=== design 1 ===
==> design_1/layer_met3.png <==
The bar under the picture is 20 um long.
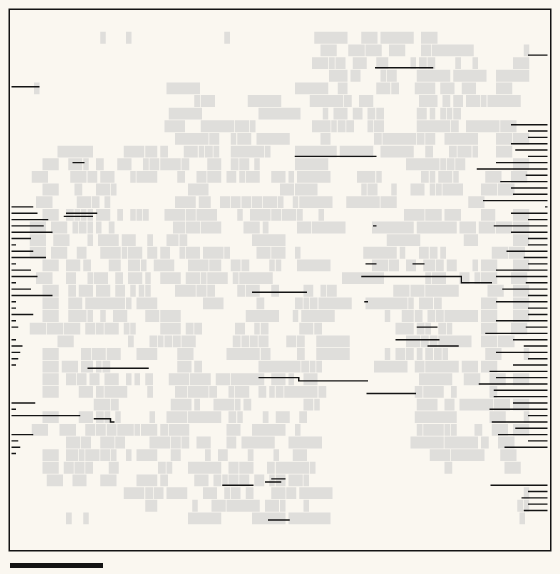

### src/rtl/wdg_sched_pkg.sv
// Shared definitions for the watchdog feed scheduler.
// Holds the FSM state encoding, the watchdog key/feed write values and the
// register address codes used on the write port.
package wdg_sched_pkg;

  // Encoding is exported on state_o, so the values are fixed.
  typedef enum logic [2:0] {
    IDLE    = 3'd0,
    COLLECT = 3'd1,
    KEY_WR  = 3'd2,
    FEED_WR = 3'd3,
    FAULT   = 3'd4
  } sched_state_e;

  localparam logic [31:0] KEY_VAL  = 32'h5F3C_A99A;
  localparam logic [31:0] FEED_VAL = 32'h0000_0001;

  localparam logic WDG_KEY_ADDR  = 1'b0;
  localparam logic WDG_FEED_ADDR = 1'b1;

endpackage

### src/rtl/wdg_feed_sched_if.sv
// Register write port between the feed scheduler and the watchdog.
//   wr_valid : write request (scheduler -> watchdog)
//   wr_ready : write accepted (watchdog -> scheduler)
//   wr_addr  : 0 = KEY register, 1 = FEED register
//   wr_data  : 32-bit write data
interface wdg_feed_sched_if;
  logic        wr_valid;
  logic        wr_ready;
  logic        wr_addr;
  logic [31:0] wr_data;

  modport master (output wr_valid, output wr_addr, output wr_data, input wr_ready);
  modport slave  (input wr_valid, input wr_addr, input wr_data, output wr_ready);
endinterface

### src/rtl/wdg_sched_win_cnt.sv
// Window counter for the feed scheduler.
// Ports:
//   clk_i, rst_i : clock, synchronous active-high reset
//   clr_i        : force the count to zero (has priority over en_i)
//   en_i         : count up by one this cycle
//   window_i     : window length in cycles; 0 is treated as 1
//   tc_o         : current count is the last cycle of the window
module wdg_sched_win_cnt #(
  parameter int CNT_WIDTH = 32
) (
  input  logic                 clk_i,
  input  logic                 rst_i,
  input  logic                 clr_i,
  input  logic                 en_i,
  input  logic [CNT_WIDTH-1:0] window_i,
  output logic                 tc_o
);

  logic [CNT_WIDTH-1:0] cnt_q;
  logic [CNT_WIDTH-1:0] cnt_d;
  logic [CNT_WIDTH-1:0] last_cnt;

  // Terminal count is max(window_i,1) - 1.
  always_comb begin
    last_cnt = '0;
    if (window_i != '0) begin
      last_cnt = window_i - CNT_WIDTH'(1);
    end
  end

  always_comb begin
    cnt_d = cnt_q;
    if (clr_i) begin
      cnt_d = '0;
    end else if (en_i) begin
      cnt_d = cnt_q + CNT_WIDTH'(1);
    end
  end

  // window_i is live, so a shrinking window can leave the count past the
  // new terminal value; >= still ends the window instead of waiting for a wrap.
  assign tc_o = (cnt_q >= last_cnt);

  always_ff @(posedge clk_i) begin
    if (rst_i) begin
      cnt_q <= '0;
    end else begin
      cnt_q <= cnt_d;
    end
  end

endmodule

### src/rtl/wdg_feed_sched.sv
// Task-alive supervisor that decides when the watchdog is fed.
// Collects per-window alive pulses from the requesters and, once every
// enabled requester has checked in, writes KEY then FEED to the watchdog.
// A missed window stops feeding and raises a sticky fault.
// Ports:
//   clk_i, rst_i : clock, synchronous active-high reset
//   en_i         : scheduler enable
//   clr_i        : fault clear pulse (only acts in FAULT)
//   mask_i       : requester enable mask
//   window_i     : window length in clk_i cycles
//   alive_i      : per-requester alive pulses
//   wr           : watchdog register write port (master side)
//   fault_o      : sticky missed-window fault
//   missing_o    : requesters absent when the fault was raised
//   feed_cnt_o   : completed feeds, wraps
//   state_o      : current FSM state, for debug
module wdg_feed_sched
  import wdg_sched_pkg::*;
#(
  parameter int NUM_REQ    = 4,
  parameter int CNT_WIDTH  = 32,
  parameter int FCNT_WIDTH = 16
) (
  input  logic                  clk_i,
  input  logic                  rst_i,
  input  logic                  en_i,
  input  logic                  clr_i,
  input  logic [NUM_REQ-1:0]    mask_i,
  input  logic [CNT_WIDTH-1:0]  window_i,
  input  logic [NUM_REQ-1:0]    alive_i,
  wdg_feed_sched_if.master      wr,
  output logic                  fault_o,
  output logic [NUM_REQ-1:0]    missing_o,
  output logic [FCNT_WIDTH-1:0] feed_cnt_o,
  output logic [2:0]            state_o
);

  sched_state_e          state_q, state_d;
  logic [NUM_REQ-1:0]    alive_q, alive_d;
  logic                  fault_q, fault_d;
  logic [NUM_REQ-1:0]    missing_q, missing_d;
  logic [FCNT_WIDTH-1:0] feed_cnt_q, feed_cnt_d;

  logic [NUM_REQ-1:0] alive_nxt;
  logic               cnt_clr;
  logic               cnt_en;
  logic               win_tc;
  logic               wr_valid;
  logic               wr_addr;
  logic [31:0]        wr_data;

  // The counter only runs in COLLECT; every other state holds it at zero,
  // so each new round starts from cnt = 0 without extra bookkeeping.
  wdg_sched_win_cnt #(
    .CNT_WIDTH (CNT_WIDTH)
  ) u_win_cnt (
    .clk_i    (clk_i),
    .rst_i    (rst_i),
    .clr_i    (cnt_clr),
    .en_i     (cnt_en),
    .window_i (window_i),
    .tc_o     (win_tc)
  );

  assign alive_nxt = alive_q | (alive_i & mask_i);

  always_comb begin
    state_d    = state_q;
    alive_d    = '0;
    fault_d    = fault_q;
    missing_d  = missing_q;
    feed_cnt_d = feed_cnt_q;
    cnt_clr    = 1'b1;
    cnt_en     = 1'b0;
    wr_valid   = 1'b0;
    wr_addr    = WDG_KEY_ADDR;
    wr_data    = '0;

    case (state_q)
      IDLE: begin
        if (en_i) begin
          state_d = COLLECT;
        end
      end

      COLLECT: begin
        cnt_clr = 1'b0;
        cnt_en  = 1'b1;
        alive_d = alive_nxt;
        // Completion is checked before expiry so a last-cycle check-in still feeds.
        if (!en_i) begin
          state_d = IDLE;
        end else if ((mask_i != '0) && (alive_nxt == mask_i)) begin
          state_d = KEY_WR;
        end else if (win_tc) begin
          state_d   = FAULT;
          fault_d   = 1'b1;
          missing_d = mask_i & ~alive_nxt;
        end
      end

      // en_i is deliberately ignored here: a key must always be followed by its feed.
      KEY_WR: begin
        wr_valid = 1'b1;
        wr_addr  = WDG_KEY_ADDR;
        wr_data  = KEY_VAL;
        if (wr.wr_ready) begin
          state_d = FEED_WR;
        end
      end

      FEED_WR: begin
        wr_valid = 1'b1;
        wr_addr  = WDG_FEED_ADDR;
        wr_data  = FEED_VAL;
        if (wr.wr_ready) begin
          feed_cnt_d = feed_cnt_q + FCNT_WIDTH'(1);
          state_d    = en_i ? COLLECT : IDLE;
        end
      end

      FAULT: begin
        if (clr_i) begin
          fault_d   = 1'b0;
          missing_d = '0;
          state_d   = COLLECT;
        end else if (!en_i) begin
          state_d = IDLE;
        end
      end

      default: begin
        state_d = IDLE;
      end
    endcase
  end

  always_ff @(posedge clk_i) begin
    if (rst_i) begin
      state_q    <= IDLE;
      alive_q    <= '0;
      fault_q    <= 1'b0;
      missing_q  <= '0;
      feed_cnt_q <= '0;
    end else begin
      state_q    <= state_d;
      alive_q    <= alive_d;
      fault_q    <= fault_d;
      missing_q  <= missing_d;
      feed_cnt_q <= feed_cnt_d;
    end
  end

  // Write outputs decode only from the state register, so they are held
  // stable for as long as the watchdog stalls.
  assign wr.wr_valid = wr_valid;
  assign wr.wr_addr  = wr_addr;
  assign wr.wr_data  = wr_data;

  assign fault_o    = fault_q;
  assign missing_o  = missing_q;
  assign feed_cnt_o = feed_cnt_q;
  assign state_o    = state_q;

endmodule
### src/flat_wrapper.sv
// flat-port wrapper written by rule: the top's interface ports become plain ports
module wdg_feed_sched_flat import wdg_sched_pkg::*;
#(
  parameter int NUM_REQ    = 4,
  parameter int CNT_WIDTH  = 32,
  parameter int FCNT_WIDTH = 16
)
  (clk_i, rst_i, en_i, clr_i, mask_i, window_i, alive_i, fault_o, missing_o, feed_cnt_o, state_o, wr_wr_valid, wr_wr_addr, wr_wr_data, wr_wr_ready);
  wdg_feed_sched_if wr_i ();
  input  logic clk_i;
  input  logic rst_i;
  input  logic en_i;
  input  logic clr_i;
  input  logic [NUM_REQ-1:0] mask_i;
  input  logic [CNT_WIDTH-1:0] window_i;
  input  logic [NUM_REQ-1:0] alive_i;
  output logic fault_o;
  output logic [NUM_REQ-1:0] missing_o;
  output logic [FCNT_WIDTH-1:0] feed_cnt_o;
  output logic [2:0] state_o;
  output wire logic [$bits(wr_i.wr_valid)-1:0] wr_wr_valid;
  output wire logic [$bits(wr_i.wr_addr)-1:0] wr_wr_addr;
  output wire logic [$bits(wr_i.wr_data)-1:0] wr_wr_data;
  input wire logic [$bits(wr_i.wr_ready)-1:0] wr_wr_ready;
  assign wr_wr_valid = wr_i.wr_valid;
  assign wr_wr_addr = wr_i.wr_addr;
  assign wr_wr_data = wr_i.wr_data;
  assign wr_i.wr_ready = wr_wr_ready;
  wdg_feed_sched #(.NUM_REQ(NUM_REQ), .CNT_WIDTH(CNT_WIDTH), .FCNT_WIDTH(FCNT_WIDTH)) u_core (.clk_i(clk_i), .rst_i(rst_i), .en_i(en_i), .clr_i(clr_i), .mask_i(mask_i), .window_i(window_i), .alive_i(alive_i), .wr(wr_i), .fault_o(fault_o), .missing_o(missing_o), .feed_cnt_o(feed_cnt_o), .state_o(state_o));
endmodule
### config.mk
export PLATFORM = sky130hd
export DESIGN_NAME = wdg_feed_sched_flat
export DESIGN_NICKNAME = d
export VERILOG_FILES = /design/src/rtl/wdg_sched_pkg.sv /design/src/rtl/wdg_feed_sched_if.sv /design/src/rtl/wdg_sched_win_cnt.sv /design/src/rtl/wdg_feed_sched.sv /design/src/flat_wrapper.sv
export SDC_FILE = /design/constraint.sdc
export NUM_CORES = 1
export LEC_CHECK = 0
export CORE_MARGIN = 4
export CORE_UTILIZATION = 38
export DETAILED_ROUTE_END_ITERATION = 8
export HOLD_SLACK_MARGIN = 0.05
export PLACE_DENSITY = 0.65
export SKIP_CTS_REPAIR_TIMING = 1
export SYNTH_ARGS = -nofsm -noshare
export SYNTH_HDL_FRONTEND = slang
export SYNTH_HIERARCHICAL = 1
export SYNTH_SLANG_ARGS = --single-unit
### constraint.sdc
create_clock -name clk_i -period 10.3 [get_ports clk_i]
set_input_delay 1.545 -clock clk_i [delete_from_list [all_inputs] [get_ports clk_i]]
set_output_delay 1.545 -clock clk_i [all_outputs]
set_load 0.05 [all_outputs]
=== design 2 ===
$ cat config.mk
export PLATFORM = sky130hd
export DESIGN_NAME = alu_share_arbiter
export DESIGN_NICKNAME = d
export VERILOG_FILES = /design/src/rtl/alu_pkg.sv /design/src/rtl/rr_arb2.sv /design/src/rtl/alu_share_arbiter.sv
export SDC_FILE = /design/constraint.sdc
export NUM_CORES = 1
export LEC_CHECK = 0
export ABC_AREA = 1
export CORE_AREA = 2 2 131 133
export CTS_BUF_LIST = sky130_fd_sc_hd__clkbuf_8
export DETAILED_ROUTE_END_ITERATION = 10
export DIE_AREA = 0 0 133 135
export GPL_TIMING_DRIVEN = 0
export PLACE_DENSITY = 0.75
export RECOVER_POWER = 100
export SLEW_MARGIN = 15
export SYNTH_ARGS = -nofsm -noshare
export SYNTH_HDL_FRONTEND = slang
export SYNTH_SLANG_ARGS = --single-unit
$ cat constraint.sdc
create_clock -name clk -period 1.5 [get_ports clk]
set_input_delay 0.225 -clock clk [delete_from_list [all_inputs] [get_ports clk]]
set_output_delay 0.225 -clock clk [all_outputs]
set_load 0.01 [all_outputs]
$ cat src/rtl/alu_pkg.sv
// alu_pkg: ALU command encodings, NZCV bit positions and lock-owner encodings shared by the arbiter
package alu_pkg;
  localparam logic [3:0] CMD_IDLE = 4'b0000;
  localparam logic [3:0] CMD_MOV  = 4'b0001;
  localparam logic [3:0] CMD_MVN  = 4'b1001;
  localparam logic [3:0] CMD_ADD  = 4'b0010;
  localparam logic [3:0] CMD_ADC  = 4'b0011;
  localparam logic [3:0] CMD_SUB  = 4'b0100;
  localparam logic [3:0] CMD_CMP  = 4'b0100;
  localparam logic [3:0] CMD_SBC  = 4'b0101;
  localparam logic [3:0] CMD_AND  = 4'b0110;
  localparam logic [3:0] CMD_TST  = 4'b0110;
  localparam logic [3:0] CMD_ORR  = 4'b0111;
  localparam logic [3:0] CMD_EOR  = 4'b1000;
  localparam int N_BIT = 3;
  localparam int Z_BIT = 2;
  localparam int C_BIT = 1;
  localparam int V_BIT = 0;
  typedef enum logic [1:0] {
    LOCK_NONE = 2'd0,
    LOCK_P0   = 2'd1,
    LOCK_P1   = 2'd2
  } lock_e;
  function automatic lock_e lock_of(input logic port);
    return port ? LOCK_P1 : LOCK_P0;
  endfunction
endpackage

$ cat src/rtl/rr_arb2.sv
// rr_arb2: two-way round-robin grant; a lock owner excludes the other port entirely
module rr_arb2
  import alu_pkg::*;
(
  input  logic [1:0] elig,
  input  logic       last_grant,
  input  lock_e      lock_owner,
  output logic [1:0] gnt
);
  always_comb
    gnt = lock_owner == LOCK_P0 ? {1'b0, elig[0]} :
          lock_owner == LOCK_P1 ? {elig[1], 1'b0} :
          &elig                 ? (last_grant ? 2'b01 : 2'b10) : elig;
endmodule

$ cat src/rtl/alu_share_arbiter.sv
// alu_share_arbiter: shares one ALU between two requesters with round-robin/lock arbitration, owns NZCV
module alu_share_arbiter
  import alu_pkg::*;
#(
  parameter int DW    = 32,
  parameter int CMD_W = 4
) (
  input  logic                      clk,
  input  logic                      rst_n,
  input  logic [1:0]                req_valid,
  output logic [1:0]                req_ready,
  input  logic [1:0][CMD_W-1:0]     req_cmd,
  input  logic [1:0][DW-1:0]        req_val1,
  input  logic [1:0][DW-1:0]        req_val2,
  input  logic [1:0]                req_s,
  input  logic [1:0]                req_lock,
  output logic [1:0]                rsp_valid,
  input  logic [1:0]                rsp_ready,
  output logic [1:0][DW-1:0]        rsp_result,
  output logic [1:0][3:0]           rsp_nzcv,
  output logic [DW-1:0]             alu_val1,
  output logic [DW-1:0]             alu_val2,
  output logic [CMD_W-1:0]          alu_exe_cmd,
  output logic [3:0]                alu_status,
  input  logic [DW-1:0]             alu_out,
  input  logic [3:0]                alu_status_out,
  output logic [3:0]                nzcv
);
  logic [1:0]          rsp_valid_q, rsp_valid_d;
  logic [1:0][DW-1:0]  rsp_result_q, rsp_result_d;
  logic [1:0][3:0]     rsp_nzcv_q, rsp_nzcv_d;
  logic [3:0]          nzcv_q, nzcv_d;
  logic                last_grant_q, last_grant_d;
  lock_e               lock_q, lock_d;
  logic [1:0]          elig, gnt;
  logic                sel, any;
  // a slot being drained this cycle can be refilled in the same cycle; nothing is granted in reset
  assign elig = {2{rst_n}} & req_valid & (~rsp_valid_q | rsp_ready);
  rr_arb2 u_arb (
    .elig       (elig),
    .last_grant (last_grant_q),
    .lock_owner (lock_q),
    .gnt        (gnt)
  );
  always_comb begin
    sel             = gnt[1];
    any             = |gnt;
    alu_val1        = any ? req_val1[sel] : '0;
    alu_val2        = any ? req_val2[sel] : '0;
    alu_exe_cmd     = any ? req_cmd[sel] : '0;
    rsp_valid_d     = gnt | (rsp_valid_q & ~rsp_ready);
    rsp_result_d[0] = gnt[0] ? alu_out : rsp_result_q[0];
    rsp_result_d[1] = gnt[1] ? alu_out : rsp_result_q[1];
    rsp_nzcv_d[0]   = gnt[0] ? alu_status_out : rsp_nzcv_q[0];
    rsp_nzcv_d[1]   = gnt[1] ? alu_status_out : rsp_nzcv_q[1];
    nzcv_d          = any && req_s[sel] ? alu_status_out : nzcv_q;
    last_grant_d    = any ? sel : last_grant_q;
    lock_d          = !any ? lock_q : req_lock[sel] ? lock_of(sel) : LOCK_NONE;
  end
  always_ff @(posedge clk or negedge rst_n)
    if (!rst_n) begin
      rsp_valid_q  <= '0;
      rsp_result_q <= '0;
      rsp_nzcv_q   <= '0;
      nzcv_q       <= '0;
      last_grant_q <= 1'b1;
      lock_q       <= LOCK_NONE;
    end else begin
      rsp_valid_q  <= rsp_valid_d;
      rsp_result_q <= rsp_result_d;
      rsp_nzcv_q   <= rsp_nzcv_d;
      nzcv_q       <= nzcv_d;
      last_grant_q <= last_grant_d;
      lock_q       <= lock_d;
    end
  assign req_ready  = gnt;
  assign rsp_valid  = rsp_valid_q;
  assign rsp_result = rsp_result_q;
  assign rsp_nzcv   = rsp_nzcv_q;
  assign nzcv       = nzcv_q;
  assign alu_status = nzcv_q;
endmodule
=== design 3 ===
<file path="config.mk">
export PLATFORM = sky130hd
export DESIGN_NAME = event_framer
export DESIGN_NICKNAME = d
export VERILOG_FILES = /design/src/rtl/event_framer.sv
export SDC_FILE = /design/constraint.sdc
export NUM_CORES = 1
export LEC_CHECK = 0
export CAP_MARGIN = 40
export CORE_ASPECT_RATIO = 1.1
export CORE_UTILIZATION = 30
export DETAILED_ROUTE_END_ITERATION = 6
export HOLD_SLACK_MARGIN = 0.03
export SYNTH_ARGS = -nofsm -noshare
export SYNTH_HDL_FRONTEND = slang
export SYNTH_SLANG_ARGS = --single-unit
</file>
<file path="constraint.sdc">
create_clock -name clk100 -period 4.1 [get_ports clk100]
set_clock_uncertainty 0.2 [all_clocks]
set_input_delay 0.82 -clock clk100 [delete_from_list [all_inputs] [get_ports clk100]]
set_output_delay 0.82 -clock clk100 [all_outputs]
set_load 0.02 [all_outputs]
</file>
<file path="src/rtl/event_framer.sv">
// Frames per-event drift-tube words as header / body / trailer into the readout FIFO.
// Define ZERO_SUPPRESS_EN to discard body words whose drift-time byte is zero.
module event_framer #(
  parameter int unsigned EVT_ID_W  = 12,
  parameter int unsigned BUF_DEPTH = 8,
  parameter int unsigned CNT_W     = 16
) (
  input  logic                clk100,
  input  logic                rst,
  input  logic [15:0]         in_data,
  input  logic                in_valid,
  input  logic                in_last,
  output logic [15:0]         fifo_din,
  output logic                fifo_wr_en,
  input  logic                fifo_full,
  output logic [EVT_ID_W-1:0] evt_count,
  output logic [CNT_W-1:0]    drop_count,
  output logic                busy
);

  localparam int unsigned PtrW = $clog2(BUF_DEPTH);
  localparam logic [PtrW:0] DepthCnt = (PtrW + 1)'(BUF_DEPTH);

  typedef enum logic [1:0] {StIdle, StHdr, StBody, StTrl} state_e;

  // Elastic buffer: each entry is {last, word}
  logic [16:0]      buf_mem [BUF_DEPTH];
  logic [PtrW-1:0]  wr_ptr_q, wr_ptr_d;
  logic [PtrW-1:0]  rd_ptr_q, rd_ptr_d;
  logic [PtrW:0]    count_q, count_d;
  logic             buf_empty, buf_full;
  logic [16:0]      head;

  state_e           state_q, state_d;
  logic [EVT_ID_W-1:0] evt_id_q, evt_id_d;
  logic [5:0]       hits_q, hits_d;
  logic             ovf_q, ovf_d;
  logic             pend_close_q, pend_close_d;
  logic [CNT_W-1:0] drop_q, drop_d;
  logic [15:0]      out_q, out_d;
  logic             out_vld_q, out_vld_d;

  logic             push, pop, drop;
  logic             suppress;
  logic             out_load, hit_inc, frame_done;
  logic [15:0]      out_word;
  logic [11:0]      evt_id_ext;

  assign buf_empty  = (count_q == '0);
  assign buf_full   = (count_q == DepthCnt);
  assign head       = buf_mem[rd_ptr_q];
  assign evt_id_ext = 12'(evt_id_q);

`ifdef ZERO_SUPPRESS_EN
  assign suppress = (head[15:8] == 8'h00);
`else
  assign suppress = 1'b0;
`endif

  // A pop in the same cycle frees a slot before the push lands
  assign push = in_valid && (!buf_full || pop);
  assign drop = in_valid && buf_full && !pop;

  // Drain FSM: every transition waits for a non-full FIFO
  always_comb begin
    state_d    = state_q;
    pop        = 1'b0;
    out_load   = 1'b0;
    out_word   = '0;
    hit_inc    = 1'b0;
    frame_done = 1'b0;
    if (!fifo_full) begin
      unique case (state_q)
        StIdle: begin
          if (!buf_empty || pend_close_q) state_d = StHdr;
        end
        StHdr: begin
          out_load = 1'b1;
          out_word = {4'hA, evt_id_ext};
          state_d  = StBody;
        end
        StBody: begin
          if (!buf_empty) begin
            pop = 1'b1;
            if (!suppress) begin
              out_load = 1'b1;
              out_word = head[15:0];
              hit_inc  = 1'b1;
            end
            if (head[16]) state_d = StTrl;
          end else if (pend_close_q) begin
            state_d = StTrl;
          end
        end
        StTrl: begin
          out_load   = 1'b1;
          out_word   = {4'hC, ovf_q, 5'b0, hits_q};
          frame_done = 1'b1;
          state_d    = StIdle;
        end
        default: state_d = StIdle;
      endcase
    end
  end

  // Buffer pointers and occupancy
  always_comb begin
    wr_ptr_d = wr_ptr_q;
    rd_ptr_d = rd_ptr_q;
    count_d  = count_q;
    if (push) wr_ptr_d = wr_ptr_q + PtrW'(1);
    if (pop)  rd_ptr_d = rd_ptr_q + PtrW'(1);
    unique case ({push, pop})
      2'b10:   count_d = count_q + (PtrW + 1)'(1);
      2'b01:   count_d = count_q - (PtrW + 1)'(1);
      default: count_d = count_q;
    endcase
  end

  // Per-frame bookkeeping; a new drop on the trailer cycle belongs to the next frame
  always_comb begin
    evt_id_d     = evt_id_q;
    hits_d       = hits_q;
    ovf_d        = ovf_q;
    pend_close_d = pend_close_q;
    drop_d       = drop_q;
    if (frame_done) begin
      evt_id_d     = evt_id_q + EVT_ID_W'(1);
      hits_d       = '0;
      ovf_d        = 1'b0;
      pend_close_d = 1'b0;
    end else if (hit_inc) begin
      hits_d = hits_q + 6'd1;
    end
    if (drop) begin
      ovf_d = 1'b1;
      if (in_last) pend_close_d = 1'b1;
      if (drop_q != '1) drop_d = drop_q + CNT_W'(1);
    end
  end

  // Output word register; a word loaded just before the FIFO fills is held, not lost
  always_comb begin
    out_d     = out_q;
    out_vld_d = out_vld_q && fifo_full;
    if (out_load) begin
      out_d     = out_word;
      out_vld_d = 1'b1;
    end
  end

  always_ff @(posedge clk100) begin
    if (push) buf_mem[wr_ptr_q] <= {in_last, in_data};
  end

  always_ff @(posedge clk100) begin
    if (rst) begin
      state_q      <= StIdle;
      wr_ptr_q     <= '0;
      rd_ptr_q     <= '0;
      count_q      <= '0;
      evt_id_q     <= '0;
      hits_q       <= '0;
      ovf_q        <= 1'b0;
      pend_close_q <= 1'b0;
      drop_q       <= '0;
      out_q        <= '0;
      out_vld_q    <= 1'b0;
    end else begin
      state_q      <= state_d;
      wr_ptr_q     <= wr_ptr_d;
      rd_ptr_q     <= rd_ptr_d;
      count_q      <= count_d;
      evt_id_q     <= evt_id_d;
      hits_q       <= hits_d;
      ovf_q        <= ovf_d;
      pend_close_q <= pend_close_d;
      drop_q       <= drop_d;
      out_q        <= out_d;
      out_vld_q    <= out_vld_d;
    end
  end

  assign fifo_din   = out_q;
  assign fifo_wr_en = out_vld_q && !fifo_full;
  assign evt_count  = evt_id_q;
  assign drop_count = drop_q;
  assign busy       = (state_q != StIdle) || !buf_empty;

endmodule

</file>

==> notes/layouts.md <==
Pictures saved along the way, in no particular order.

Met2 routing.
panel A
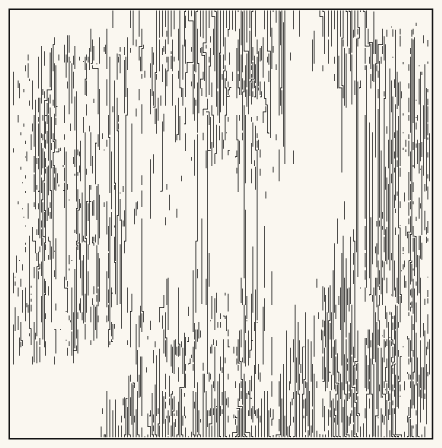
panel B
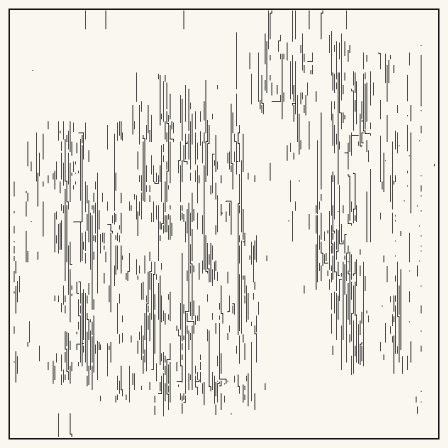
panel C
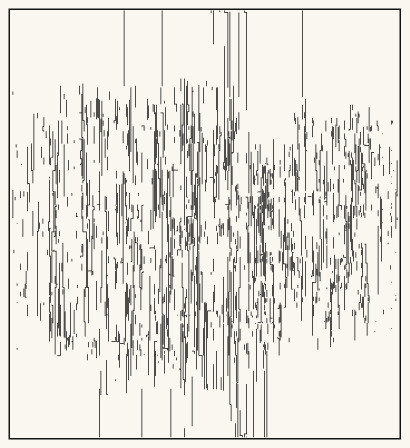
panel B -> design 1
panel A -> design 2
panel C -> design 3

==> design_3/layer_met4.png <==
Supply wires on this layer in gray.
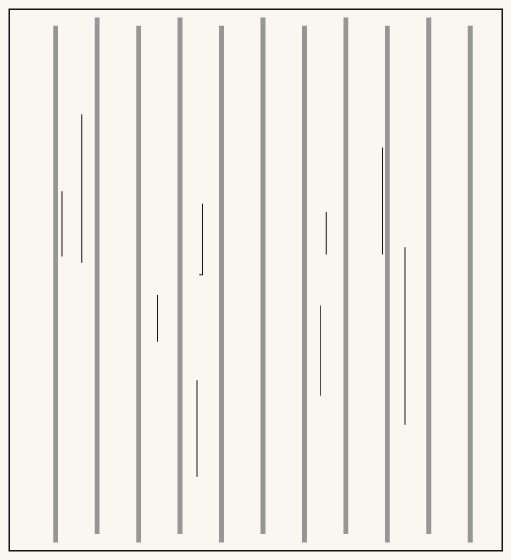
main direction: vertical
share of all routed wire: 1.5%
wire length on this layer: 275 um
longest straight run: 57.8 um
nets with wire on the layer: 3

==> qor.yml, design 3 <==
combinational_share_of_power_pct: 8.6
grt_start_max_net_pins: 37
globalRouteTotalUtil_pct: 13.1
portion_of_total_power_attributed_to_sequential_cells_pct: 49.6
floorplanUtilization_pct: 30.7
ys.flops: 204
drtAntennaViolNets: 0
hold_path.class: "register to register"
pwr_density_cell_nw_per_um2: 456
ctsHtreeMaxLevel: 1
maxCapViolCount: 0
crit_buf_inv: 1
vdd_ir_drop_max_v: 0.000261
gp_routability_congestion: 0.750
floorplan.core_area_um2: 27100
ys_warn_count: 0
pin_count: 67
holdCritStartpoint: "pend_close_q"
clock_sink_count: 204
asyncSetResetFlopFracSynth_pct: 0
clock_latency_ps: 520
status: "finished, final reports clean"
ys_chip_area_um2: 8330
cts.reportedPaths.clkPinSlew_ps: 60
synth.area.top_cells: "sky130_fd_sc_hd__edfxtp_1 (49%), sky130_fd_sc_hd__dfxtp_1 (16%), sky130_fd_sc_hd__mux4_2 (8.4%)"
n_all_buffers: 84
clockBufferDepth: 3
hold-path-endpoint: "pend_close_q"
cpPeakStageDelay_ps: 580
placedCellCount: 982
seq_cell_power_mw: 2.30
power.share.clock_pct: 41.8
yosysTopAreaCell: "sky130_fd_sc_hd__edfxtp_1"
post_synth_instance_area_um2: 8330
flip_flops_with_a_built_in_enable: 136
seq_cell_count: 204
[design 3: logic make-up (layout without fill, tap and decap cells)]
kind of cell	Yosys count	count (layout)	share of synthesized area [%]
compound gates	67	67	5.87
xor+xnor	30	30	3.16
fa+ha+maj	10	10	1.50
buf+inv	30	128	1.79
flops	204	204	65.4
mux	58	58	11.8
simple gates	168	168	10.5
[design 3: per-layer routing]
layer	global-route usage (%)	up-vias	share of wire [%]	wire length, um
li1	-	2349	-	-
met2	20.7	114	46	8460
met4	2.87	0	1.5	274
met3	2.06	22	4.2	770
met5	0	-	0	0
met1	18.8	2470	48	8750
[design 3: worst reg2reg max path, stage by stage (launching register included)]
cell                       delay (ps)
sky130_fd_sc_hd__dfxtp_1          360
sky130_fd_sc_hd__inv_1            100
sky130_fd_sc_hd__ha_1             210
sky130_fd_sc_hd__nand2b_1         290
sky130_fd_sc_hd__a21boi_0         580
sky130_fd_sc_hd__nand2_1          230
sky130_fd_sc_hd__nor3_2           180
sky130_fd_sc_hd__buf_4            260
==> design_1/clocks.png <==
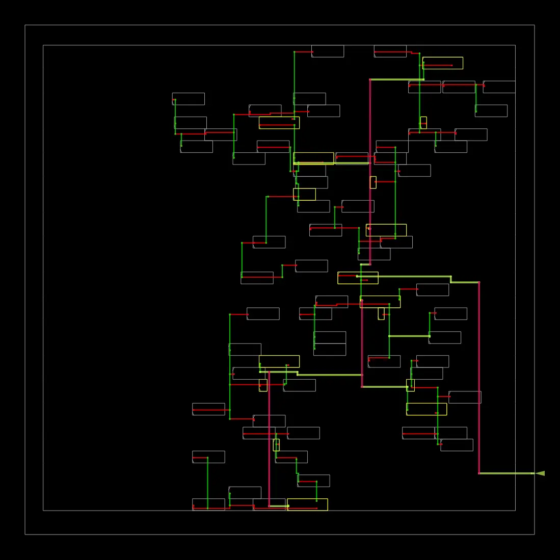
clock insertion delay at the later pin of the skew report: 320 ps
number of sinks on the clock net: 60
number of sequential storage elements: 60
number of buffers added by the clock tree synthesis step: 9
total of clock buffers placed in the layout: 14

## Picture notes: design_1/layer_met3.png
nets with wire on the layer: 105
main direction: horizontal

==> qor.yml, design 1 <==
status: "finished, final reports clean"
m1WireLength_mm: 4.93
ys_chip_area_um2: 4440
io_buffer_count: 89
placement.setup.worst_slack_ps: 4420
drt-vias-per-instance: 5.23
cp_data_arrival_time_ps: 5830
placedCellCount: 746
num_antenna_cells: 0
place_hpwl_mm: 7.99
post_synth_instance_area_um2: 4440
highest-signal-layer: "met4"
final_tally_of_max_slew_violations: 0
drt-initial-drc-count: 270
layout_cells_sized_above_1_pct: 4.52
crit_end: "u_core/missing_o[2]"
post-route-min-period_ps: 5590
gp_routability_congestion: 0.820
pwr_density_cell_nw_per_um2: 108
met2WireLength_mm: 4.46
ys.flops: 60
drtAntennaViolNets: 0
design 1: sequential cells by signal, summed over array words and instances, names as in the netlist:
register,cells
u_core/alive_q,4
u_core/fault_o,1
u_core/feed_cnt_o,16
u_core/missing_o,4
u_core/state_o,3
u_core/u_win_cnt/cnt_q,32
design 1: cells by family (layout without fill, tap and decap cells):
kind of cell	after synthesis	after routing	share of synthesized area [%]
flops	60	60	27.0
other cells	1	13	0.0844
xor+xnor	56	56	11.0
fa+ha+maj	40	40	11.3
simple gates	254	254	30.9
compound gates	73	73	10.2
buf+inv	57	117	8.03
mux	6	6	1.44
design 1: layout make-up:
type                    instances  share of cell area, %
clock buffers                  14                   4.61
clock inverters                 2                  0.182
flip-flops and latches         60                   21.8
repair buffers                 90                   16.3
multi-input cells             442                   53.1
inverters                      11                  0.749
well taps                     143                   3.24
design 1: report_power, final:
| group | switching, mW | internal [mW] |
|---|---|---|
| clock | 0.0962 | 0.168 |
| sequential | 0.00378 | 0.235 |
| combinational | 0.0562 | 0.0365 |
design 1: worst max-delay path: cells and delay by family:
kind,cells,cell delay (ps)
buffers and inverters,1,480
AND/OR/NAND/NOR,5,1810
AND-OR/OR-AND,7,1750
adder cells (fa/ha/maj),1,250
==> design_2/layer_met1.png <==
The bar under the picture is 50 um long. Supply wires on this layer in gray.
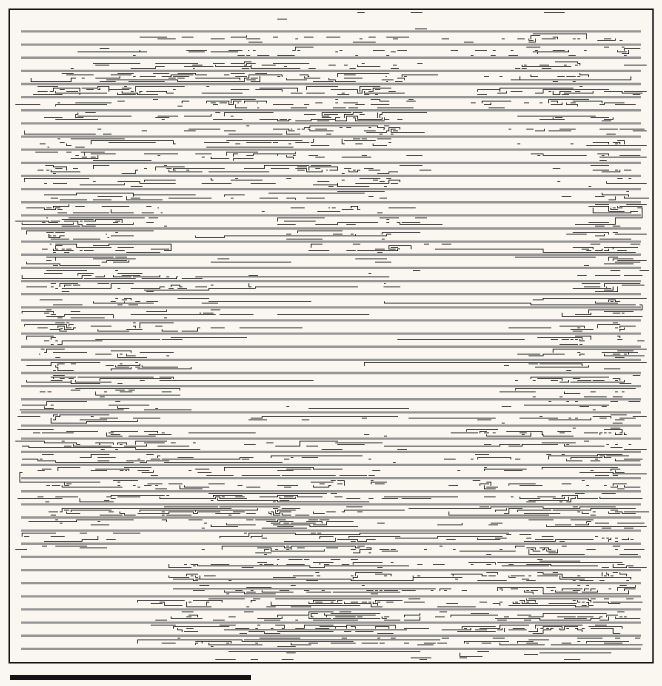
main direction: horizontal
share of all routed wire: 35%
wire length on this layer: 7320 um
longest straight run: 58.4 um

==> qor.yml, design 2 <==
status: "complete, but fails checks"
failed_checks: "setup timing"
cts.reportedPaths.clkPinSlew_ps: 90
synthAdderAreaFrac_pct: 0
synth.top_cell.area_share_pct: 49.2
area_fraction_in_compound_gates_pct: 9.32
timing.final.ws_setup_ps: -549
power.share.clock_pct: 12.3
critPathCaptureType: "output port"
combAreaFraction_pct: 22.4
synth-simple-area-share_pct: 29.3
place_area_um2: 7700
die_height_um: 135
drtAntennaViolNets: 0
worst_r2r_startpoint: "last_grant_q"
setup_viol: 137
cpPeakStageDelay_ps: 540
cellLeakagePower_nw: 5.34
design.die.area_um2: 18000
cp_data_arrival_time_ps: 1820
[design 2: state kept, by name, indices dropped and copies added, names as in the netlist]
| name | cells |
|---|---|
| rsp_nzcv | 8 |
| last_grant_q | 1 |
| lock_q | 2 |
| rsp_result | 64 |
| rsp_valid | 2 |
| alu_status | 4 |
[design 2: metal layers]
layer / up-vias / share of wire, % / GRT usage [%] / wire length [um]
li1: 2461 / - / - / -
met1: 2421 / 35 / 22.0 / 7320
met2: 242 / 51 / 38.8 / 10600
met3: 58 / 8.1 / 6.94 / 1670
met4: 0 / 5.1 / 12.4 / 1060
met5: - / 0 / 0 / 0
[design 2: tightest hold or removal path: cells and delay by family]
family,cells,cell delay [ps]
buffers and inverters,1,400
AND/OR/NAND/NOR,1,60
AND-OR/OR-AND,1,50
[design 2: repair_timing]
item                       CTS  global route
buffers inserted            15             7
gates cloned                11             8
hold endpoints to repair    51             0
pin swaps                   17            23
setup endpoints to repair  220           204
gates resized              468           226
hold buffers                 6             0

=== design 4 ===
==> design_4/layer_met4.png <==
Supply wires on this layer in gray.
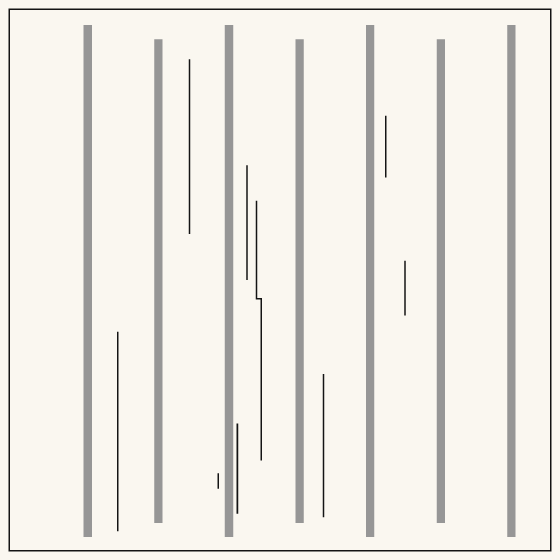

### src/rtl/sync_fifo.sv
// Single-clock FIFO with registered read data, handshake pulses and occupancy flags.
// Define SYNC_FIFO_SVA_EN to compile the embedded assertions and cover properties.
module sync_fifo #(
    parameter int unsigned FIFO_WIDTH = 16,
    parameter int unsigned FIFO_DEPTH = 8
) (
    input  logic                  clk,
    input  logic                  rst_n,
    input  logic [FIFO_WIDTH-1:0] data_in,
    input  logic                  wr_en,
    input  logic                  rd_en,
    output logic [FIFO_WIDTH-1:0] data_out,
    output logic                  wr_ack,
    output logic                  overflow,
    output logic                  underflow,
    output logic                  full,
    output logic                  almostfull,
    output logic                  empty,
    output logic                  almostempty
);

    localparam int unsigned PtrW = $clog2(FIFO_DEPTH);
    localparam int unsigned CntW = PtrW + 1;
    localparam logic [CntW-1:0] DepthCnt      = CntW'(FIFO_DEPTH);
    localparam logic [CntW-1:0] AlmostFullCnt = CntW'(FIFO_DEPTH - 1);
    localparam logic [CntW-1:0] OneCnt        = CntW'(1);

    logic [FIFO_WIDTH-1:0] mem [FIFO_DEPTH];
    logic [PtrW-1:0]       wr_ptr_q, rd_ptr_q;
    logic [CntW-1:0]       count_q, count_d;
    logic [FIFO_WIDTH-1:0] data_out_q;
    logic                  wr_ack_q, overflow_q, underflow_q;
    logic                  wr_accept, rd_accept;

    // A write into a full FIFO is still accepted when a read frees a slot on the same edge.
    always_comb begin
        rd_accept = rd_en && (count_q != '0);
        wr_accept = wr_en && ((count_q != DepthCnt) || rd_accept);
        count_d   = count_q;
        unique case ({wr_accept, rd_accept})
            2'b10:   count_d = count_q + OneCnt;
            2'b01:   count_d = count_q - OneCnt;
            default: count_d = count_q;
        endcase
    end

    // Storage is deliberately not reset.
    always_ff @(posedge clk) begin
        if (rst_n && wr_accept) begin
            mem[wr_ptr_q] <= data_in;
        end
    end

    always_ff @(posedge clk) begin
        if (!rst_n) begin
            wr_ptr_q    <= '0;
            rd_ptr_q    <= '0;
            count_q     <= '0;
            data_out_q  <= '0;
            wr_ack_q    <= 1'b0;
            overflow_q  <= 1'b0;
            underflow_q <= 1'b0;
        end else begin
            if (wr_accept) begin
                wr_ptr_q <= wr_ptr_q + PtrW'(1);
            end
            if (rd_accept) begin
                rd_ptr_q   <= rd_ptr_q + PtrW'(1);
                data_out_q <= mem[rd_ptr_q];
            end
            count_q     <= count_d;
            wr_ack_q    <= wr_accept;
            overflow_q  <= wr_en && !wr_accept;
            underflow_q <= rd_en && (count_q == '0);
        end
    end

    assign data_out    = data_out_q;
    assign wr_ack      = wr_ack_q;
    assign overflow    = overflow_q;
    assign underflow   = underflow_q;
    assign full        = (count_q == DepthCnt);
    assign almostfull  = (count_q == AlmostFullCnt);
    assign empty       = (count_q == '0);
    assign almostempty = (count_q == OneCnt);

`ifdef SYNC_FIFO_SVA_EN
    a_count_bound: assert property (@(posedge clk) disable iff (!rst_n) count_q <= DepthCnt);
    a_full_empty: assert property (@(posedge clk) disable iff (!rst_n) !(full && empty));
    a_ack_ovf: assert property (@(posedge clk) disable iff (!rst_n) !(wr_ack && overflow));
    a_wr_wrap: assert property (@(posedge clk) disable iff (!rst_n)
        (wr_accept && (wr_ptr_q == PtrW'(FIFO_DEPTH - 1))) |=> (wr_ptr_q == '0));
    a_rd_wrap: assert property (@(posedge clk) disable iff (!rst_n)
        (rd_accept && (rd_ptr_q == PtrW'(FIFO_DEPTH - 1))) |=> (rd_ptr_q == '0));
    a_reset_vals: assert property (@(posedge clk) !rst_n |=>
        (wr_ptr_q == '0) && (rd_ptr_q == '0) && (count_q == '0) && (data_out_q == '0) &&
        !wr_ack_q && !overflow_q && !underflow_q);

    c_full: cover property (@(posedge clk) full);
    c_empty: cover property (@(posedge clk) empty);
    c_overflow: cover property (@(posedge clk) overflow);
    c_underflow: cover property (@(posedge clk) underflow);
`endif

endmodule

### config.mk
export PLATFORM = sky130hd
export DESIGN_NAME = sync_fifo
export DESIGN_NICKNAME = d
export VERILOG_FILES = /design/src/rtl/sync_fifo.sv
export SDC_FILE = /design/constraint.sdc
export NUM_CORES = 1
export LEC_CHECK = 0
export CORE_MARGIN = 1
export CORE_UTILIZATION = 60
export CTS_CLUSTER_SIZE = 40
export DETAILED_ROUTE_END_ITERATION = 10
export DONT_BUFFER_PORTS = 1
export GPL_TIMING_DRIVEN = 0
export PLACE_DENSITY = 0.76
export SLEW_MARGIN = 20
export SYNTH_ARGS = -nofsm -noshare
export SYNTH_HDL_FRONTEND = slang
export SYNTH_SLANG_ARGS = --single-unit
### constraint.sdc
create_clock -name clk -period 5.3 [get_ports clk]
set_clock_uncertainty 0.05 [all_clocks]
set_input_delay 1.59 -clock clk [delete_from_list [all_inputs] [get_ports clk]]
set_output_delay 1.59 -clock clk [all_outputs]
set_load 0.05 [all_outputs]
=== design 5 ===
## config.mk

```make
export PLATFORM = sky130hd
export DESIGN_NAME = mem_arbiter_flat
export DESIGN_NICKNAME = d
export VERILOG_FILES = /design/src/rtl/mem_arbiter_pkg.sv /design/src/rtl/mem_arbiter_if.sv /design/src/rtl/mem_arbiter.sv /design/src/flat_wrapper.sv
export SDC_FILE = /design/constraint.sdc
export NUM_CORES = 1
export LEC_CHECK = 0
export CAP_MARGIN = 20
export CORE_MARGIN = 4
export CORE_UTILIZATION = 25
export CTS_CLUSTER_SIZE = 28
export DETAILED_ROUTE_END_ITERATION = 10
export PLACE_DENSITY_LB_ADDON = 0.15
export SLEW_MARGIN = 20
export SYNTH_ARGS = -nofsm -noshare
export SYNTH_HDL_FRONTEND = slang
export SYNTH_SLANG_ARGS = --single-unit
```

## constraint.sdc

```tcl
create_clock -name clk -period 1.5 [get_ports clk]
set_input_delay 0.225 -clock clk [delete_from_list [all_inputs] [get_ports clk]]
set_output_delay 0.225 -clock clk [all_outputs]
set_load 0.01 [all_outputs]
```

## src/rtl/mem_arbiter_pkg.sv

```systemverilog
`timescale 1ns/1ps
// Shared types and constants for the fetch/data memory-port arbiter.
package mem_arbiter_pkg;

    localparam logic [1:0] WIDTH_B = 2'b00;
    localparam logic [1:0] WIDTH_H = 2'b01;
    localparam logic [1:0] WIDTH_W = 2'b10;

    typedef enum logic [1:0] {
        ST_IDLE    = 2'd0,
        ST_BUSY    = 2'd1,
        ST_RELEASE = 2'd2
    } state_e;

    typedef enum logic {
        OWNER_DATA  = 1'b0,
        OWNER_FETCH = 1'b1
    } owner_e;

    // Everything presented to memory for one transaction, latched at grant.
    typedef struct packed {
        logic [31:0] addr;
        logic        write;
        logic [31:0] wdata;
        logic        extend;
        logic [1:0]  width;
    } mem_cmd_t;

    // A zero limit still needs a one-bit counter to keep the vector legal.
    function automatic int starve_cnt_w(input int limit);
        return (limit > 0) ? $clog2(limit + 1) : 1;
    endfunction

endpackage

```

## src/rtl/mem_arbiter_if.sv

```systemverilog
`timescale 1ns/1ps
// Bundle of the fetch requester, data requester and memory-port signals.
// slave = arbiter view; master = requesters plus memory model view.
interface mem_arbiter_if;

    logic        fe_req;
    logic [31:0] fe_addr;
    logic        fe_ack;
    logic [31:0] fe_data;

    logic        mem_req;
    logic [31:0] mem_addr;
    logic        mem_write;
    logic [31:0] mem_data_out;
    logic        mem_extend;
    logic [1:0]  mem_width;
    logic        mem_ack;
    logic [31:0] mem_data_in;

    logic        memory_req;
    logic [31:0] memory_addr;
    logic        memory_write;
    logic [31:0] memory_data_in;
    logic        memory_extend;
    logic [1:0]  memory_width;
    logic        memory_ack;
    logic [31:0] memory_data_out;

    modport slave (
        input  fe_req, fe_addr,
        input  mem_req, mem_addr, mem_write, mem_data_out, mem_extend, mem_width,
        input  memory_ack, memory_data_out,
        output fe_ack, fe_data, mem_ack, mem_data_in,
        output memory_req, memory_addr, memory_write, memory_data_in,
        output memory_extend, memory_width
    );

    modport master (
        output fe_req, fe_addr,
        output mem_req, mem_addr, mem_write, mem_data_out, mem_extend, mem_width,
        output memory_ack, memory_data_out,
        input  fe_ack, fe_data, mem_ack, mem_data_in,
        input  memory_req, memory_addr, memory_write, memory_data_in,
        input  memory_extend, memory_width
    );

endinterface

```

## src/rtl/mem_arbiter.sv

```systemverilog
`timescale 1ns/1ps
// Purpose: share one memory port between fetch and data; data wins, starve counter forces fetch.
// Latency: req -> memory_req 1 cycle; memory_ack -> owner ack 1 cycle; k+3 cycles per transaction.
// Backpressure: requesters hold req until their ack; memory holds off by delaying memory_ack.
module mem_arbiter
    import mem_arbiter_pkg::*;
#(
    parameter int STARVE_LIMIT = 4
) (
    input  logic          clk,
    input  logic          reset_n,
    mem_arbiter_if.slave  bus
);

    localparam int                CNT_W   = starve_cnt_w(STARVE_LIMIT);
    localparam logic [CNT_W-1:0]  CNT_MAX = CNT_W'(STARVE_LIMIT);

    state_e           state_q, state_d;
    owner_e           owner_q, owner_d;
    logic [CNT_W-1:0] starve_q, starve_d;
    logic             memory_req_q, memory_req_d;
    mem_cmd_t         cmd_q, cmd_d;
    logic             fe_ack_q, fe_ack_d;
    logic             mem_ack_q, mem_ack_d;
    logic [31:0]      fe_data_q, fe_data_d;
    logic [31:0]      mem_rdata_q, mem_rdata_d;

    logic             starve_hit;
    logic             fetch_wins;
    logic [CNT_W-1:0] starve_inc;
    mem_cmd_t         fetch_cmd;
    mem_cmd_t         data_cmd;

    assign starve_hit = (STARVE_LIMIT != 0) && (starve_q == CNT_MAX);
    assign fetch_wins = bus.fe_req && (!bus.mem_req || starve_hit);
    assign starve_inc = (starve_q == CNT_MAX) ? starve_q : starve_q + CNT_W'(1);

    // Fetch is always a plain word read, so store/extend fields are forced quiet.
    assign fetch_cmd = '{addr: bus.fe_addr, write: 1'b0, wdata: 32'd0,
                         extend: 1'b0, width: WIDTH_W};
    assign data_cmd  = '{addr: bus.mem_addr, write: bus.mem_write, wdata: bus.mem_data_out,
                         extend: bus.mem_extend, width: bus.mem_width};

    always_comb begin
        state_d      = state_q;
        owner_d      = owner_q;
        starve_d     = starve_q;
        memory_req_d = memory_req_q;
        cmd_d        = cmd_q;
        fe_ack_d     = 1'b0;
        mem_ack_d    = 1'b0;
        fe_data_d    = fe_data_q;
        mem_rdata_d  = mem_rdata_q;

        unique case (state_q)
            ST_IDLE: begin
                if (bus.fe_req || bus.mem_req) begin
                    memory_req_d = 1'b1;
                    state_d      = ST_BUSY;
                    if (fetch_wins) begin
                        owner_d  = OWNER_FETCH;
                        cmd_d    = fetch_cmd;
                        starve_d = '0;
                    end else begin
                        owner_d  = OWNER_DATA;
                        cmd_d    = data_cmd;
                        starve_d = bus.fe_req ? starve_inc : '0;
                    end
                end
            end
            ST_BUSY: begin
                if (bus.memory_ack) begin
                    memory_req_d = 1'b0;
                    state_d      = ST_RELEASE;
                    if (owner_q == OWNER_FETCH) begin
                        fe_ack_d  = 1'b1;
                        fe_data_d = bus.memory_data_out;
                    end else begin
                        mem_ack_d   = 1'b1;
                        mem_rdata_d = bus.memory_data_out;
                    end
                end
            end
            // Dead cycle: requester sees its ack and may drop req before the next grant.
            ST_RELEASE: begin
                state_d = ST_IDLE;
            end
            default: begin
                state_d = ST_IDLE;
            end
        endcase
    end

    always_ff @(posedge clk or negedge reset_n) begin
        if (!reset_n) begin
            state_q      <= ST_IDLE;
            owner_q      <= OWNER_DATA;
            starve_q     <= '0;
            memory_req_q <= 1'b0;
            cmd_q        <= '0;
            fe_ack_q     <= 1'b0;
            mem_ack_q    <= 1'b0;
            fe_data_q    <= 32'd0;
            mem_rdata_q  <= 32'd0;
        end else begin
            state_q      <= state_d;
            owner_q      <= owner_d;
            starve_q     <= starve_d;
            memory_req_q <= memory_req_d;
            cmd_q        <= cmd_d;
            fe_ack_q     <= fe_ack_d;
            mem_ack_q    <= mem_ack_d;
            fe_data_q    <= fe_data_d;
            mem_rdata_q  <= mem_rdata_d;
        end
    end

    assign bus.memory_req     = memory_req_q;
    assign bus.memory_addr    = cmd_q.addr;
    assign bus.memory_write   = cmd_q.write;
    assign bus.memory_data_in = cmd_q.wdata;
    assign bus.memory_extend  = cmd_q.extend;
    assign bus.memory_width   = cmd_q.width;
    assign bus.fe_ack         = fe_ack_q;
    assign bus.fe_data        = fe_data_q;
    assign bus.mem_ack        = mem_ack_q;
    assign bus.mem_data_in    = mem_rdata_q;

    a_ack_exclusive: assert property (@(posedge clk) disable iff (!reset_n)
        !(fe_ack_q && mem_ack_q));

    a_req_means_busy: assert property (@(posedge clk) disable iff (!reset_n)
        memory_req_q == (state_q == ST_BUSY));

    a_cmd_frozen: assert property (@(posedge clk) disable iff (!reset_n)
        (state_q != ST_IDLE) |=> $stable(cmd_q));

endmodule

```

## src/flat_wrapper.sv

```systemverilog
// flat-port wrapper written by rule: the top's interface ports become plain ports
module mem_arbiter_flat import mem_arbiter_pkg::*;
#(
    parameter int STARVE_LIMIT = 4
)
  (clk, reset_n, bus_fe_req, bus_fe_addr, bus_mem_req, bus_mem_addr, bus_mem_write, bus_mem_data_out, bus_mem_extend, bus_mem_width, bus_memory_ack, bus_memory_data_out, bus_fe_ack, bus_fe_data, bus_mem_ack, bus_mem_data_in, bus_memory_req, bus_memory_addr, bus_memory_write, bus_memory_data_in, bus_memory_extend, bus_memory_width);
  mem_arbiter_if bus_i ();
  input  logic clk;
  input  logic reset_n;
  input wire logic [$bits(bus_i.fe_req)-1:0] bus_fe_req;
  input wire logic [$bits(bus_i.fe_addr)-1:0] bus_fe_addr;
  input wire logic [$bits(bus_i.mem_req)-1:0] bus_mem_req;
  input wire logic [$bits(bus_i.mem_addr)-1:0] bus_mem_addr;
  input wire logic [$bits(bus_i.mem_write)-1:0] bus_mem_write;
  input wire logic [$bits(bus_i.mem_data_out)-1:0] bus_mem_data_out;
  input wire logic [$bits(bus_i.mem_extend)-1:0] bus_mem_extend;
  input wire logic [$bits(bus_i.mem_width)-1:0] bus_mem_width;
  input wire logic [$bits(bus_i.memory_ack)-1:0] bus_memory_ack;
  input wire logic [$bits(bus_i.memory_data_out)-1:0] bus_memory_data_out;
  output wire logic [$bits(bus_i.fe_ack)-1:0] bus_fe_ack;
  output wire logic [$bits(bus_i.fe_data)-1:0] bus_fe_data;
  output wire logic [$bits(bus_i.mem_ack)-1:0] bus_mem_ack;
  output wire logic [$bits(bus_i.mem_data_in)-1:0] bus_mem_data_in;
  output wire logic [$bits(bus_i.memory_req)-1:0] bus_memory_req;
  output wire logic [$bits(bus_i.memory_addr)-1:0] bus_memory_addr;
  output wire logic [$bits(bus_i.memory_write)-1:0] bus_memory_write;
  output wire logic [$bits(bus_i.memory_data_in)-1:0] bus_memory_data_in;
  output wire logic [$bits(bus_i.memory_extend)-1:0] bus_memory_extend;
  output wire logic [$bits(bus_i.memory_width)-1:0] bus_memory_width;
  assign bus_i.fe_req = bus_fe_req;
  assign bus_i.fe_addr = bus_fe_addr;
  assign bus_i.mem_req = bus_mem_req;
  assign bus_i.mem_addr = bus_mem_addr;
  assign bus_i.mem_write = bus_mem_write;
  assign bus_i.mem_data_out = bus_mem_data_out;
  assign bus_i.mem_extend = bus_mem_extend;
  assign bus_i.mem_width = bus_mem_width;
  assign bus_i.memory_ack = bus_memory_ack;
  assign bus_i.memory_data_out = bus_memory_data_out;
  assign bus_fe_ack = bus_i.fe_ack;
  assign bus_fe_data = bus_i.fe_data;
  assign bus_mem_ack = bus_i.mem_ack;
  assign bus_mem_data_in = bus_i.mem_data_in;
  assign bus_memory_req = bus_i.memory_req;
  assign bus_memory_addr = bus_i.memory_addr;
  assign bus_memory_write = bus_i.memory_write;
  assign bus_memory_data_in = bus_i.memory_data_in;
  assign bus_memory_extend = bus_i.memory_extend;
  assign bus_memory_width = bus_i.memory_width;
  mem_arbiter #(.STARVE_LIMIT(STARVE_LIMIT)) u_core (.clk(clk), .reset_n(reset_n), .bus(bus_i));
endmodule
```

==> design_4/layer_met2.png <==
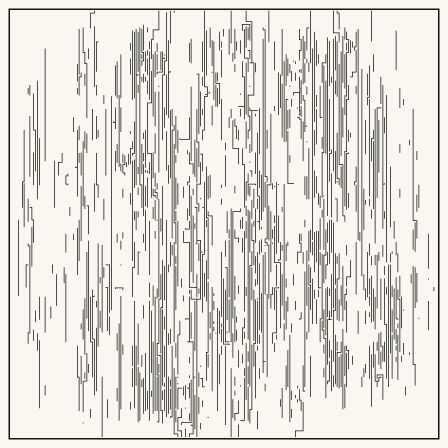
nets with wire on the layer: 391
main direction: vertical
wire length on this layer: 6530 um

==> design_4/layer_met3.png <==
The bar under the picture is 20 um long.
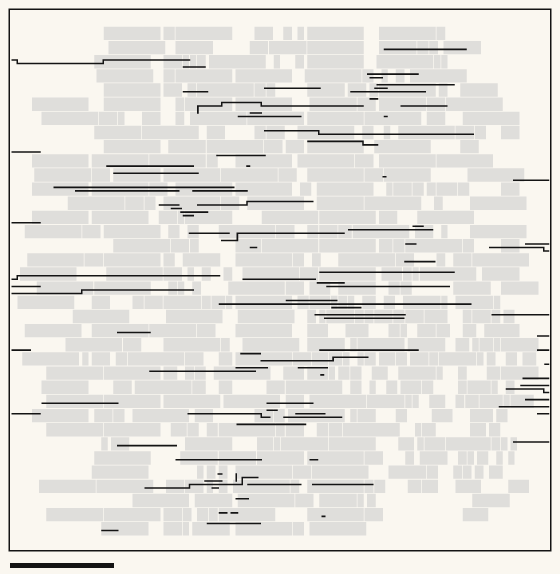
longest straight run: 48.3 um
wire length on this layer: 1020 um

About design_4/layer_met4.png:
share of all routed wire: 1.6%
main direction: vertical
wire length on this layer: 212 um

==> qor.yml, design 4 <==
drtPass1Iterations: 5
postCtsSetupBuffers: 0
seq_cell_count: 157
top_cell: "sky130_fd_sc_hd__edfxtp_1"
cpPeakStageDelay_ps: 680
clock_latency_ps: 530
synth_sequential_area_ratio_pct: 71.2
synth.area.top_cells: "sky130_fd_sc_hd__edfxtp_1 (62%), sky130_fd_sc_hd__mux2i_1 (11%), sky130_fd_sc_hd__dfxtp_1 (9.3%)"
top_flip_flop_cell_by_instance_count_after_synthesis: "sky130_fd_sc_hd__edfxtp_1"
num-clock-buffers: 19
cts-buffers-inserted: 17
final_net_count: 464
slew-limit-headroom_pct: 41.2
drt-vias-per-instance: 6.18
tritoncts: "built"
drc_errors: 0
globalRouteTotalUtil_pct: 26.6
seq_area_share_pct: 62.2
status: "finished, final reports clean"
crit_buf_inv: 1
io_buffer_count: 0
antenna_found_initial: 0
drt_wl_total_mm: 13.2
clock_cell_share_of_area_pct: 8.34
clockBufferDepth: 2
place_hpwl_mm: 8.03
## design 4: through the flow
step	std cells	total power, mW	utilization [%]	instance area, um2	worst slack (ps)
after floorplan	410	2.18	-	6220	1530
final	585	3.57	71.8	7110	1600
after global placement	543	2.33	64.4	6380	240
after detailed placement	553	2.37	65.8	6520	1750
after CTS	585	3.57	71.8	7110	1620
after global routing	585	3.69	71.8	7110	1510
## design 4: path summary, 6_finish.rpt
check	startpoint	endpoint	slack, ps
worst min register to register	wr_ptr_q[2]	wr_ptr_q[2]	530
worst max-delay path	count_q[1]	empty	1600
worst min-delay path	wr_ptr_q[2]	wr_ptr_q[2]	530
worst max register to register	count_q[1]	mem[0][10]	2400
## design 4: routing by layer
layer	up-vias	global-route usage, %	routed length (um)
li1	1624	-	-
met1	1797	34.8	5450
met2	172	42.3	6530
met3	23	7.61	1020
met4	0	10.5	212
met5	-	0	0
## design 4: where the power goes
group	switching (mW)	leakage, nW	internal [mW]
Combinational	0.431	0.669	0.252
Sequential	0.251	1.39	1.42
Clock	0.452	0.280	0.758
## design 4: flip-flops by register name, indices dropped and copies added (netlist names)
signal,count
wr_ack,1
count_q,4
wr_ptr_q,3
overflow,1
rd_ptr_q,3
mem,128
data_out,16
underflow,1
==> design_5/layer_met2.png <==
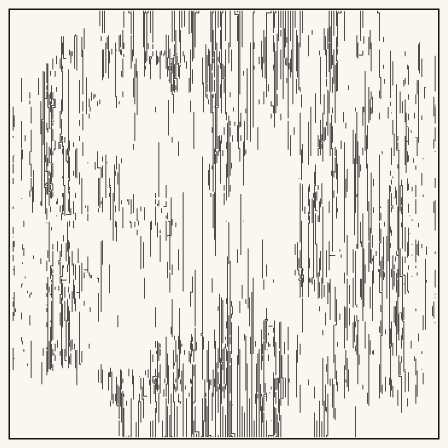
wire length on this layer: 10100 um
longest straight run: 67.5 um
main direction: vertical
nets with wire on the layer: 817

==> qor.yml, design 5 <==
worst_setup_path_start_kind: "register"
status: "complete, but fails checks"
clock_latency_ps: 420
top_flip_flop_cell_by_instance_count_after_synthesis: "sky130_fd_sc_hd__dfrtp_1"
drt-initial-drc-count: 191
ys_warn_count: 0
final_net_count: 916
top_cell_excl_fill_tap: "sky130_fd_sc_hd__dfrtp_1"
synthCells: 486
drtPass1Iterations: 4
power.share.clock_pct: 23.0
worst_clk_skew_ps: 9.72
timing_worst_setup_path_type: "register to register"
die_width_um: 163
flip_flops_with_a_built_in_enable: 0
synth_sequential_area_ratio_pct: 58.6
clockBufferDepth: 2
gp_routability_congestion: 0.752
m1WireLength_mm: 9.30
powerClk_mw: 4.53
combinational_share_of_power_pct: 43.7
layout_worst_path_cycle_share_pct: 108
comb-power_mw: 8.62
place_area_um2: 9360
failed_checks: "setup timing"
internal-power_mw: 13.2
layout_cells_sized_above_1_pct: 19.3
timing.final.ws_setup_ps: -119
pwr_density_cell_nw_per_um2: 1930
setup_viol: 32
placement.setup.worst_slack_ps: -448
antenna_found_initial: 1
path_max_fanout: 29
fin_area_um2: 10200
slew-limit-headroom_pct: 51.8
die_height_um: 163
synthXorXnorAreaFrac_pct: 0
## design 5: worst max-delay path: stages (launching register included)
cell and delay [ps]:
sky130_fd_sc_hd__dfrtp_1 380, sky130_fd_sc_hd__inv_1 60, sky130_fd_sc_hd__ha_2 180, sky130_fd_sc_hd__a21bo_4 180, sky130_fd_sc_hd__buf_12 150, sky130_fd_sc_hd__nand2_4 60
sky130_fd_sc_hd__buf_12 160, sky130_fd_sc_hd__a221o_1 310
## design 5: area by class of cell
type / count / area share [%]
flip-flops and latches: 141 / 34.5
well taps: 319 / 3.90
repair buffers: 319 / 31.7
multi-input cells: 293 / 23.6
inverters: 5 / 0.232
clock buffers: 18 / 4.19
clock inverters: 13 / 1.86
## design 5: sequential cells by signal, indices dropped and copies added, names as in the netlist
name / flops
u_core.bus.memory_req: 1
u_core.bus.fe_data: 32
u_core.state_q: 2
u_core.owner_q: 1
u_core.bus.memory_data_in: 32
u_core.bus.memory_extend: 1
u_core.bus.mem_ack: 1
u_core.bus.fe_ack: 1
u_core.bus.memory_width: 2
u_core.bus.mem_data_in: 32
u_core.starve_q: 3
u_core.bus.memory_addr: 32
u_core.bus.memory_write: 1


==> layout pictures side by side <==
Clock routing.
image #1
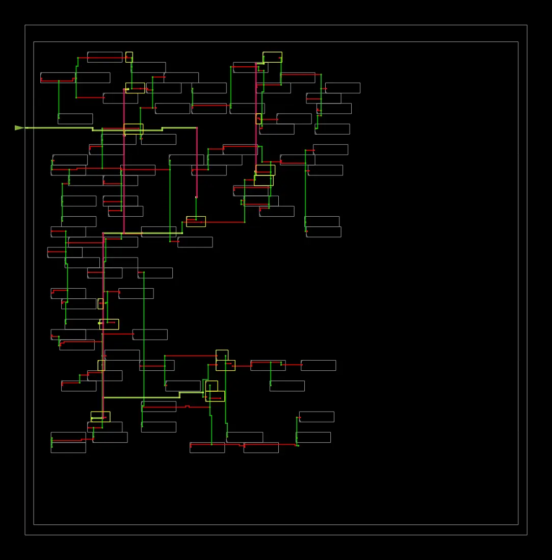
image #2
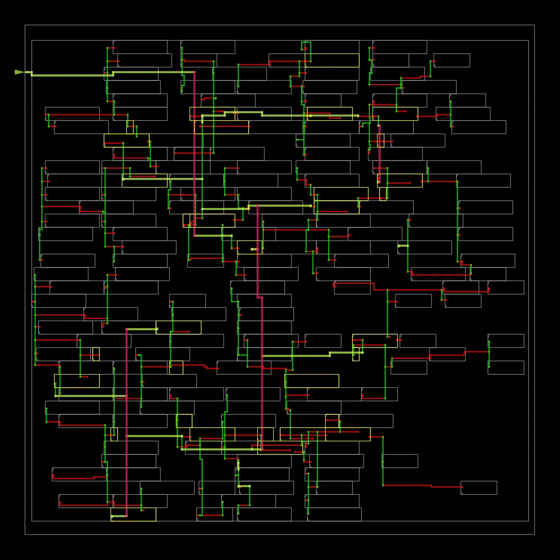
image #3
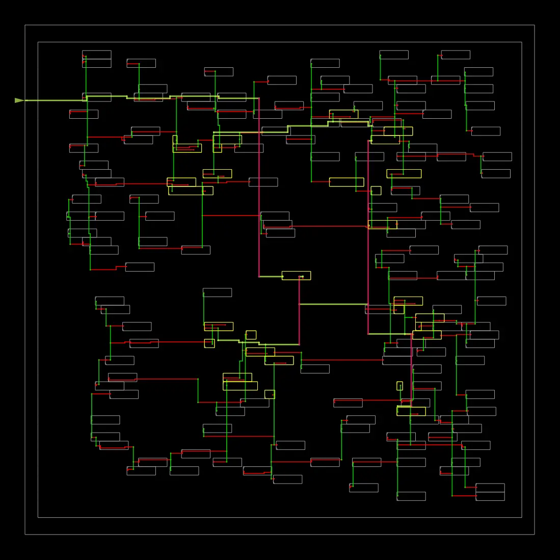
image #4
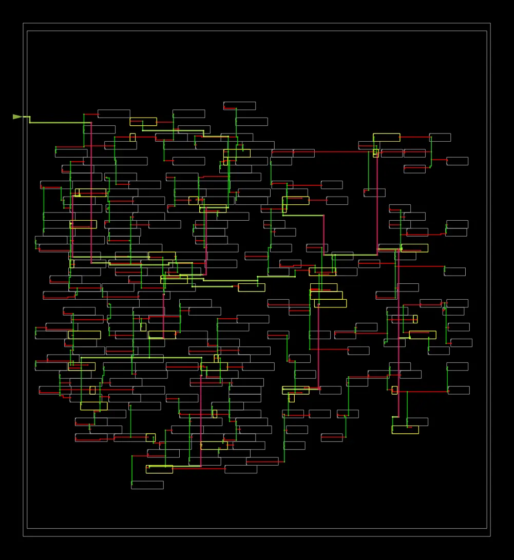
Design 2 is image #1.
Design 5 is image #3.
Design 3 is image #4.
Design 4 is image #2.
Of these, fewest sequential cells: image #1


==> gallery <==
Met1 routing.
shot_01.png
The bar under the picture is 20 um long. Supply wires on this layer in gray.
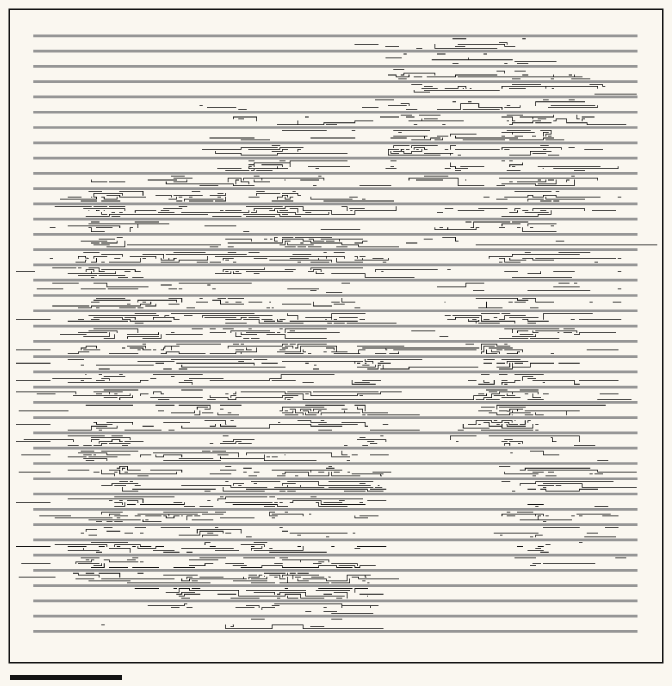
shot_02.png
The bar under the picture is 20 um long. Supply wires on this layer in gray.
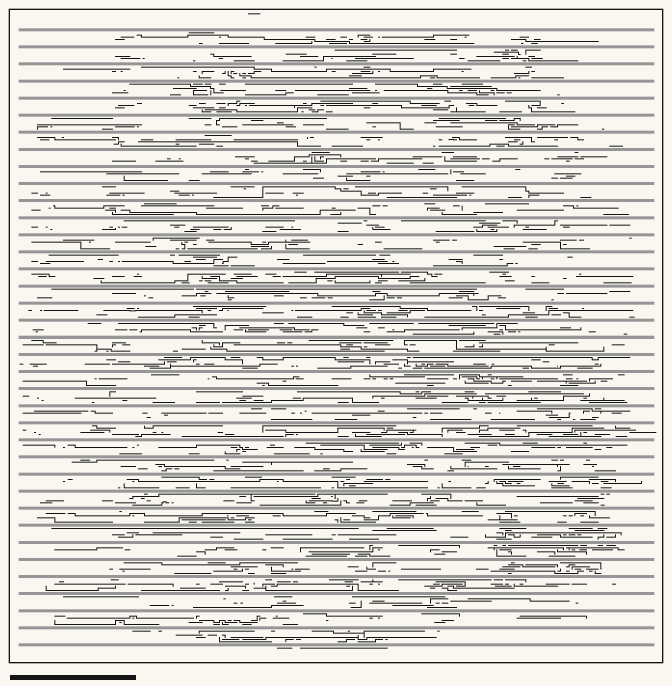
shot_03.png
The bar under the picture is 50 um long. Supply wires on this layer in gray.
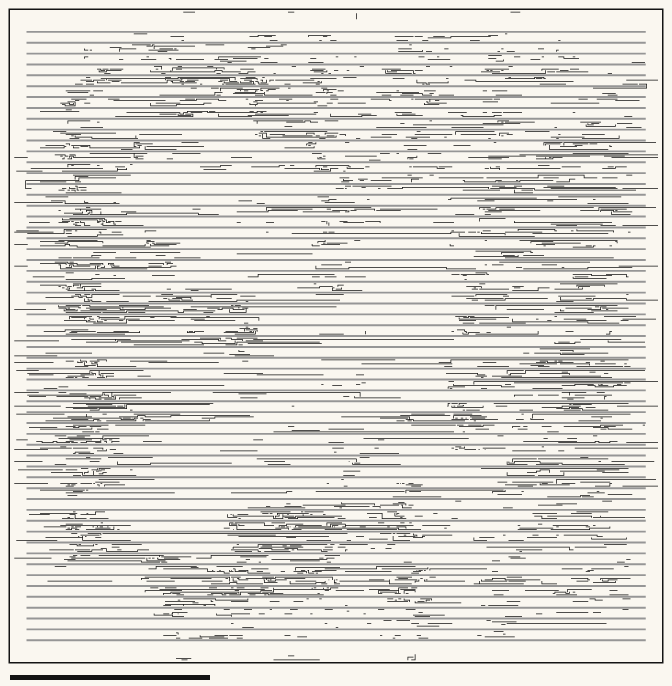
shot_04.png
The bar under the picture is 50 um long. Supply wires on this layer in gray.
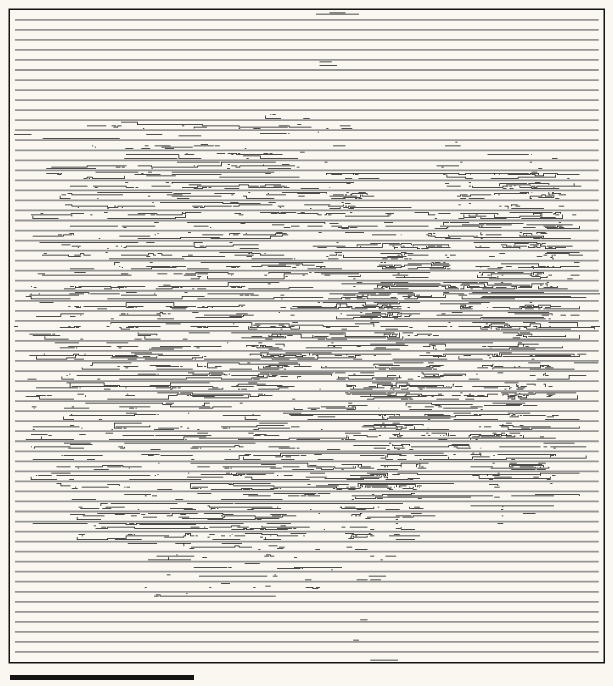
| picture | from |
|---|---|
| shot_01.png | design 1 |
| shot_03.png | design 5 |
| shot_02.png | design 4 |
| shot_04.png | design 3 |

No activity file was given, so power comes from the tool's default toggle rates.
